==================== frame_check
==> frame_check/clk_routes.png <==
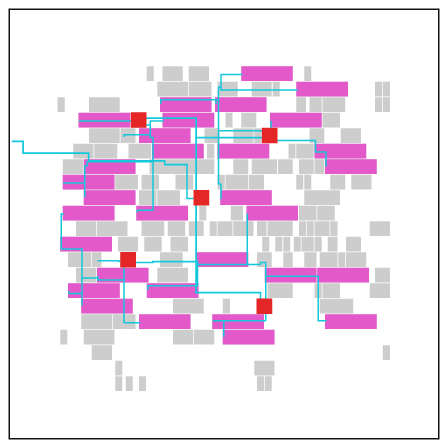

--- src/rtl/frame_check.sv ---
// frame_check: UART receive frame-integrity checker (data bits, optional parity, 1..2 stop bits).
// Define FRAME_CHECK_ERR_CNT_EN to build the saturating parity/stop error counters and cnt_clr.
module frame_check #(
  parameter int DATA_WIDTH    = 8,
  parameter int STOP_BITS     = 1,
  parameter int ERR_CNT_WIDTH = 8
) (
  input  logic                     clk,
  input  logic                     rst,
  input  logic                     frame_start,
  input  logic                     bit_in,
  input  logic                     bit_valid,
  input  logic                     par_en,
  input  logic                     par_type,
  input  logic                     cnt_clr,
  output logic [DATA_WIDTH-1:0]    p_data,
  output logic                     data_valid,
  output logic                     par_error,
  output logic                     stop_error,
  output logic                     busy,
  output logic [ERR_CNT_WIDTH-1:0] par_err_cnt,
  output logic [ERR_CNT_WIDTH-1:0] stop_err_cnt
);

  localparam logic [2:0] S_IDLE   = 3'd0;
  localparam logic [2:0] S_DATA   = 3'd1;
  localparam logic [2:0] S_PARITY = 3'd2;
  localparam logic [2:0] S_STOP   = 3'd3;
  localparam logic [2:0] S_DONE   = 3'd4;

  localparam logic [3:0] DATA_LAST = 4'(DATA_WIDTH - 1);
  localparam logic [3:0] STOP_LAST = 4'(STOP_BITS - 1);

  logic [2:0]            r_state;
  logic [2:0]            w_state_nxt;
  logic [3:0]            r_idx;
  logic [DATA_WIDTH-1:0] r_shift;
  logic [DATA_WIDTH-1:0] r_p_data;
  logic                  r_par_en;
  logic                  r_par_type;
  logic                  r_par_fail;
  logic                  r_stop_fail;
  logic                  r_data_valid;
  logic                  r_par_error;
  logic                  r_stop_error;
  logic                  r_busy;
  logic                  w_data_last;
  logic                  w_stop_last;
  logic                  w_stop_fail;
  logic                  w_frame_ok;

  function automatic logic f_even_parity(input logic [DATA_WIDTH-1:0] d);
    return ^d;
  endfunction

  assign w_data_last = (r_idx == DATA_LAST);
  assign w_stop_last = (r_idx == STOP_LAST);
  assign w_stop_fail = r_stop_fail | ~bit_in;
  assign w_frame_ok  = ~r_par_fail & ~w_stop_fail;

  // Next-state selection; a frame_start from any state restarts the frame.
  always_comb begin
    w_state_nxt = r_state;
    if (frame_start) begin
      w_state_nxt = S_DATA;
    end else begin
      case (r_state)
        S_IDLE:   w_state_nxt = S_IDLE;
        S_DATA: begin
          if (bit_valid && w_data_last) begin
            w_state_nxt = r_par_en ? S_PARITY : S_STOP;
          end else begin
            w_state_nxt = S_DATA;
          end
        end
        S_PARITY: begin
          if (bit_valid) begin
            w_state_nxt = S_STOP;
          end else begin
            w_state_nxt = S_PARITY;
          end
        end
        S_STOP: begin
          if (bit_valid && w_stop_last) begin
            w_state_nxt = S_DONE;
          end else begin
            w_state_nxt = S_STOP;
          end
        end
        S_DONE:   w_state_nxt = S_IDLE;
        default:  w_state_nxt = S_IDLE;
      endcase
    end
  end

  // Frame sequencing; results register on the final stop bit so they are visible during DONE.
  always_ff @(posedge clk or negedge rst) begin
    if (!rst) begin
      r_state      <= S_IDLE;
      r_idx        <= 4'd0;
      r_shift      <= '0;
      r_p_data     <= '0;
      r_par_en     <= 1'b0;
      r_par_type   <= 1'b0;
      r_par_fail   <= 1'b0;
      r_stop_fail  <= 1'b0;
      r_data_valid <= 1'b0;
      r_par_error  <= 1'b0;
      r_stop_error <= 1'b0;
      r_busy       <= 1'b0;
    end else begin
      r_state      <= w_state_nxt;
      r_busy       <= (w_state_nxt != S_IDLE);
      r_data_valid <= 1'b0;
      if (frame_start) begin
        r_idx        <= 4'd0;
        r_par_en     <= par_en;
        r_par_type   <= par_type;
        r_par_fail   <= 1'b0;
        r_stop_fail  <= 1'b0;
        r_par_error  <= 1'b0;
        r_stop_error <= 1'b0;
      end else if (bit_valid) begin
        case (r_state)
          S_DATA: begin
            // Shifting in at the MSB leaves the first-received bit at index 0.
            r_shift <= {bit_in, r_shift[DATA_WIDTH-1:1]};
            r_idx   <= w_data_last ? 4'd0 : r_idx + 4'd1;
          end
          S_PARITY: r_par_fail <= (bit_in != (f_even_parity(r_shift) ^ r_par_type));
          S_STOP: begin
            r_stop_fail <= w_stop_fail;
            r_idx       <= r_idx + 4'd1;
            if (w_stop_last) begin
              r_par_error  <= r_par_fail;
              r_stop_error <= w_stop_fail;
              if (w_frame_ok) begin
                r_p_data     <= r_shift;
                r_data_valid <= 1'b1;
              end
            end
          end
          default: ;
        endcase
      end
    end
  end

  assign p_data     = r_p_data;
  assign data_valid = r_data_valid;
  assign par_error  = r_par_error;
  assign stop_error = r_stop_error;
  assign busy       = r_busy;

`ifdef FRAME_CHECK_ERR_CNT_EN
  localparam logic [ERR_CNT_WIDTH-1:0] CNT_ONE = ERR_CNT_WIDTH'(1);

  logic [ERR_CNT_WIDTH-1:0] r_par_cnt;
  logic [ERR_CNT_WIDTH-1:0] r_stop_cnt;
  logic                     w_cnt_tick;

  assign w_cnt_tick = (r_state == S_DONE) & ~frame_start;

  // Saturating error counters; a clear overrides a same-cycle increment.
  always_ff @(posedge clk or negedge rst) begin
    if (!rst) begin
      r_par_cnt  <= '0;
      r_stop_cnt <= '0;
    end else if (cnt_clr) begin
      r_par_cnt  <= '0;
      r_stop_cnt <= '0;
    end else if (w_cnt_tick) begin
      if (r_par_error && (r_par_cnt != '1)) begin
        r_par_cnt <= r_par_cnt + CNT_ONE;
      end
      if (r_stop_error && (r_stop_cnt != '1)) begin
        r_stop_cnt <= r_stop_cnt + CNT_ONE;
      end
    end
  end

  assign par_err_cnt  = r_par_cnt;
  assign stop_err_cnt = r_stop_cnt;
`else
  logic w_unused_cnt_clr;
  assign w_unused_cnt_clr = cnt_clr;
  assign par_err_cnt      = '0;
  assign stop_err_cnt     = '0;
`endif

endmodule

--- config.mk ---
export PLATFORM = sky130hd
export DESIGN_NAME = frame_check
export DESIGN_NICKNAME = d
export VERILOG_FILES = /design/src/rtl/frame_check.sv
export SDC_FILE = /design/constraint.sdc
export NUM_CORES = 1
export LEC_CHECK = 0
export CAP_MARGIN = 20
export CORE_MARGIN = 8
export CORE_UTILIZATION = 45
export CTS_BUF_LIST = sky130_fd_sc_hd__clkbuf_4
export CTS_CLUSTER_SIZE = 28
export DETAILED_ROUTE_END_ITERATION = 8
export MAX_ROUTING_LAYER = met4
export PLACE_DENSITY = 0.79
export SKIP_LAST_GASP = 1
export SYNTH_ARGS = -nofsm -noshare
export SYNTH_HDL_FRONTEND = slang
export SYNTH_SLANG_ARGS = --single-unit
--- constraint.sdc ---
create_clock -name clk -period 2.4 [get_ports clk]
set_input_delay 0.6 -clock clk [delete_from_list [all_inputs] [get_ports clk]]
set_output_delay 0.6 -clock clk [all_outputs]
set_load 0.02 [all_outputs]
==================== config_chain_loader
## config.mk

```make
export PLATFORM = sky130hd
export DESIGN_NAME = config_chain_loader
export DESIGN_NICKNAME = d
export VERILOG_FILES = /design/src/rtl/config_pkg.sv /design/src/rtl/config_word_serializer.sv /design/src/rtl/config_chain_loader.sv
export SDC_FILE = /design/constraint.sdc
export NUM_CORES = 1
export LEC_CHECK = 0
export ABC_AREA = 1
export CORE_ASPECT_RATIO = 2
export CORE_MARGIN = 2
export CORE_UTILIZATION = 45
export DETAILED_ROUTE_END_ITERATION = 16
export PLACE_DENSITY = 0.71
export SLEW_MARGIN = 25
export SYNTH_ARGS = -nofsm -noshare
export SYNTH_HDL_FRONTEND = slang
export SYNTH_HIERARCHICAL = 1
export SYNTH_SLANG_ARGS = --single-unit
```

## constraint.sdc

```tcl
create_clock -name clk -period 2.2 [get_ports clk]
set_input_delay 0.66 -clock clk [delete_from_list [all_inputs] [get_ports clk]]
set_output_delay 0.66 -clock clk [all_outputs]
set_load 0.01 [all_outputs]
```

## src/rtl/config_pkg.sv

```systemverilog
// Shared types and sizing helpers for the configuration shift-chain loader.
package config_pkg;

    // Loader sequencing states.
    typedef enum logic [1:0] {
        IDLE = 2'd0,
        LOAD = 2'd1,
        SET  = 2'd2,
        DONE = 2'd3
    } state_e;

    // Chain lengths of the tile types found on the configuration chain.
    // Switch box: each of six directions carries WS single and WD/2 double
    // track bits.
    localparam int SB_WS        = 4;
    localparam int SB_WD        = 8;
    localparam int SB_CHAIN_LEN = (SB_WS + SB_WD / 2) * 6;

    // CLB: N LUTs of K inputs, each with a flop-bypass select bit.
    localparam int CLB_K         = 4;
    localparam int CLB_N         = 4;
    localparam int CLB_CHAIN_LEN = CLB_N * ((2 ** CLB_K) + 1);

    // Words needed to cover a chain of chain_len bits.
    function automatic int num_words(input int chain_len, input int word_w);
        return (chain_len + word_w - 1) / word_w;
    endfunction

    // Bits of the final word that actually reach the chain.
    function automatic int last_word_bits(input int chain_len, input int word_w);
        return chain_len - (num_words(chain_len, word_w) - 1) * word_w;
    endfunction

endpackage

```

## src/rtl/config_word_serializer.sv

```systemverilog
// Word-to-bit serializer: one-word holding register in front of an LSB-first
// shift register. Offers the next bit combinationally so the caller can
// register it onto the chain.
module config_word_serializer
    import config_pkg::*;
#(
    parameter int WORD_W = 32
) (
    input  logic              clk,
    input  logic              rst,
    input  logic              clear_i,
    input  logic              emit_en_i,
    input  logic              push_i,
    input  logic [WORD_W-1:0] word_i,
    output logic              bit_vld_o,
    output logic              bit_o,
    output logic              hold_empty_o
);

    localparam int CW = $clog2(WORD_W + 1);
    localparam logic [CW-1:0] REFILL_CNT = CW'(WORD_W - 1);

    logic [WORD_W-1:0] sh_q, sh_d;
    logic [WORD_W-1:0] hold_q, hold_d;
    logic [CW-1:0]     cnt_q, cnt_d;
    logic              hold_vld_q, hold_vld_d;
    logic              sh_empty;

    assign sh_empty     = (cnt_q == '0);
    assign hold_empty_o = !hold_vld_q;

    // Next bit source priority: shifter, then holding, then the word being
    // accepted this cycle (so an empty datapath adds no latency).
    always_comb begin
        bit_o     = sh_q[0];
        bit_vld_o = 1'b0;
        if (sh_empty) begin
            bit_o = hold_vld_q ? hold_q[0] : word_i[0];
        end
        bit_vld_o = emit_en_i && (!sh_empty || hold_vld_q || push_i);
    end

    // Shifter / holding next state; a word whose bit 0 is taken directly
    // leaves its remaining WORD_W-1 bits in the shifter.
    always_comb begin
        sh_d       = sh_q;
        cnt_d      = cnt_q;
        hold_d     = hold_q;
        hold_vld_d = hold_vld_q;
        if (clear_i) begin
            sh_d       = '0;
            cnt_d      = '0;
            hold_d     = '0;
            hold_vld_d = 1'b0;
        end else if (emit_en_i && !sh_empty) begin
            sh_d  = sh_q >> 1;
            cnt_d = cnt_q - 1'b1;
            if (push_i) begin
                hold_d     = word_i;
                hold_vld_d = 1'b1;
            end
        end else if (emit_en_i && hold_vld_q) begin
            sh_d       = hold_q >> 1;
            cnt_d      = REFILL_CNT;
            hold_vld_d = push_i;
            if (push_i) begin
                hold_d = word_i;
            end
        end else if (emit_en_i && push_i) begin
            sh_d  = word_i >> 1;
            cnt_d = REFILL_CNT;
        end else if (push_i) begin
            hold_d     = word_i;
            hold_vld_d = 1'b1;
        end
    end

    // Datapath registers.
    always_ff @(posedge clk or negedge rst) begin
        if (!rst) begin
            sh_q       <= '0;
            cnt_q      <= '0;
            hold_q     <= '0;
            hold_vld_q <= 1'b0;
        end else begin
            sh_q       <= sh_d;
            cnt_q      <= cnt_d;
            hold_q     <= hold_d;
            hold_vld_q <= hold_vld_d;
        end
    end

endmodule

```

## src/rtl/config_chain_loader.sv

```systemverilog
// Transmit end of the fabric configuration chain: streams CHAIN_LEN bits
// LSB-first with a shift enable, then commits them with a one-cycle set.
//
// state | meaning
// IDLE  | waiting for start
// LOAD  | accepting words and shifting bits onto the chain
// SET   | set_out high: chain copies shadow into active config
// DONE  | done pulse, busy already low
module config_chain_loader
    import config_pkg::*;
#(
    parameter int WORD_W    = 32,
    parameter int CHAIN_LEN = 1024
) (
    input  logic              clk,
    input  logic              rst,
    input  logic              start,
    input  logic [WORD_W-1:0] in_data,
    input  logic              in_valid,
    output logic              in_ready,
    output logic              shift_out,
    output logic              cen,
    output logic              set_out,
    output logic              busy,
    output logic              done
);

    localparam int NWORDS = num_words(CHAIN_LEN, WORD_W);
    localparam int CNT_W  = $clog2(CHAIN_LEN + 1);
    localparam int WCNT_W = $clog2(NWORDS + 1);
    localparam logic [CNT_W-1:0]  CHAIN_LEN_C = CNT_W'(CHAIN_LEN);
    localparam logic [WCNT_W-1:0] NWORDS_C    = WCNT_W'(NWORDS);

    state_e            state_q;
    logic [CNT_W-1:0]  bit_cnt_q;
    logic [WCNT_W-1:0] words_q;
    logic              busy_q;
    logic              done_q;
    logic              set_q;
    logic              cen_q;
    logic              so_q;

    logic loading;
    logic push;
    logic emit_en;
    logic clear;
    logic bit_vld;
    logic ser_bit;
    logic hold_empty;

    assign loading  = (state_q == LOAD);
    assign in_ready = loading && hold_empty && (words_q < NWORDS_C);
    assign push     = in_valid && in_ready;
    // Once the counter reaches CHAIN_LEN, leftover bits of the final word
    // stay in the shifter and are dropped at the next clear.
    assign emit_en  = loading && (bit_cnt_q != CHAIN_LEN_C);
    assign clear    = (state_q == IDLE) && start;

    assign shift_out = so_q;
    assign cen       = cen_q;
    assign set_out   = set_q;
    assign busy      = busy_q;
    assign done      = done_q;

    config_word_serializer #(
        .WORD_W(WORD_W)
    ) u_ser (
        .clk         (clk),
        .rst         (rst),
        .clear_i     (clear),
        .emit_en_i   (emit_en),
        .push_i      (push),
        .word_i      (in_data),
        .bit_vld_o   (bit_vld),
        .bit_o       (ser_bit),
        .hold_empty_o(hold_empty)
    );

    // Sequencer, counters and registered chain-side outputs.
    always_ff @(posedge clk or negedge rst) begin
        if (!rst) begin
            state_q   <= IDLE;
            bit_cnt_q <= '0;
            words_q   <= '0;
            busy_q    <= 1'b0;
            done_q    <= 1'b0;
            set_q     <= 1'b0;
            cen_q     <= 1'b0;
            so_q      <= 1'b0;
        end else begin
            cen_q <= bit_vld;
            so_q  <= bit_vld & ser_bit;
            case (state_q)
                IDLE: begin
                    done_q <= 1'b0;
                    set_q  <= 1'b0;
                    if (start) begin
                        state_q   <= LOAD;
                        busy_q    <= 1'b1;
                        bit_cnt_q <= '0;
                        words_q   <= '0;
                    end
                end
                LOAD: begin
                    if (push) begin
                        words_q <= words_q + 1'b1;
                    end
                    if (bit_vld) begin
                        bit_cnt_q <= bit_cnt_q + 1'b1;
                    end
                    if (bit_cnt_q == CHAIN_LEN_C) begin
                        state_q <= SET;
                        set_q   <= 1'b1;
                    end
                end
                SET: begin
                    state_q <= DONE;
                    set_q   <= 1'b0;
                    done_q  <= 1'b1;
                    busy_q  <= 1'b0;
                end
                DONE: begin
                    state_q <= IDLE;
                    done_q  <= 1'b0;
                end
                default: begin
                    state_q <= IDLE;
                    busy_q  <= 1'b0;
                    done_q  <= 1'b0;
                    set_q   <= 1'b0;
                end
            endcase
        end
    end

endmodule

```

==> config_chain_loader/congestion.png <==
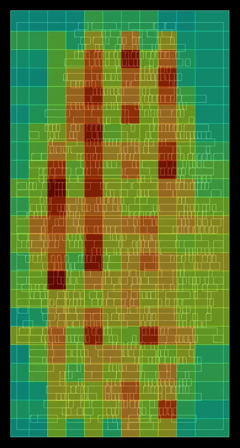
global routing usage on met3: 0.03118
met2 Use GR: 0.3873
WL/cell: 13.42 um
final core occ: 0.5578

==> config_chain_loader/clk_routes.png <==
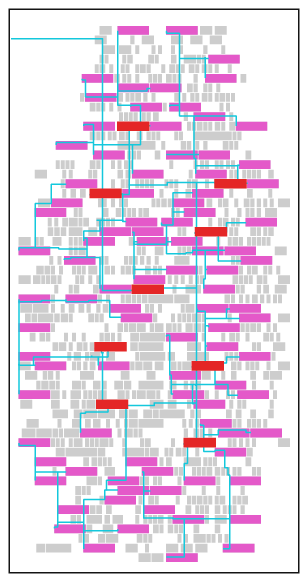
legend:
  red:
    item: clock drivers
    count: 9
  magenta:
    item: flip-flops
    count: 94
  cyan:
    item: clock wires
    length: 1200 um
routed clock nets: 10
flops lie: spread over the die

==> results.txt, config_chain_loader <==
Comb. pwr = 4.28 mW
post-route clock skew = 0.007215 ns
status = completed
CTS sink count = 94
non-filler cells, final = 993
WP data required = 1.54 ns
Rel. slew slack = 0.6484
sequential power = 2.74 mW
final hold violation count = 0
Worst Setup SP = state_q[1]
final period utilization = 0.9574
CTS tree = done
Psw = 3.701 mW
antenna violations before repair = 0
Logic pwr share = 0.489
Top logic family = simple AND/OR/NAND/NOR gates
total track usage = 0.2208
clock tree buffer depth = 2
tool warnings = 31
fa+ha+maj area frac = 0.02071
Ports = 42
Top cell area share = 0.4326
crit-path cells = inv_2 -> ha_4 -> nand2_1 -> nor2_2 -> dlygate4sd2_1
core area = 11770 um^2
Late-Pin Clk Latency = 0.34 ns
Num CTS Buffers = 9
Top Family by Delay on Critical Path = flip-flops
FP Core Util = 0.4619
Area Growth Syn to Fin = 20.75%
Synth async-reset ratio = 1.000
Final ANT Viol Nets = 0
Lkg Pwr = 3.639 nW
Post-DP Area = 6197 um^2
[config_chain_loader: per-stage QoR]
step / setup slack, ns / power [mW] / hold slack, ns
global route: -0.005794 / 9.477 / 0.4027
detailed placement: -0.1513 / 7.001 / 0.4587
floorplan: 0.1207 / 5.528 / 0.3644
global placement: -0.09950 / 6.939 / 0.4540
finish: 0.09362 / 8.747 / 0.3368
CTS: 0.007060 / 8.769 / 0.3886
==> frame_check/power_grid.png <==
Pins as bars on the die edge. Tap cells in grey.
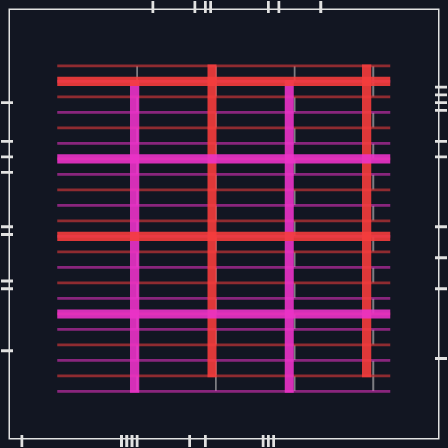
legend:
  magenta:
    net: VSS
  red:
    net: VDD
tap cells: 46
signal pins: 36
rows: 21
met1 rails: 22

==> frame_check/placement_by_type.png <==
Scale bar: 20 um.
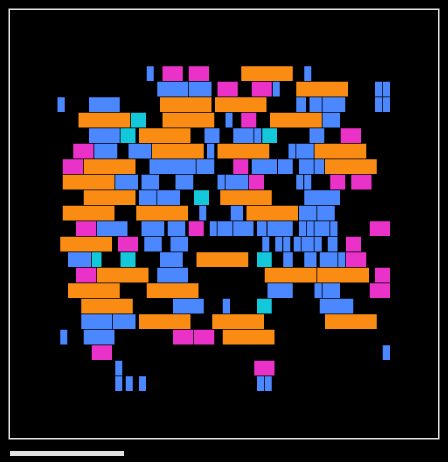
legend:
  orange:
    class: sequential cells
    cells: 31
    share_of_their_area: 44%
  cyan:
    class: clock drivers and dummy loads
    cells: 8
    share_of_their_area: 3.3%
  blue:
    class: combinational and other logic
    cells: 91
    share_of_their_area: 40%
  magenta:
    class: remaining buffers and delay cells
    cells: 25
    share_of_their_area: 13%

Notes on frame_check/clk_routes.png above:
legend:
  red:
    item: clock drivers
    count: 5
  cyan:
    item: clock wires
    length: 389 um
  magenta:
    item: flip-flops
    count: 31
routed clock nets: 6

==> results.txt, frame_check <==
DRC viols = 0
Setup TNS = 0 ns
status = completed
Routed WL = 2.824 mm
share of cells above drive strength 1 = 0.2581
Yosys top cell by area = dfrtp_1
RSZ-0062 raised after global routing = no
total track usage = 0.1171
Top class by area = flip-flops and latches
antenna violations before repair = 0
Ant. Diodes = 0
Initial DRT Pass Iterations = 4
most frequent cells in the layout = dfrtp_1 (31), clkdlybuf4s50_1 (18), conb_1 (16)
Signal buffers = 25
hold path depth = 1
pre-CTS WS = -0.1265 ns
Mean Syn Cell Area = 12.46 um^2
first-pass GRT wire length = 4.774 mm
WL/cell = 14.05 um
Logic pwr share = 0.256
Top cell area share = 0.4940
total number of vias = 956
Buffers & Inverters on Critical Path = 1
CTS root buf = clkbuf_4
Sequential cell area = 775.7 um^2
Pwr per Cell Area = 702.7 nW/um^2
Top area cell types = dfrtp_1 (49%), buf_4 (7.6%), mux2_4 (7.6%), mux2_2 (7.2%), xnor2_1 (3.3%)
Yosys cell types = 38
Complex Gates by Area = 0.03745
Port-buffer cells = 18
Worst Slack Setup Final = 0.2182 ns
DR WL met2 = 1.373 mm
YS chip area = 1570 um^2
Num CTS Buffers = 5
num tapcells = 46
top cells by count = dfrtp_1 (31), buf_4 (16), mux2_2 (10), nor2_1 (10), mux2_4 (8)
Ports = 36
critical path fanouts, max = 9
kind of critical path = input port to flip-flop
MUX share of area = 0.1610
final setup vio count = 0
# rows = 21
core area = 3337 um^2
Post-synth EDFFs = 0
Psw = 369.4 uW
flop2flop setup slack = 0.33 ns
clock tree buffer depth = 2
startpoint types = input port
WP data required = 2.61 ns
number of max-cap violations = 0
frame_check: layer usage:
metal / up-vias / track usage
li1: 449 / -
met1: 476 / 0.1306
met2: 26 / 0.1775
met3: 5 / 0.05593
met4: 0 / 0.04348
met5: - / -
frame_check: power by group through the flow:
stage | registers (mW) | clock network [mW] | logic, mW
CTS | 0.648 | 0.321 | 0.331
finish | 0.646 | 0.308 | 0.329
global placement | 0.653 | 0 | 0.318
global route | 0.658 | 0.352 | 0.361
detailed placement | 0.658 | 0 | 0.325
floorplan | 0.639 | 0 | 0.293

==> screenshots <==
Where the registers sit.
Other sequential cells in the stronger grey, the rest of the logic in the fainter grey.
(a)
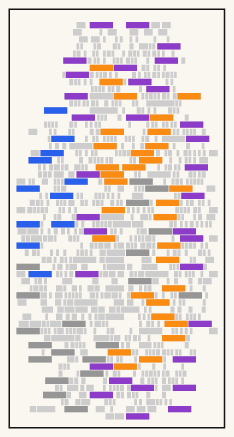
(b)
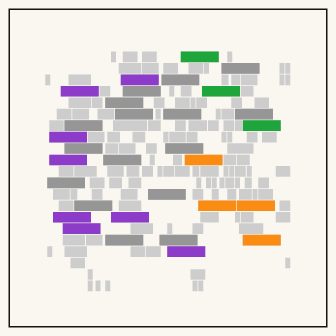
| from | picture |
|---|---|
| config_chain_loader | (a) |
| frame_check | (b) |

Key to (b):
legend:
  green:
    name_in_the_netlist: r_state
    placed_flops: 3
  purple:
    name_in_the_netlist: p_data
    placed_flops: 8
  orange:
    name_in_the_netlist: r_idx
    placed_flops: 4
not coloured: 16


==================== fetch_unit
==> fetch_unit/congestion.png <==
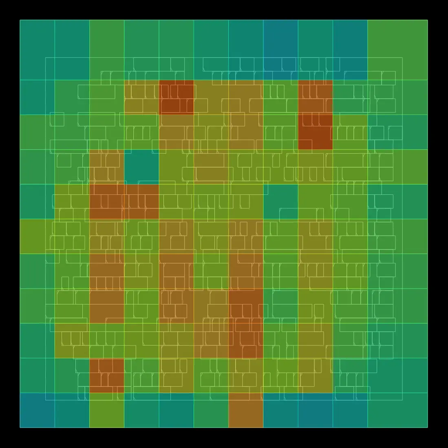

**config.mk**
```make
export PLATFORM = sky130hd
export DESIGN_NAME = fetch_unit
export DESIGN_NICKNAME = d
export VERILOG_FILES = /design/src/rtl/fetch_unit_pkg.sv /design/src/rtl/fetch_unit_pc_reg.sv /design/src/rtl/fetch_unit.sv
export SDC_FILE = /design/constraint.sdc
export NUM_CORES = 1
export LEC_CHECK = 0
export CAP_MARGIN = 20
export CORE_MARGIN = 5
export CORE_UTILIZATION = 39
export CTS_CLUSTER_DIAMETER = 30
export CTS_CLUSTER_SIZE = 12
export DETAILED_ROUTE_END_ITERATION = 10
export GPL_ROUTABILITY_DRIVEN = 0
export PLACE_DENSITY_LB_ADDON = 0.08
export SYNTH_ARGS = -nofsm -noshare
export SYNTH_HDL_FRONTEND = slang
export SYNTH_SLANG_ARGS = --single-unit
```
**constraint.sdc**
```tcl
create_clock -name clk -period 2 [get_ports clk]
set_input_delay 0.6 -clock clk [delete_from_list [all_inputs] [get_ports clk]]
set_output_delay 0.6 -clock clk [all_outputs]
set_load 0.05 [all_outputs]
```
**src/rtl/fetch_unit_pkg.sv**
```systemverilog
// Shared widths, instruction field positions and fetch FSM states for the
// fetch stage.
package fetch_unit_pkg;

  localparam int ADDR_W  = 6;
  localparam int INSTR_W = 23;

  localparam int OPC_MSB = 22;
  localparam int OPC_LSB = 20;
  localparam int RD_MSB  = 19;
  localparam int RD_LSB  = 16;
  localparam int IMM_MSB = 15;
  localparam int IMM_LSB = 0;

  typedef enum logic [1:0] {
    IDLE,
    RUN,
    DONE
  } state_t;

endpackage

```
**src/rtl/fetch_unit_pc_reg.sv**
```systemverilog
// Program counter: a redirect load beats an increment, and the increment
// wraps naturally at the top of the address space.
module fetch_unit_pc_reg
  import fetch_unit_pkg::*;
(
  input  logic              clk,
  input  logic              reset,
  input  logic              load,
  input  logic              inc,
  input  logic [ADDR_W-1:0] target,
  output logic [ADDR_W-1:0] pc
);

  // NOTE: sequential state is written with non-blocking assignments only,
  // so every register samples the values from before the clock edge.
  always_ff @(posedge clk) begin
    if (reset) begin
      pc <= '0;
    end else if (load) begin
      pc <= target;
    end else if (inc) begin
      pc <= pc + ADDR_W'(1);
    end
  end

endmodule

```
**src/rtl/fetch_unit.sv**
```systemverilog
// Fetch stage: drives the instruction-memory address, captures the word into
// the decode slot, and hands it to decode over a valid/ready handshake.
module fetch_unit
  import fetch_unit_pkg::*;
#(
  parameter logic [ADDR_W-1:0] LAST_ADDR = 6'h3F,
  parameter int                CNT_W     = 8
) (
  input  logic               clk,
  input  logic               reset,
  input  logic               start,
  output logic [ADDR_W-1:0]  im_address,
  input  logic [INSTR_W-1:0] im_code,
  input  logic               redirect_valid,
  input  logic [ADDR_W-1:0]  redirect_target,
  output logic               out_valid,
  input  logic               out_ready,
  output logic [ADDR_W-1:0]  out_pc,
  output logic [2:0]         out_opcode,
  output logic [3:0]         out_rd,
  output logic [15:0]        out_imm,
  output logic               done,
  output logic [CNT_W-1:0]   fetch_count
);

  state_t             state, state_next;
  logic [ADDR_W-1:0]  pc;
  logic [INSTR_W-1:0] ir;
  logic               slot_free;
  logic               capture;
  logic               flush;
  logic               drain;

  assign slot_free = !out_valid || out_ready;

  fetch_unit_pc_reg u_pc_reg (
    .clk    (clk),
    .reset  (reset),
    .load   (flush),
    .inc    (capture),
    .target (redirect_target),
    .pc     (pc)
  );

  always_ff @(posedge clk) begin
    if (reset) state <= IDLE;
    else       state <= state_next;
  end

  // NOTE: every output of this block gets a default first, so no path
  // through the case statement can leave a latch behind.
  always_comb begin
    state_next = state;
    capture    = 1'b0;
    flush      = 1'b0;
    drain      = 1'b0;
    unique case (state)
      IDLE: begin
        if (start) state_next = RUN;
      end
      RUN: begin
        // A redirect flushes the slot even when decode is accepting it.
        if (redirect_valid) begin
          flush = 1'b1;
        end else if (slot_free) begin
          capture = 1'b1;
          if (pc == LAST_ADDR) state_next = DONE;
        end
      end
      DONE: begin
        if (redirect_valid) begin
          flush      = 1'b1;
          state_next = RUN;
        end else if (out_ready) begin
          drain = 1'b1;
        end
      end
      default: state_next = IDLE;
    endcase
  end

  always_ff @(posedge clk) begin
    if (reset) begin
      ir          <= '0;
      out_pc      <= '0;
      out_valid   <= 1'b0;
      fetch_count <= '0;
    end else if (flush || drain) begin
      out_valid <= 1'b0;
    end else if (capture) begin
      ir        <= im_code;
      out_pc    <= pc;
      out_valid <= 1'b1;
      if (fetch_count != {CNT_W{1'b1}}) fetch_count <= fetch_count + CNT_W'(1);
    end
  end

  assign im_address = pc;
  assign done       = (state == DONE);
  assign out_opcode = ir[OPC_MSB:OPC_LSB];
  assign out_rd     = ir[RD_MSB:RD_LSB];
  assign out_imm    = ir[IMM_MSB:IMM_LSB];

endmodule

```
==================== axi4l_cmd_master_flat
**config.mk**
```make
export PLATFORM = sky130hd
export DESIGN_NAME = axi4l_cmd_master_flat
export DESIGN_NICKNAME = d
export VERILOG_FILES = /design/src/rtl/axi4l_pkg.sv /design/src/rtl/axi4l_if.sv /design/src/rtl/axi4l_cmd_master.sv /design/src/flat_wrapper.sv
export SDC_FILE = /design/constraint.sdc
export NUM_CORES = 1
export LEC_CHECK = 0
export ABC_CLOCK_PERIOD_IN_PS = 3300
export CAP_MARGIN = 20
export CORE_MARGIN = 4
export CORE_UTILIZATION = 40
export DETAILED_ROUTE_END_ITERATION = 7
export MAX_ROUTING_LAYER = met4
export PLACE_DENSITY = 0.81
export SYNTH_ARGS = -nofsm -noshare
export SYNTH_HDL_FRONTEND = slang
export SYNTH_SLANG_ARGS = --single-unit
```
**constraint.sdc**
```tcl
create_clock -name clk -period 3.3 [get_ports clk]
set_input_delay 0.99 -clock clk [delete_from_list [all_inputs] [get_ports clk]]
set_output_delay 0.99 -clock clk [all_outputs]
set_load 0.01 [all_outputs]
```
**src/rtl/axi4l_pkg.sv**
```systemverilog
// Shared AXI4-Lite types: response codes, command-master state encoding and default PROT.
package axi4l_pkg;

    typedef enum logic [1:0] {
        AXI4L_OKAY   = 2'b00,
        AXI4L_EXOKAY = 2'b01,
        AXI4L_SLVERR = 2'b10,
        AXI4L_DECERR = 2'b11
    } axi4l_resp_t;

    typedef enum logic [2:0] {
        ST_IDLE,
        ST_WR,
        ST_WR_RESP,
        ST_RD_ADDR,
        ST_RD_DATA,
        ST_RSP,
        ST_DRAIN
    } axi4l_cmd_state_t;

    localparam logic [2:0] AXI4L_PROT_DEFAULT = 3'b000;

endpackage

```
**src/rtl/axi4l_if.sv**
```systemverilog
// AXI4-Lite channel bundle with master and slave views.
interface axi4l_if #(
    parameter int ADDR_WIDTH = 32,
    parameter int DATA_WIDTH = 32
);
    logic [ADDR_WIDTH-1:0]   awaddr;
    logic [2:0]              awprot;
    logic                    awvalid;
    logic                    awready;
    logic [DATA_WIDTH-1:0]   wdata;
    logic [DATA_WIDTH/8-1:0] wstrb;
    logic                    wvalid;
    logic                    wready;
    logic [1:0]              bresp;
    logic                    bvalid;
    logic                    bready;
    logic [ADDR_WIDTH-1:0]   araddr;
    logic [2:0]              arprot;
    logic                    arvalid;
    logic                    arready;
    logic [DATA_WIDTH-1:0]   rdata;
    logic [1:0]              rresp;
    logic                    rvalid;
    logic                    rready;

    modport MASTER (
        output awaddr, awprot, awvalid, wdata, wstrb, wvalid, bready,
               araddr, arprot, arvalid, rready,
        input  awready, wready, bresp, bvalid, arready, rdata, rresp, rvalid
    );

    modport SLAVE (
        input  awaddr, awprot, awvalid, wdata, wstrb, wvalid, bready,
               araddr, arprot, arvalid, rready,
        output awready, wready, bresp, bvalid, arready, rdata, rresp, rvalid
    );
endinterface

```
**src/rtl/axi4l_cmd_master.sv**
```systemverilog
// Turns a valid/ready command stream into single AXI4-Lite transactions, one in flight,
// returning data/response/timeout on a response stream.
module axi4l_cmd_master
    import axi4l_pkg::*;
#(
    parameter int                    ADDR_WIDTH     = 32,
    parameter int                    DATA_WIDTH     = 32,
    parameter logic [ADDR_WIDTH-1:0] BASE_OFFSET    = 'h8000_0000,
    parameter int                    TIMEOUT_CYCLES = 1024
) (
    input  logic                    clk,
    input  logic                    rstn,
    input  logic                    cmd_valid,
    output logic                    cmd_ready,
    input  logic                    cmd_write,
    input  logic [ADDR_WIDTH-1:0]   cmd_addr,
    input  logic [DATA_WIDTH-1:0]   cmd_wdata,
    input  logic [DATA_WIDTH/8-1:0] cmd_wstrb,
    output logic                    rsp_valid,
    input  logic                    rsp_ready,
    output logic [DATA_WIDTH-1:0]   rsp_rdata,
    output logic [1:0]              rsp_resp,
    output logic                    rsp_timeout,
    axi4l_if.MASTER                 intf
);

    localparam int CNT_W = (TIMEOUT_CYCLES > 2) ? $clog2(TIMEOUT_CYCLES) : 1;
    localparam logic [CNT_W-1:0] CNT_LAST =
        CNT_W'((TIMEOUT_CYCLES > 0) ? TIMEOUT_CYCLES - 1 : 0);

    axi4l_cmd_state_t        r_state;
    logic                    r_cmd_ready;
    logic                    r_rsp_valid;
    logic [DATA_WIDTH-1:0]   r_rsp_rdata;
    logic [1:0]              r_rsp_resp;
    logic                    r_rsp_timeout;
    logic [ADDR_WIDTH-1:0]   r_addr;
    logic [DATA_WIDTH-1:0]   r_wdata;
    logic [DATA_WIDTH/8-1:0] r_wstrb;
    logic                    r_awvalid;
    logic                    r_wvalid;
    logic                    r_bready;
    logic                    r_arvalid;
    logic                    r_rready;
    logic                    r_aw_done;
    logic                    r_w_done;
    logic                    r_drain;
    logic [CNT_W-1:0]        r_cnt;

    logic w_aw_hs, w_w_hs, w_b_hs, w_ar_hs, w_r_hs;
    logic w_aw_done, w_w_done, w_tmo, w_late_hs;

    assign w_aw_hs   = r_awvalid & intf.awready;
    assign w_w_hs    = r_wvalid  & intf.wready;
    assign w_b_hs    = r_bready  & intf.bvalid;
    assign w_ar_hs   = r_arvalid & intf.arready;
    assign w_r_hs    = r_rready  & intf.rvalid;
    assign w_aw_done = r_aw_done | w_aw_hs;
    assign w_w_done  = r_w_done  | w_w_hs;
    assign w_tmo     = (TIMEOUT_CYCLES != 0) && (r_cnt == CNT_LAST);
    // A response that was already reported as a timeout is swallowed here.
    assign w_late_hs = r_drain & (w_b_hs | w_r_hs);

    always_ff @(posedge clk or negedge rstn) begin
        if (!rstn) begin
            r_state       <= ST_IDLE;
            r_cmd_ready   <= 1'b0;
            r_rsp_valid   <= 1'b0;
            r_rsp_rdata   <= '0;
            r_rsp_resp    <= '0;
            r_rsp_timeout <= 1'b0;
            r_addr        <= '0;
            r_wdata       <= '0;
            r_wstrb       <= '0;
            r_awvalid     <= 1'b0;
            r_wvalid      <= 1'b0;
            r_bready      <= 1'b0;
            r_arvalid     <= 1'b0;
            r_rready      <= 1'b0;
            r_aw_done     <= 1'b0;
            r_w_done      <= 1'b0;
            r_drain       <= 1'b0;
            r_cnt         <= '0;
        end else begin
            case (r_state)
                ST_IDLE: begin
                    r_cmd_ready <= 1'b1;
                    if (cmd_valid && r_cmd_ready) begin
                        r_cmd_ready <= 1'b0;
                        r_addr      <= BASE_OFFSET + cmd_addr;
                        if (cmd_write) begin
                            r_wdata   <= cmd_wdata;
                            r_wstrb   <= cmd_wstrb;
                            r_awvalid <= 1'b1;
                            r_wvalid  <= 1'b1;
                            r_aw_done <= 1'b0;
                            r_w_done  <= 1'b0;
                            r_state   <= ST_WR;
                        end else begin
                            r_arvalid <= 1'b1;
                            r_state   <= ST_RD_ADDR;
                        end
                    end
                end
                ST_WR: begin
                    if (w_aw_hs) r_awvalid <= 1'b0;
                    if (w_w_hs)  r_wvalid  <= 1'b0;
                    r_aw_done <= w_aw_done;
                    r_w_done  <= w_w_done;
                    if (w_aw_done && w_w_done) begin
                        r_bready <= 1'b1;
                        r_cnt    <= '0;
                        r_state  <= ST_WR_RESP;
                    end
                end
                ST_WR_RESP: begin
                    if (w_b_hs) begin
                        r_bready      <= 1'b0;
                        r_rsp_resp    <= intf.bresp;
                        r_rsp_rdata   <= '0;
                        r_rsp_timeout <= 1'b0;
                        r_rsp_valid   <= 1'b1;
                        r_state       <= ST_RSP;
                    end else if (w_tmo) begin
                        r_rsp_resp    <= AXI4L_SLVERR;
                        r_rsp_rdata   <= '0;
                        r_rsp_timeout <= 1'b1;
                        r_rsp_valid   <= 1'b1;
                        r_drain       <= 1'b1;
                        r_state       <= ST_RSP;
                    end else begin
                        r_cnt <= r_cnt + CNT_W'(1);
                    end
                end
                ST_RD_ADDR: begin
                    if (w_ar_hs) begin
                        r_arvalid <= 1'b0;
                        r_rready  <= 1'b1;
                        r_cnt     <= '0;
                        r_state   <= ST_RD_DATA;
                    end
                end
                ST_RD_DATA: begin
                    if (w_r_hs) begin
                        r_rready      <= 1'b0;
                        r_rsp_resp    <= intf.rresp;
                        r_rsp_rdata   <= intf.rdata;
                        r_rsp_timeout <= 1'b0;
                        r_rsp_valid   <= 1'b1;
                        r_state       <= ST_RSP;
                    end else if (w_tmo) begin
                        r_rsp_resp    <= AXI4L_SLVERR;
                        r_rsp_rdata   <= '0;
                        r_rsp_timeout <= 1'b1;
                        r_rsp_valid   <= 1'b1;
                        r_drain       <= 1'b1;
                        r_state       <= ST_RSP;
                    end else begin
                        r_cnt <= r_cnt + CNT_W'(1);
                    end
                end
                ST_RSP: begin
                    // The late B/R may already arrive while the timeout response waits.
                    if (w_late_hs) begin
                        r_drain  <= 1'b0;
                        r_bready <= 1'b0;
                        r_rready <= 1'b0;
                    end
                    if (rsp_ready) begin
                        r_rsp_valid <= 1'b0;
                        if (r_drain && !w_late_hs) begin
                            r_state <= ST_DRAIN;
                        end else begin
                            r_cmd_ready <= 1'b1;
                            r_state     <= ST_IDLE;
                        end
                    end
                end
                ST_DRAIN: begin
                    if (w_late_hs) begin
                        r_drain     <= 1'b0;
                        r_bready    <= 1'b0;
                        r_rready    <= 1'b0;
                        r_cmd_ready <= 1'b1;
                        r_state     <= ST_IDLE;
                    end
                end
                default: r_state <= ST_IDLE;
            endcase
        end
    end

    assign cmd_ready    = r_cmd_ready;
    assign rsp_valid    = r_rsp_valid;
    assign rsp_rdata    = r_rsp_rdata;
    assign rsp_resp     = r_rsp_resp;
    assign rsp_timeout  = r_rsp_timeout;

    assign intf.awaddr  = r_addr;
    assign intf.awprot  = AXI4L_PROT_DEFAULT;
    assign intf.awvalid = r_awvalid;
    assign intf.wdata   = r_wdata;
    assign intf.wstrb   = r_wstrb;
    assign intf.wvalid  = r_wvalid;
    assign intf.bready  = r_bready;
    assign intf.araddr  = r_addr;
    assign intf.arprot  = AXI4L_PROT_DEFAULT;
    assign intf.arvalid = r_arvalid;
    assign intf.rready  = r_rready;

endmodule

```
**src/flat_wrapper.sv**
```systemverilog
// flat-port wrapper written by rule: the top's interface ports become plain ports
module axi4l_cmd_master_flat import axi4l_pkg::*;
#(
    parameter int                    ADDR_WIDTH     = 32,
    parameter int                    DATA_WIDTH     = 32,
    parameter logic [ADDR_WIDTH-1:0] BASE_OFFSET    = 'h8000_0000,
    parameter int                    TIMEOUT_CYCLES = 1024
)
  (clk, rstn, cmd_valid, cmd_ready, cmd_write, cmd_addr, cmd_wdata, cmd_wstrb, rsp_valid, rsp_ready, rsp_rdata, rsp_resp, rsp_timeout, intf_awaddr, intf_awprot, intf_awvalid, intf_wdata, intf_wstrb, intf_wvalid, intf_bready, intf_araddr, intf_arprot, intf_arvalid, intf_rready, intf_awready, intf_wready, intf_bresp, intf_bvalid, intf_arready, intf_rdata, intf_rresp, intf_rvalid);
  axi4l_if #(.ADDR_WIDTH(ADDR_WIDTH), .DATA_WIDTH(DATA_WIDTH)) intf_i ();
  input  logic clk;
  input  logic rstn;
  input  logic cmd_valid;
  output logic cmd_ready;
  input  logic cmd_write;
  input  logic [ADDR_WIDTH-1:0] cmd_addr;
  input  logic [DATA_WIDTH-1:0] cmd_wdata;
  input  logic [DATA_WIDTH/8-1:0] cmd_wstrb;
  output logic rsp_valid;
  input  logic rsp_ready;
  output logic [DATA_WIDTH-1:0] rsp_rdata;
  output logic [1:0] rsp_resp;
  output logic rsp_timeout;
  output wire logic [$bits(intf_i.awaddr)-1:0] intf_awaddr;
  output wire logic [$bits(intf_i.awprot)-1:0] intf_awprot;
  output wire logic [$bits(intf_i.awvalid)-1:0] intf_awvalid;
  output wire logic [$bits(intf_i.wdata)-1:0] intf_wdata;
  output wire logic [$bits(intf_i.wstrb)-1:0] intf_wstrb;
  output wire logic [$bits(intf_i.wvalid)-1:0] intf_wvalid;
  output wire logic [$bits(intf_i.bready)-1:0] intf_bready;
  output wire logic [$bits(intf_i.araddr)-1:0] intf_araddr;
  output wire logic [$bits(intf_i.arprot)-1:0] intf_arprot;
  output wire logic [$bits(intf_i.arvalid)-1:0] intf_arvalid;
  output wire logic [$bits(intf_i.rready)-1:0] intf_rready;
  input wire logic [$bits(intf_i.awready)-1:0] intf_awready;
  input wire logic [$bits(intf_i.wready)-1:0] intf_wready;
  input wire logic [$bits(intf_i.bresp)-1:0] intf_bresp;
  input wire logic [$bits(intf_i.bvalid)-1:0] intf_bvalid;
  input wire logic [$bits(intf_i.arready)-1:0] intf_arready;
  input wire logic [$bits(intf_i.rdata)-1:0] intf_rdata;
  input wire logic [$bits(intf_i.rresp)-1:0] intf_rresp;
  input wire logic [$bits(intf_i.rvalid)-1:0] intf_rvalid;
  assign intf_awaddr = intf_i.awaddr;
  assign intf_awprot = intf_i.awprot;
  assign intf_awvalid = intf_i.awvalid;
  assign intf_wdata = intf_i.wdata;
  assign intf_wstrb = intf_i.wstrb;
  assign intf_wvalid = intf_i.wvalid;
  assign intf_bready = intf_i.bready;
  assign intf_araddr = intf_i.araddr;
  assign intf_arprot = intf_i.arprot;
  assign intf_arvalid = intf_i.arvalid;
  assign intf_rready = intf_i.rready;
  assign intf_i.awready = intf_awready;
  assign intf_i.wready = intf_wready;
  assign intf_i.bresp = intf_bresp;
  assign intf_i.bvalid = intf_bvalid;
  assign intf_i.arready = intf_arready;
  assign intf_i.rdata = intf_rdata;
  assign intf_i.rresp = intf_rresp;
  assign intf_i.rvalid = intf_rvalid;
  axi4l_cmd_master #(.ADDR_WIDTH(ADDR_WIDTH), .DATA_WIDTH(DATA_WIDTH), .BASE_OFFSET(BASE_OFFSET), .TIMEOUT_CYCLES(TIMEOUT_CYCLES)) u_core (.clk(clk), .rstn(rstn), .cmd_valid(cmd_valid), .cmd_ready(cmd_ready), .cmd_write(cmd_write), .cmd_addr(cmd_addr), .cmd_wdata(cmd_wdata), .cmd_wstrb(cmd_wstrb), .rsp_valid(rsp_valid), .rsp_ready(rsp_ready), .rsp_rdata(rsp_rdata), .rsp_resp(rsp_resp), .rsp_timeout(rsp_timeout), .intf(intf_i));
endmodule
```
==================== fetch_sequencer
### config.mk
export PLATFORM = sky130hd
export DESIGN_NAME = fetch_sequencer
export DESIGN_NICKNAME = d
export VERILOG_FILES = /design/src/rtl/fetch_sequencer.sv
export SDC_FILE = /design/constraint.sdc
export NUM_CORES = 1
export LEC_CHECK = 0
export CORE_MARGIN = 1
export CORE_UTILIZATION = 46
export DETAILED_ROUTE_END_ITERATION = 6
export GPL_TIMING_DRIVEN = 0
export PLACE_DENSITY = 0.92
export SYNTH_ARGS = -nofsm -noshare
export SYNTH_HDL_FRONTEND = slang
export SYNTH_SLANG_ARGS = --single-unit
### constraint.sdc
create_clock -name clk -period 2.9 [get_ports clk]
set_input_delay 0.29 -clock clk [delete_from_list [all_inputs] [get_ports clk]]
set_output_delay 0.29 -clock clk [all_outputs]
set_load 0.03 [all_outputs]
### src/rtl/fetch_sequencer.sv
// Instruction fetch/sequencing stage: owns the PC, IR and condition flags and steps
// each instruction through FETCH, DECODE and EXECUTE ahead of the decoder.
module fetch_sequencer #(
    parameter int unsigned          PC_WIDTH     = 10,
    parameter int unsigned          INSTR_WIDTH  = 16,
    parameter logic [PC_WIDTH-1:0]  RESET_PC     = '0,
    parameter int unsigned          RETIRE_WIDTH = 16
) (
    input  logic                    clk,
    input  logic                    rst_n,
    output logic                    imemReq,
    output logic [PC_WIDTH-1:0]     imemAddr,
    input  logic                    imemReady,
    input  logic [INSTR_WIDTH-1:0]  imemData,
    output logic [3:0]              opcode,
    output logic [11:0]             dataIn,
    output logic                    execValid,
    input  logic                    jump,
    input  logic                    neg,
    input  logic                    zero,
    input  logic                    constant,
    input  logic                    compare,
    input  logic                    aluEnable,
    input  logic                    halt,
    input  logic [PC_WIDTH-1:0]     dOut,
    input  logic [PC_WIDTH-1:0]     regTarget,
    input  logic                    aluNeg,
    input  logic                    aluZero,
    input  logic                    exBusy,
    output logic [PC_WIDTH-1:0]     pc,
    output logic                    flagN,
    output logic                    flagZ,
    output logic [RETIRE_WIDTH-1:0] retired,
    output logic                    halted
);

    typedef enum logic [1:0] {StFetch, StDecode, StExecute, StHalted} state_e;

    state_e                  state_q, state_d;
    logic [PC_WIDTH-1:0]     pc_q, pc_d;
    logic [INSTR_WIDTH-1:0]  ir_q, ir_d;
    logic                    flag_n_q, flag_n_d;
    logic                    flag_z_q, flag_z_d;
    logic [RETIRE_WIDTH-1:0] retired_q, retired_d;
    // Keeps the request low during reset and for the edge it is released on.
    logic                    req_en_q;

    logic                    taken;
    logic [PC_WIDTH-1:0]     target;

    always_ff @(posedge clk or negedge rst_n) begin
        if (!rst_n) begin
            state_q   <= StFetch;
            pc_q      <= RESET_PC;
            ir_q      <= '0;
            flag_n_q  <= 1'b0;
            flag_z_q  <= 1'b0;
            retired_q <= '0;
            req_en_q  <= 1'b0;
        end else begin
            state_q   <= state_d;
            pc_q      <= pc_d;
            ir_q      <= ir_d;
            flag_n_q  <= flag_n_d;
            flag_z_q  <= flag_z_d;
            retired_q <= retired_d;
            req_en_q  <= 1'b1;
        end
    end

    // Branch uses the flags as they stood before this instruction's compare.
    assign taken  = jump & ((~neg & ~zero) | (neg & flag_n_q) | (zero & flag_z_q));
    assign target = constant ? dOut : regTarget;

    always_comb begin
        state_d   = state_q;
        pc_d      = pc_q;
        ir_d      = ir_q;
        flag_n_d  = flag_n_q;
        flag_z_d  = flag_z_q;
        retired_d = retired_q;
        unique case (state_q)
            StFetch: begin
                if (req_en_q && imemReady) begin
                    ir_d    = imemData;
                    state_d = StDecode;
                end
            end
            StDecode: state_d = StExecute;
            StExecute: begin
                if (!exBusy) begin
                    retired_d = retired_q + RETIRE_WIDTH'(1);
                    if (halt) begin
                        state_d = StHalted;
                    end else begin
                        if (compare && aluEnable) begin
                            flag_n_d = aluNeg;
                            flag_z_d = aluZero;
                        end
                        pc_d    = taken ? target : pc_q + PC_WIDTH'(1);
                        state_d = StFetch;
                    end
                end
            end
            StHalted: state_d = StHalted;
            default:  state_d = StFetch;
        endcase
    end

    assign imemReq   = (state_q == StFetch) && req_en_q;
    assign imemAddr  = pc_q;
    assign execValid = (state_q == StExecute);
    assign halted    = (state_q == StHalted);
    assign opcode    = ir_q[15:12];
    assign dataIn    = ir_q[11:0];
    assign pc        = pc_q;
    assign flagN     = flag_n_q;
    assign flagZ     = flag_z_q;
    assign retired   = retired_q;

endmodule

==> axi4l_cmd_master_flat/placement_by_type.png <==
Scale bar: 50 um.
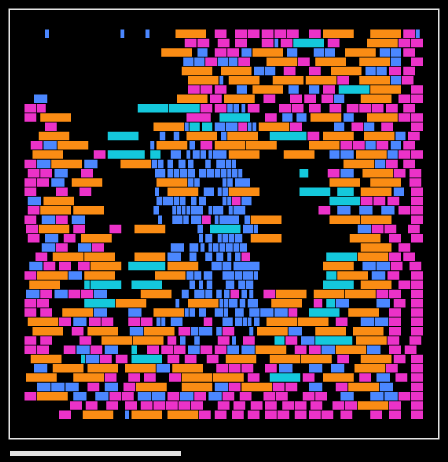
legend:
  cyan:
    class: clock drivers and dummy loads
    cells: 32
    share_of_their_area: 7.5%
  magenta:
    class: remaining buffers and delay cells
    cells: 265
    share_of_their_area: 31%
  orange:
    class: sequential cells
    cells: 126
    share_of_their_area: 38%
  blue:
    class: combinational and other logic
    cells: 258
    share_of_their_area: 23%

==> axi4l_cmd_master_flat/clk_routes.png <==
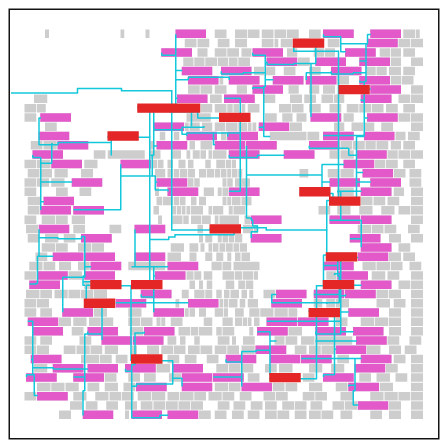
legend:
  red:
    item: clock drivers
    count: 17
  magenta:
    item: flip-flops
    count: 126
  cyan:
    item: clock wires
    length: 1630 um
routed clock nets: 18

==> results.txt, axi4l_cmd_master_flat <==
status = completed
pins over their slew limit = 0
antenna violations before repair = 0
Worst Hold Endpoint = u_core.rsp_resp[0]
Post-DP Area = 7980 um^2
top cells by count = dfrtp_1 (126), mux2_2 (63), buf_4 (42)
length in cells of the worst reg-to-reg path = 6
Final ANT Viol Nets = 0
crit path capture = u_core.r_cnt[9]
total number of vias = 4417
crit-path cells = clkdlybuf4s50_1 -> a21boi_0 -> o21ai_0 -> o211ai_1 -> nor3_1 -> o22a_1
CTS resizes = 0
non-filler cells, final = 857
sequential fraction of the synthesis area = 0.5730
Via density = 5.154
==> axi4l_cmd_master_flat: final cells by class <==
type | count | area share
Timing Repair Buffer | 265 | 0.3063
Tap cell | 176 | 0.02557
Clock buffer | 19 | 0.05143
Inverter | 5 | 0.002179
Sequential cell | 126 | 0.3661
Multi-Input combinational cell | 253 | 0.2265
Clock inverter | 13 | 0.02194
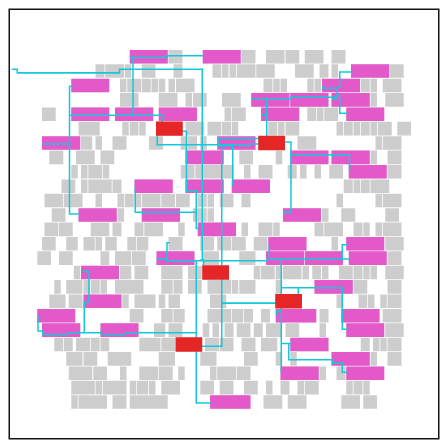
(fetch_unit/clk_routes.png)
legend:
  magenta:
    item: flip-flops
    count: 46
  cyan:
    item: clock wires
    length: 562 um
  red:
    item: clock drivers
    count: 5
routed clock nets: 6

Notes on fetch_unit/congestion.png above:
final core occ: 0.6182
WL/cell: 12.52 um

==> results.txt, fetch_unit <==
status = completed
Post-DP Area = 2899 um^2
Biggest register = ir
first-pass GRT wire length = 8.259 mm
DR WL met2 = 2.360 mm
sequential fraction of the synthesis area = 0.4697
nets@finish = 383
total number of vias = 1923
Routed WL = 5.120 mm
hold path depth = 2
pins over their slew limit = 0
total die size = 6546 um^2
Yosys cell types = 36
GR Util met1 = 0.2012
Ant. Diodes = 0
r2r startpoint = u_pc_reg.pc[0]
==> fetch_unit: layout make-up <==
| type | count | area share |
|---|---|---|
| flip-flops and latches | 46 | 0.3101 |
| multi-input cells | 177 | 0.3269 |
| inverters | 8 | 0.01008 |
| well taps | 67 | 0.02815 |
| clock buffers | 6 | 0.02437 |
| clock inverters | 1 | 0.002521 |
| repair buffers | 104 | 0.2979 |
==> fetch_unit: where the power goes <==
part / leakage (nW) / internal [mW] / switching [mW]
clock network: 0.0373 / 0.240 / 0.294
registers: 0.374 / 1.06 / 0.113
logic: 0.793 / 0.563 / 0.861
==> fetch_sequencer/clk_routes.png <==
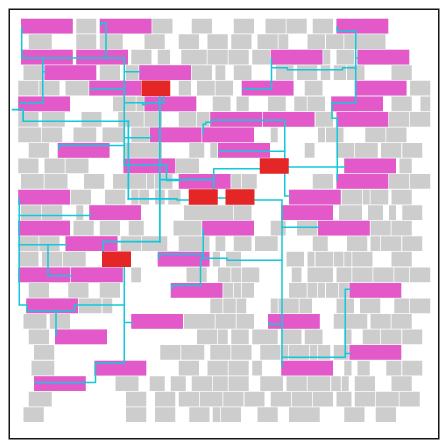
legend:
  red:
    item: clock drivers
    count: 5
  cyan:
    item: clock wires
    length: 560 um
  magenta:
    item: flip-flops
    count: 47
flops lie: spread over the die

==> results.txt, fetch_sequencer <==
Top class by area = non-clock buffers
num tapcells = 70
Late-Pin Clk Latency = 0.29 ns
hold path depth = 1
GPL Wtd Cong = 0.7562
clock slew at reported path FFs = 0.09 ns
Via density = 5.191
status = completed
sw frac = 0.4211
CTS sink count = 47
Cell Area, Synth = 2444 um^2
crit-path cells = clkbuf_2 -> nor3b_1 -> clkdlybuf4s50_1
pins over their slew limit = 0
Top Family by Delay on Critical Path = buffers and inverters
YS chip area = 2444 um^2
RSZ-0062 raised after global routing = no
crit path DAT = 1.73 ns
fin crit period = 2.021 ns
Logic pwr share = 0.562
final period utilization = 0.6970
Lkg Pwr = 1.493 nW
final setup vio count = 0
pin count of the biggest net entering global routing = 27
post-route clock skew = 0.002969 ns
Die X-Extent = 74.89 um
Max stage delay on crit path = 0.71 ns
most common cell in the netlist = dfrtp_1
hold_sp = retired[15]
vias in the first global route = 1999
Syn Inst Count = 202
Mean Syn Cell Area = 12.10 um^2
## fetch_sequencer: power by group through the flow
stage	clock (mW)	combinational (mW)	sequential, mW
final	0.386	1.92	1.11
after CTS	0.397	1.93	1.11
after global placement	0	1.88	1.10
after detailed placement	0	1.92	1.12
after global routing	0.421	2.02	1.14
after floorplan	0	0.712	1.52
## fetch_sequencer: repair_timing
item / in CTS / in global routing
hold buffers: 1 / 0
resized: 0 / 0
hold endpoints to repair: 21 / 0
setup buffers: 0 / 0

==================== serial_adder
`src/rtl/serial_adder_pkg.sv`:
```
// Shared definitions for the slice-serial adder: FSM state encoding,
// default operand/slice widths and the slice-counter width helper.
package serial_adder_pkg;

    typedef enum logic [1:0] {
        IDLE = 2'd0,
        BUSY = 2'd1,
        DONE = 2'd2
    } state_t;

    localparam int DEFAULT_WIDTH = 16;
    localparam int DEFAULT_SLICE = 4;

    // Slice counter must hold 0..n-1 but never collapse to zero bits.
    function automatic int cnt_width(input int n);
        return (n > 1) ? $clog2(n) : 1;
    endfunction

endpackage

```
`src/rtl/serial_adder_add_slice.sv`:
```
// Combinational SLICE-bit ripple adder. Besides the sum and carry-out it
// exposes the carry into its MSB so the caller can form signed overflow.
module add_slice #(
    parameter int SLICE = 4
) (
    input  logic [SLICE-1:0] a,
    input  logic [SLICE-1:0] b,
    input  logic             ci,
    output logic [SLICE-1:0] s,
    output logic             co,
    output logic             cm
);

    logic c;

    // Ripple the carry from LSB to MSB, capturing the carry entering the MSB.
    // NOTE: blocking assignments here are intentional; c must carry its
    // updated value from one loop iteration to the next within the same pass.
    always_comb begin
        s  = '0;
        cm = 1'b0;
        c  = ci;
        for (int i = 0; i < SLICE; i++) begin
            if (i == SLICE - 1) cm = c;
            s[i] = a[i] ^ b[i] ^ c;
            c    = (a[i] & b[i]) | (c & (a[i] ^ b[i]));
        end
        co = c;
    end

endmodule

```
`src/rtl/serial_adder.sv`:
```
// Slice-serial adder: accepts WIDTH-bit operands, adds SLICE bits per cycle
// (LSB slice first) and presents sum/cout/ovf after WIDTH/SLICE cycles with
// a valid/ready handshake on both sides.
// Optional feature: define SERIAL_ADDER_SUB_EN to add the sub port
// (a - b via ~b and forced carry-in of 1).
module serial_adder
    import serial_adder_pkg::*;
#(
    parameter int WIDTH = DEFAULT_WIDTH,
    parameter int SLICE = DEFAULT_SLICE
) (
    input  logic             clk,
    input  logic             rst_n,
    input  logic             in_valid,
    output logic             in_ready,
    input  logic [WIDTH-1:0] a,
    input  logic [WIDTH-1:0] b,
    input  logic             cin,
`ifdef SERIAL_ADDER_SUB_EN
    input  logic             sub,
`endif
    output logic             out_valid,
    input  logic             out_ready,
    output logic [WIDTH-1:0] sum,
    output logic             cout,
    output logic             ovf
);

    localparam int N  = WIDTH / SLICE;
    localparam int CW = cnt_width(N);

    state_t           state;
    logic [WIDTH-1:0] a_r;
    logic [WIDTH-1:0] b_r;
    logic [WIDTH-1:0] sum_r;
    logic             carry;
    logic [CW-1:0]    cnt;
    logic             cout_r;
    logic             ovf_r;

    logic [SLICE-1:0] sa;
    logic [SLICE-1:0] sb;
    logic [SLICE-1:0] ss;
    logic             sco;
    logic             scm;

    assign sa = a_r[int'(cnt) * SLICE +: SLICE];
    assign sb = b_r[int'(cnt) * SLICE +: SLICE];

    add_slice #(.SLICE(SLICE)) u_slice (
        .a  (sa),
        .b  (sb),
        .ci (carry),
        .s  (ss),
        .co (sco),
        .cm (scm)
    );

    // Handshake flags are pure decodes of the registered state.
    assign in_ready  = (state == IDLE);
    assign out_valid = (state == DONE);
    assign sum       = sum_r;
    assign cout      = cout_r;
    assign ovf       = ovf_r;

    // Control FSM and datapath: latch operands, step one slice per cycle, hold result.
    // NOTE: state uses non-blocking assignments and an asynchronous reset;
    // the operand registers are reset too so nothing is ever X after reset.
    always_ff @(posedge clk or negedge rst_n) begin
        if (!rst_n) begin
            state  <= IDLE;
            a_r    <= '0;
            b_r    <= '0;
            sum_r  <= '0;
            carry  <= 1'b0;
            cnt    <= '0;
            cout_r <= 1'b0;
            ovf_r  <= 1'b0;
        end else begin
            case (state)
                IDLE: begin
                    if (in_valid) begin
                        a_r   <= a;
`ifdef SERIAL_ADDER_SUB_EN
                        b_r   <= sub ? ~b : b;
                        carry <= sub ? 1'b1 : cin;
`else
                        b_r   <= b;
                        carry <= cin;
`endif
                        cnt   <= '0;
                        sum_r <= '0;
                        state <= BUSY;
                    end
                end
                BUSY: begin
                    sum_r[int'(cnt) * SLICE +: SLICE] <= ss;
                    carry <= sco;
                    cnt   <= cnt + 1'b1;
                    if (cnt == CW'(N - 1)) begin
                        cout_r <= sco;
                        ovf_r  <= scm ^ sco;
                        state  <= DONE;
                    end
                end
                DONE: begin
                    if (out_ready) state <= IDLE;
                end
                default: state <= IDLE;
            endcase
        end
    end

endmodule

```
`config.mk`:
```
export PLATFORM = sky130hd
export DESIGN_NAME = serial_adder
export DESIGN_NICKNAME = d
export VERILOG_FILES = /design/src/rtl/serial_adder_pkg.sv /design/src/rtl/serial_adder_add_slice.sv /design/src/rtl/serial_adder.sv
export SDC_FILE = /design/constraint.sdc
export NUM_CORES = 1
export LEC_CHECK = 0
export CAP_MARGIN = 20
export CORE_ASPECT_RATIO = 1.1
export CORE_MARGIN = 8
export CORE_UTILIZATION = 51
export CTS_CLUSTER_DIAMETER = 30
export DETAILED_ROUTE_END_ITERATION = 10
export PLACE_DENSITY_LB_ADDON = 0.2
export SLEW_MARGIN = 0
export SYNTH_ARGS = -nofsm -noshare
export SYNTH_HDL_FRONTEND = slang
export SYNTH_SLANG_ARGS = --single-unit
```
`constraint.sdc`:
```
create_clock -name clk -period 4 [get_ports clk]
set_input_delay 0.4 -clock clk [delete_from_list [all_inputs] [get_ports clk]]
set_output_delay 0.4 -clock clk [all_outputs]
set_load 0.01 [all_outputs]
```
==> serial_adder/placement_by_type.png <==
Scale bar: 20 um.
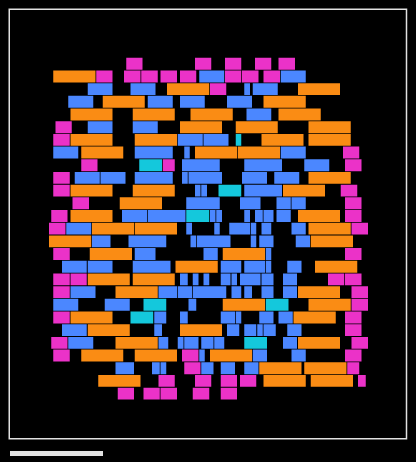
legend:
  magenta:
    class: remaining buffers and delay cells
    cells: 58
    share_of_their_area: 17%
  blue:
    class: combinational and other logic
    cells: 116
    share_of_their_area: 37%
  cyan:
    class: clock drivers and dummy loads
    cells: 8
    share_of_their_area: 3.1%
  orange:
    class: sequential cells
    cells: 55
    share_of_their_area: 42%

==> serial_adder/clk_routes.png <==
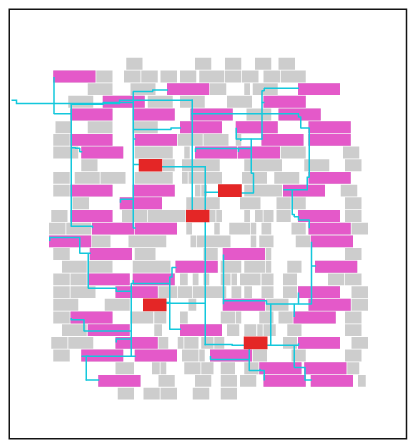
legend:
  cyan:
    item: clock wires
    length: 589 um
  red:
    item: clock drivers
    count: 5
  magenta:
    item: flip-flops
    count: 55
routed clock nets: 6

==> serial_adder/congestion.png <==
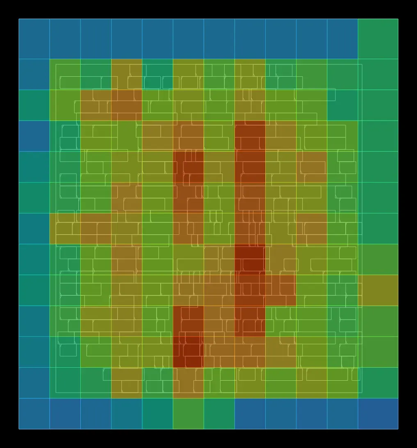
met2 Use GR: 0.2306
GR Util met1: 0.1798
final core occ: 0.6639
WL/cell: 17.76 um
Top Usage Layer GRT: met2

==> results.txt <==
CP endpoint kind = flip-flop
DRC viols = 0
Lkg Pwr = 1.506 nW
Buffers & Inverters on Critical Path = 4
sequential power = 1.01 mW
Post-CTS Hold Fix Bufs = 0
Setup TNS = 0 ns
pin count of the biggest net entering global routing = 56
startpoint types = flip-flop
YS chip area = 2661 um^2
crit-path cells = mux4_2 -> inv_1 -> fa_1 -> inv_1 -> fa_1 -> inv_1 -> fa_1 -> inv_1 -> fa_1 -> a22o_1
Via density = 5.529
Placed Cells = 287
Comb. pwr = 1.58 mW
WP data required = 4.19 ns
pins over their slew limit = 0
Hold Slack = 0.2196 ns
flop2flop setup slack = 1.10 ns
DR iter-0 viols = 58
global routing usage on met3 = 0.04103
Signal buffers = 58
DR WL met3 = 259 um
Ant. Diodes = 0
Pwr per Cell Area = 870.9 nW/um^2
synth warn = 0
GPL Wtd Cong = 0.8611
Logic pwr share = 0.541
Rel. slew slack = 0.3174
sequential cell area share = 0.4118
total track usage = 0.1439
Post-DP Area = 3242 um^2
Final ANT Viol Nets = 0
kind of critical path = flip-flop to flip-flop
num tapcells = 58
top_reg_cell synth = dfrtp_1
Num CTS Buffers = 5
syn nets = 225
share of cells above drive strength 1 = 0.2236
Mean Syn Cell Area = 14.87 um^2
sequential fraction of the synthesis area = 0.5172
post-route clock skew = 0.004510 ns
Clock group = 324 uW
Worst Setup SP = cnt[1]
status = completed
Top Consumer = combinational cells
antenna violations before repair = 0
Post-synth EDFFs = 0
Top logic family = multiplexers
r2r startpoint = cnt[1]
final setup vio count = 0
ys cells = 179
-- synthesized netlist by cell type (3+ instances only) --
cell,n,area [um^2]
a21o_1,4,30.03
a22o_1,9,78.83
buf_2,3,15.01
buf_6,4,45.04
dfrtp_1,55,1376
fa_1,4,80.08
ha_1,5,62.56
inv_1,11,41.29
mux2_2,3,33.78
mux2_4,30,450.4
mux4_2,8,180.2
nand2_1,6,22.52
nor2_1,6,22.52
o21ai_0,3,15.01
o2bb2ai_1,8,70.07
-- flip-flops by register name, indices dropped and copies added (netlist names) --
name and count:
carry 1, a_r 16, sum 16, ovf 1, b_r 16, state 2
cout 1, cnt 2


==> layout pictures side by side <==
PDN straps and rails.
Pins as bars on the die edge. Tap cells in grey.
panel A
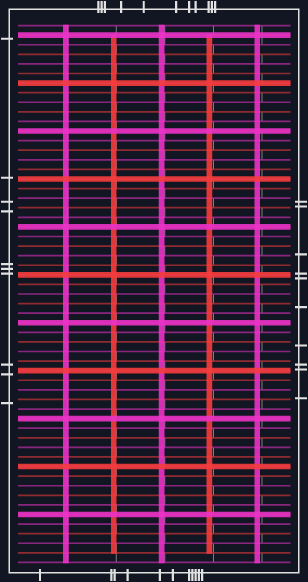
panel B
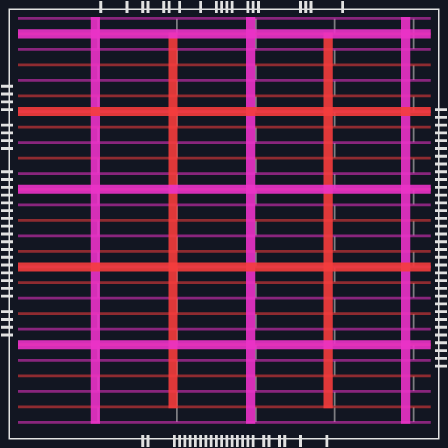
panel C
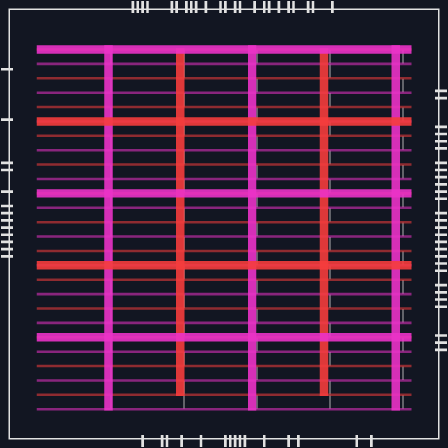
panel D
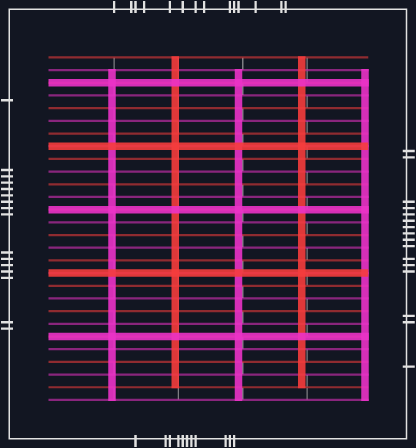
panel E
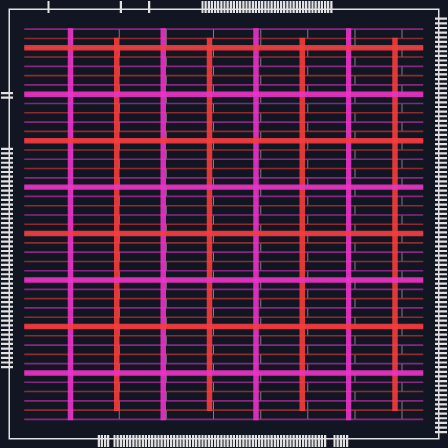
Panel D comes from serial_adder.
Panel B comes from fetch_sequencer.
Panel E comes from axi4l_cmd_master_flat.
Panel C comes from fetch_unit.
Panel A comes from config_chain_loader.
- smallest die: panel B
- most pins: panel E

Key to panel B:
legend:
  magenta:
    net: VSS
  red:
    net: VDD
met4 straps: 5
rows: 26
met1 rails: 27
tap cells: 70
met5 straps: 5


==> screenshots <==
Routing congestion map.
Plate I
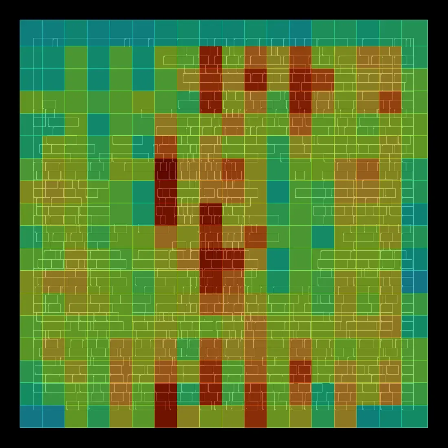
Plate II
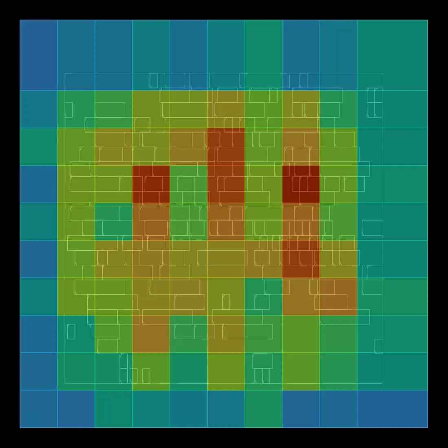
Plate III
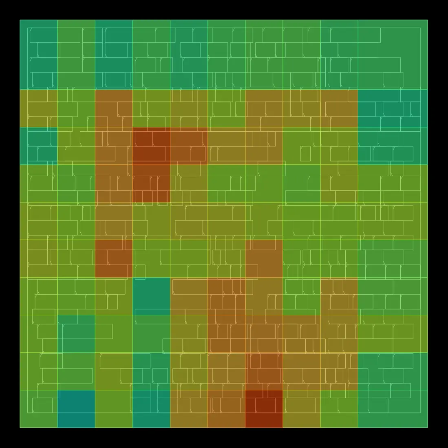
frame_check -> Plate II
fetch_sequencer -> Plate III
axi4l_cmd_master_flat -> Plate I

Power and IR drop assume default switching activity.
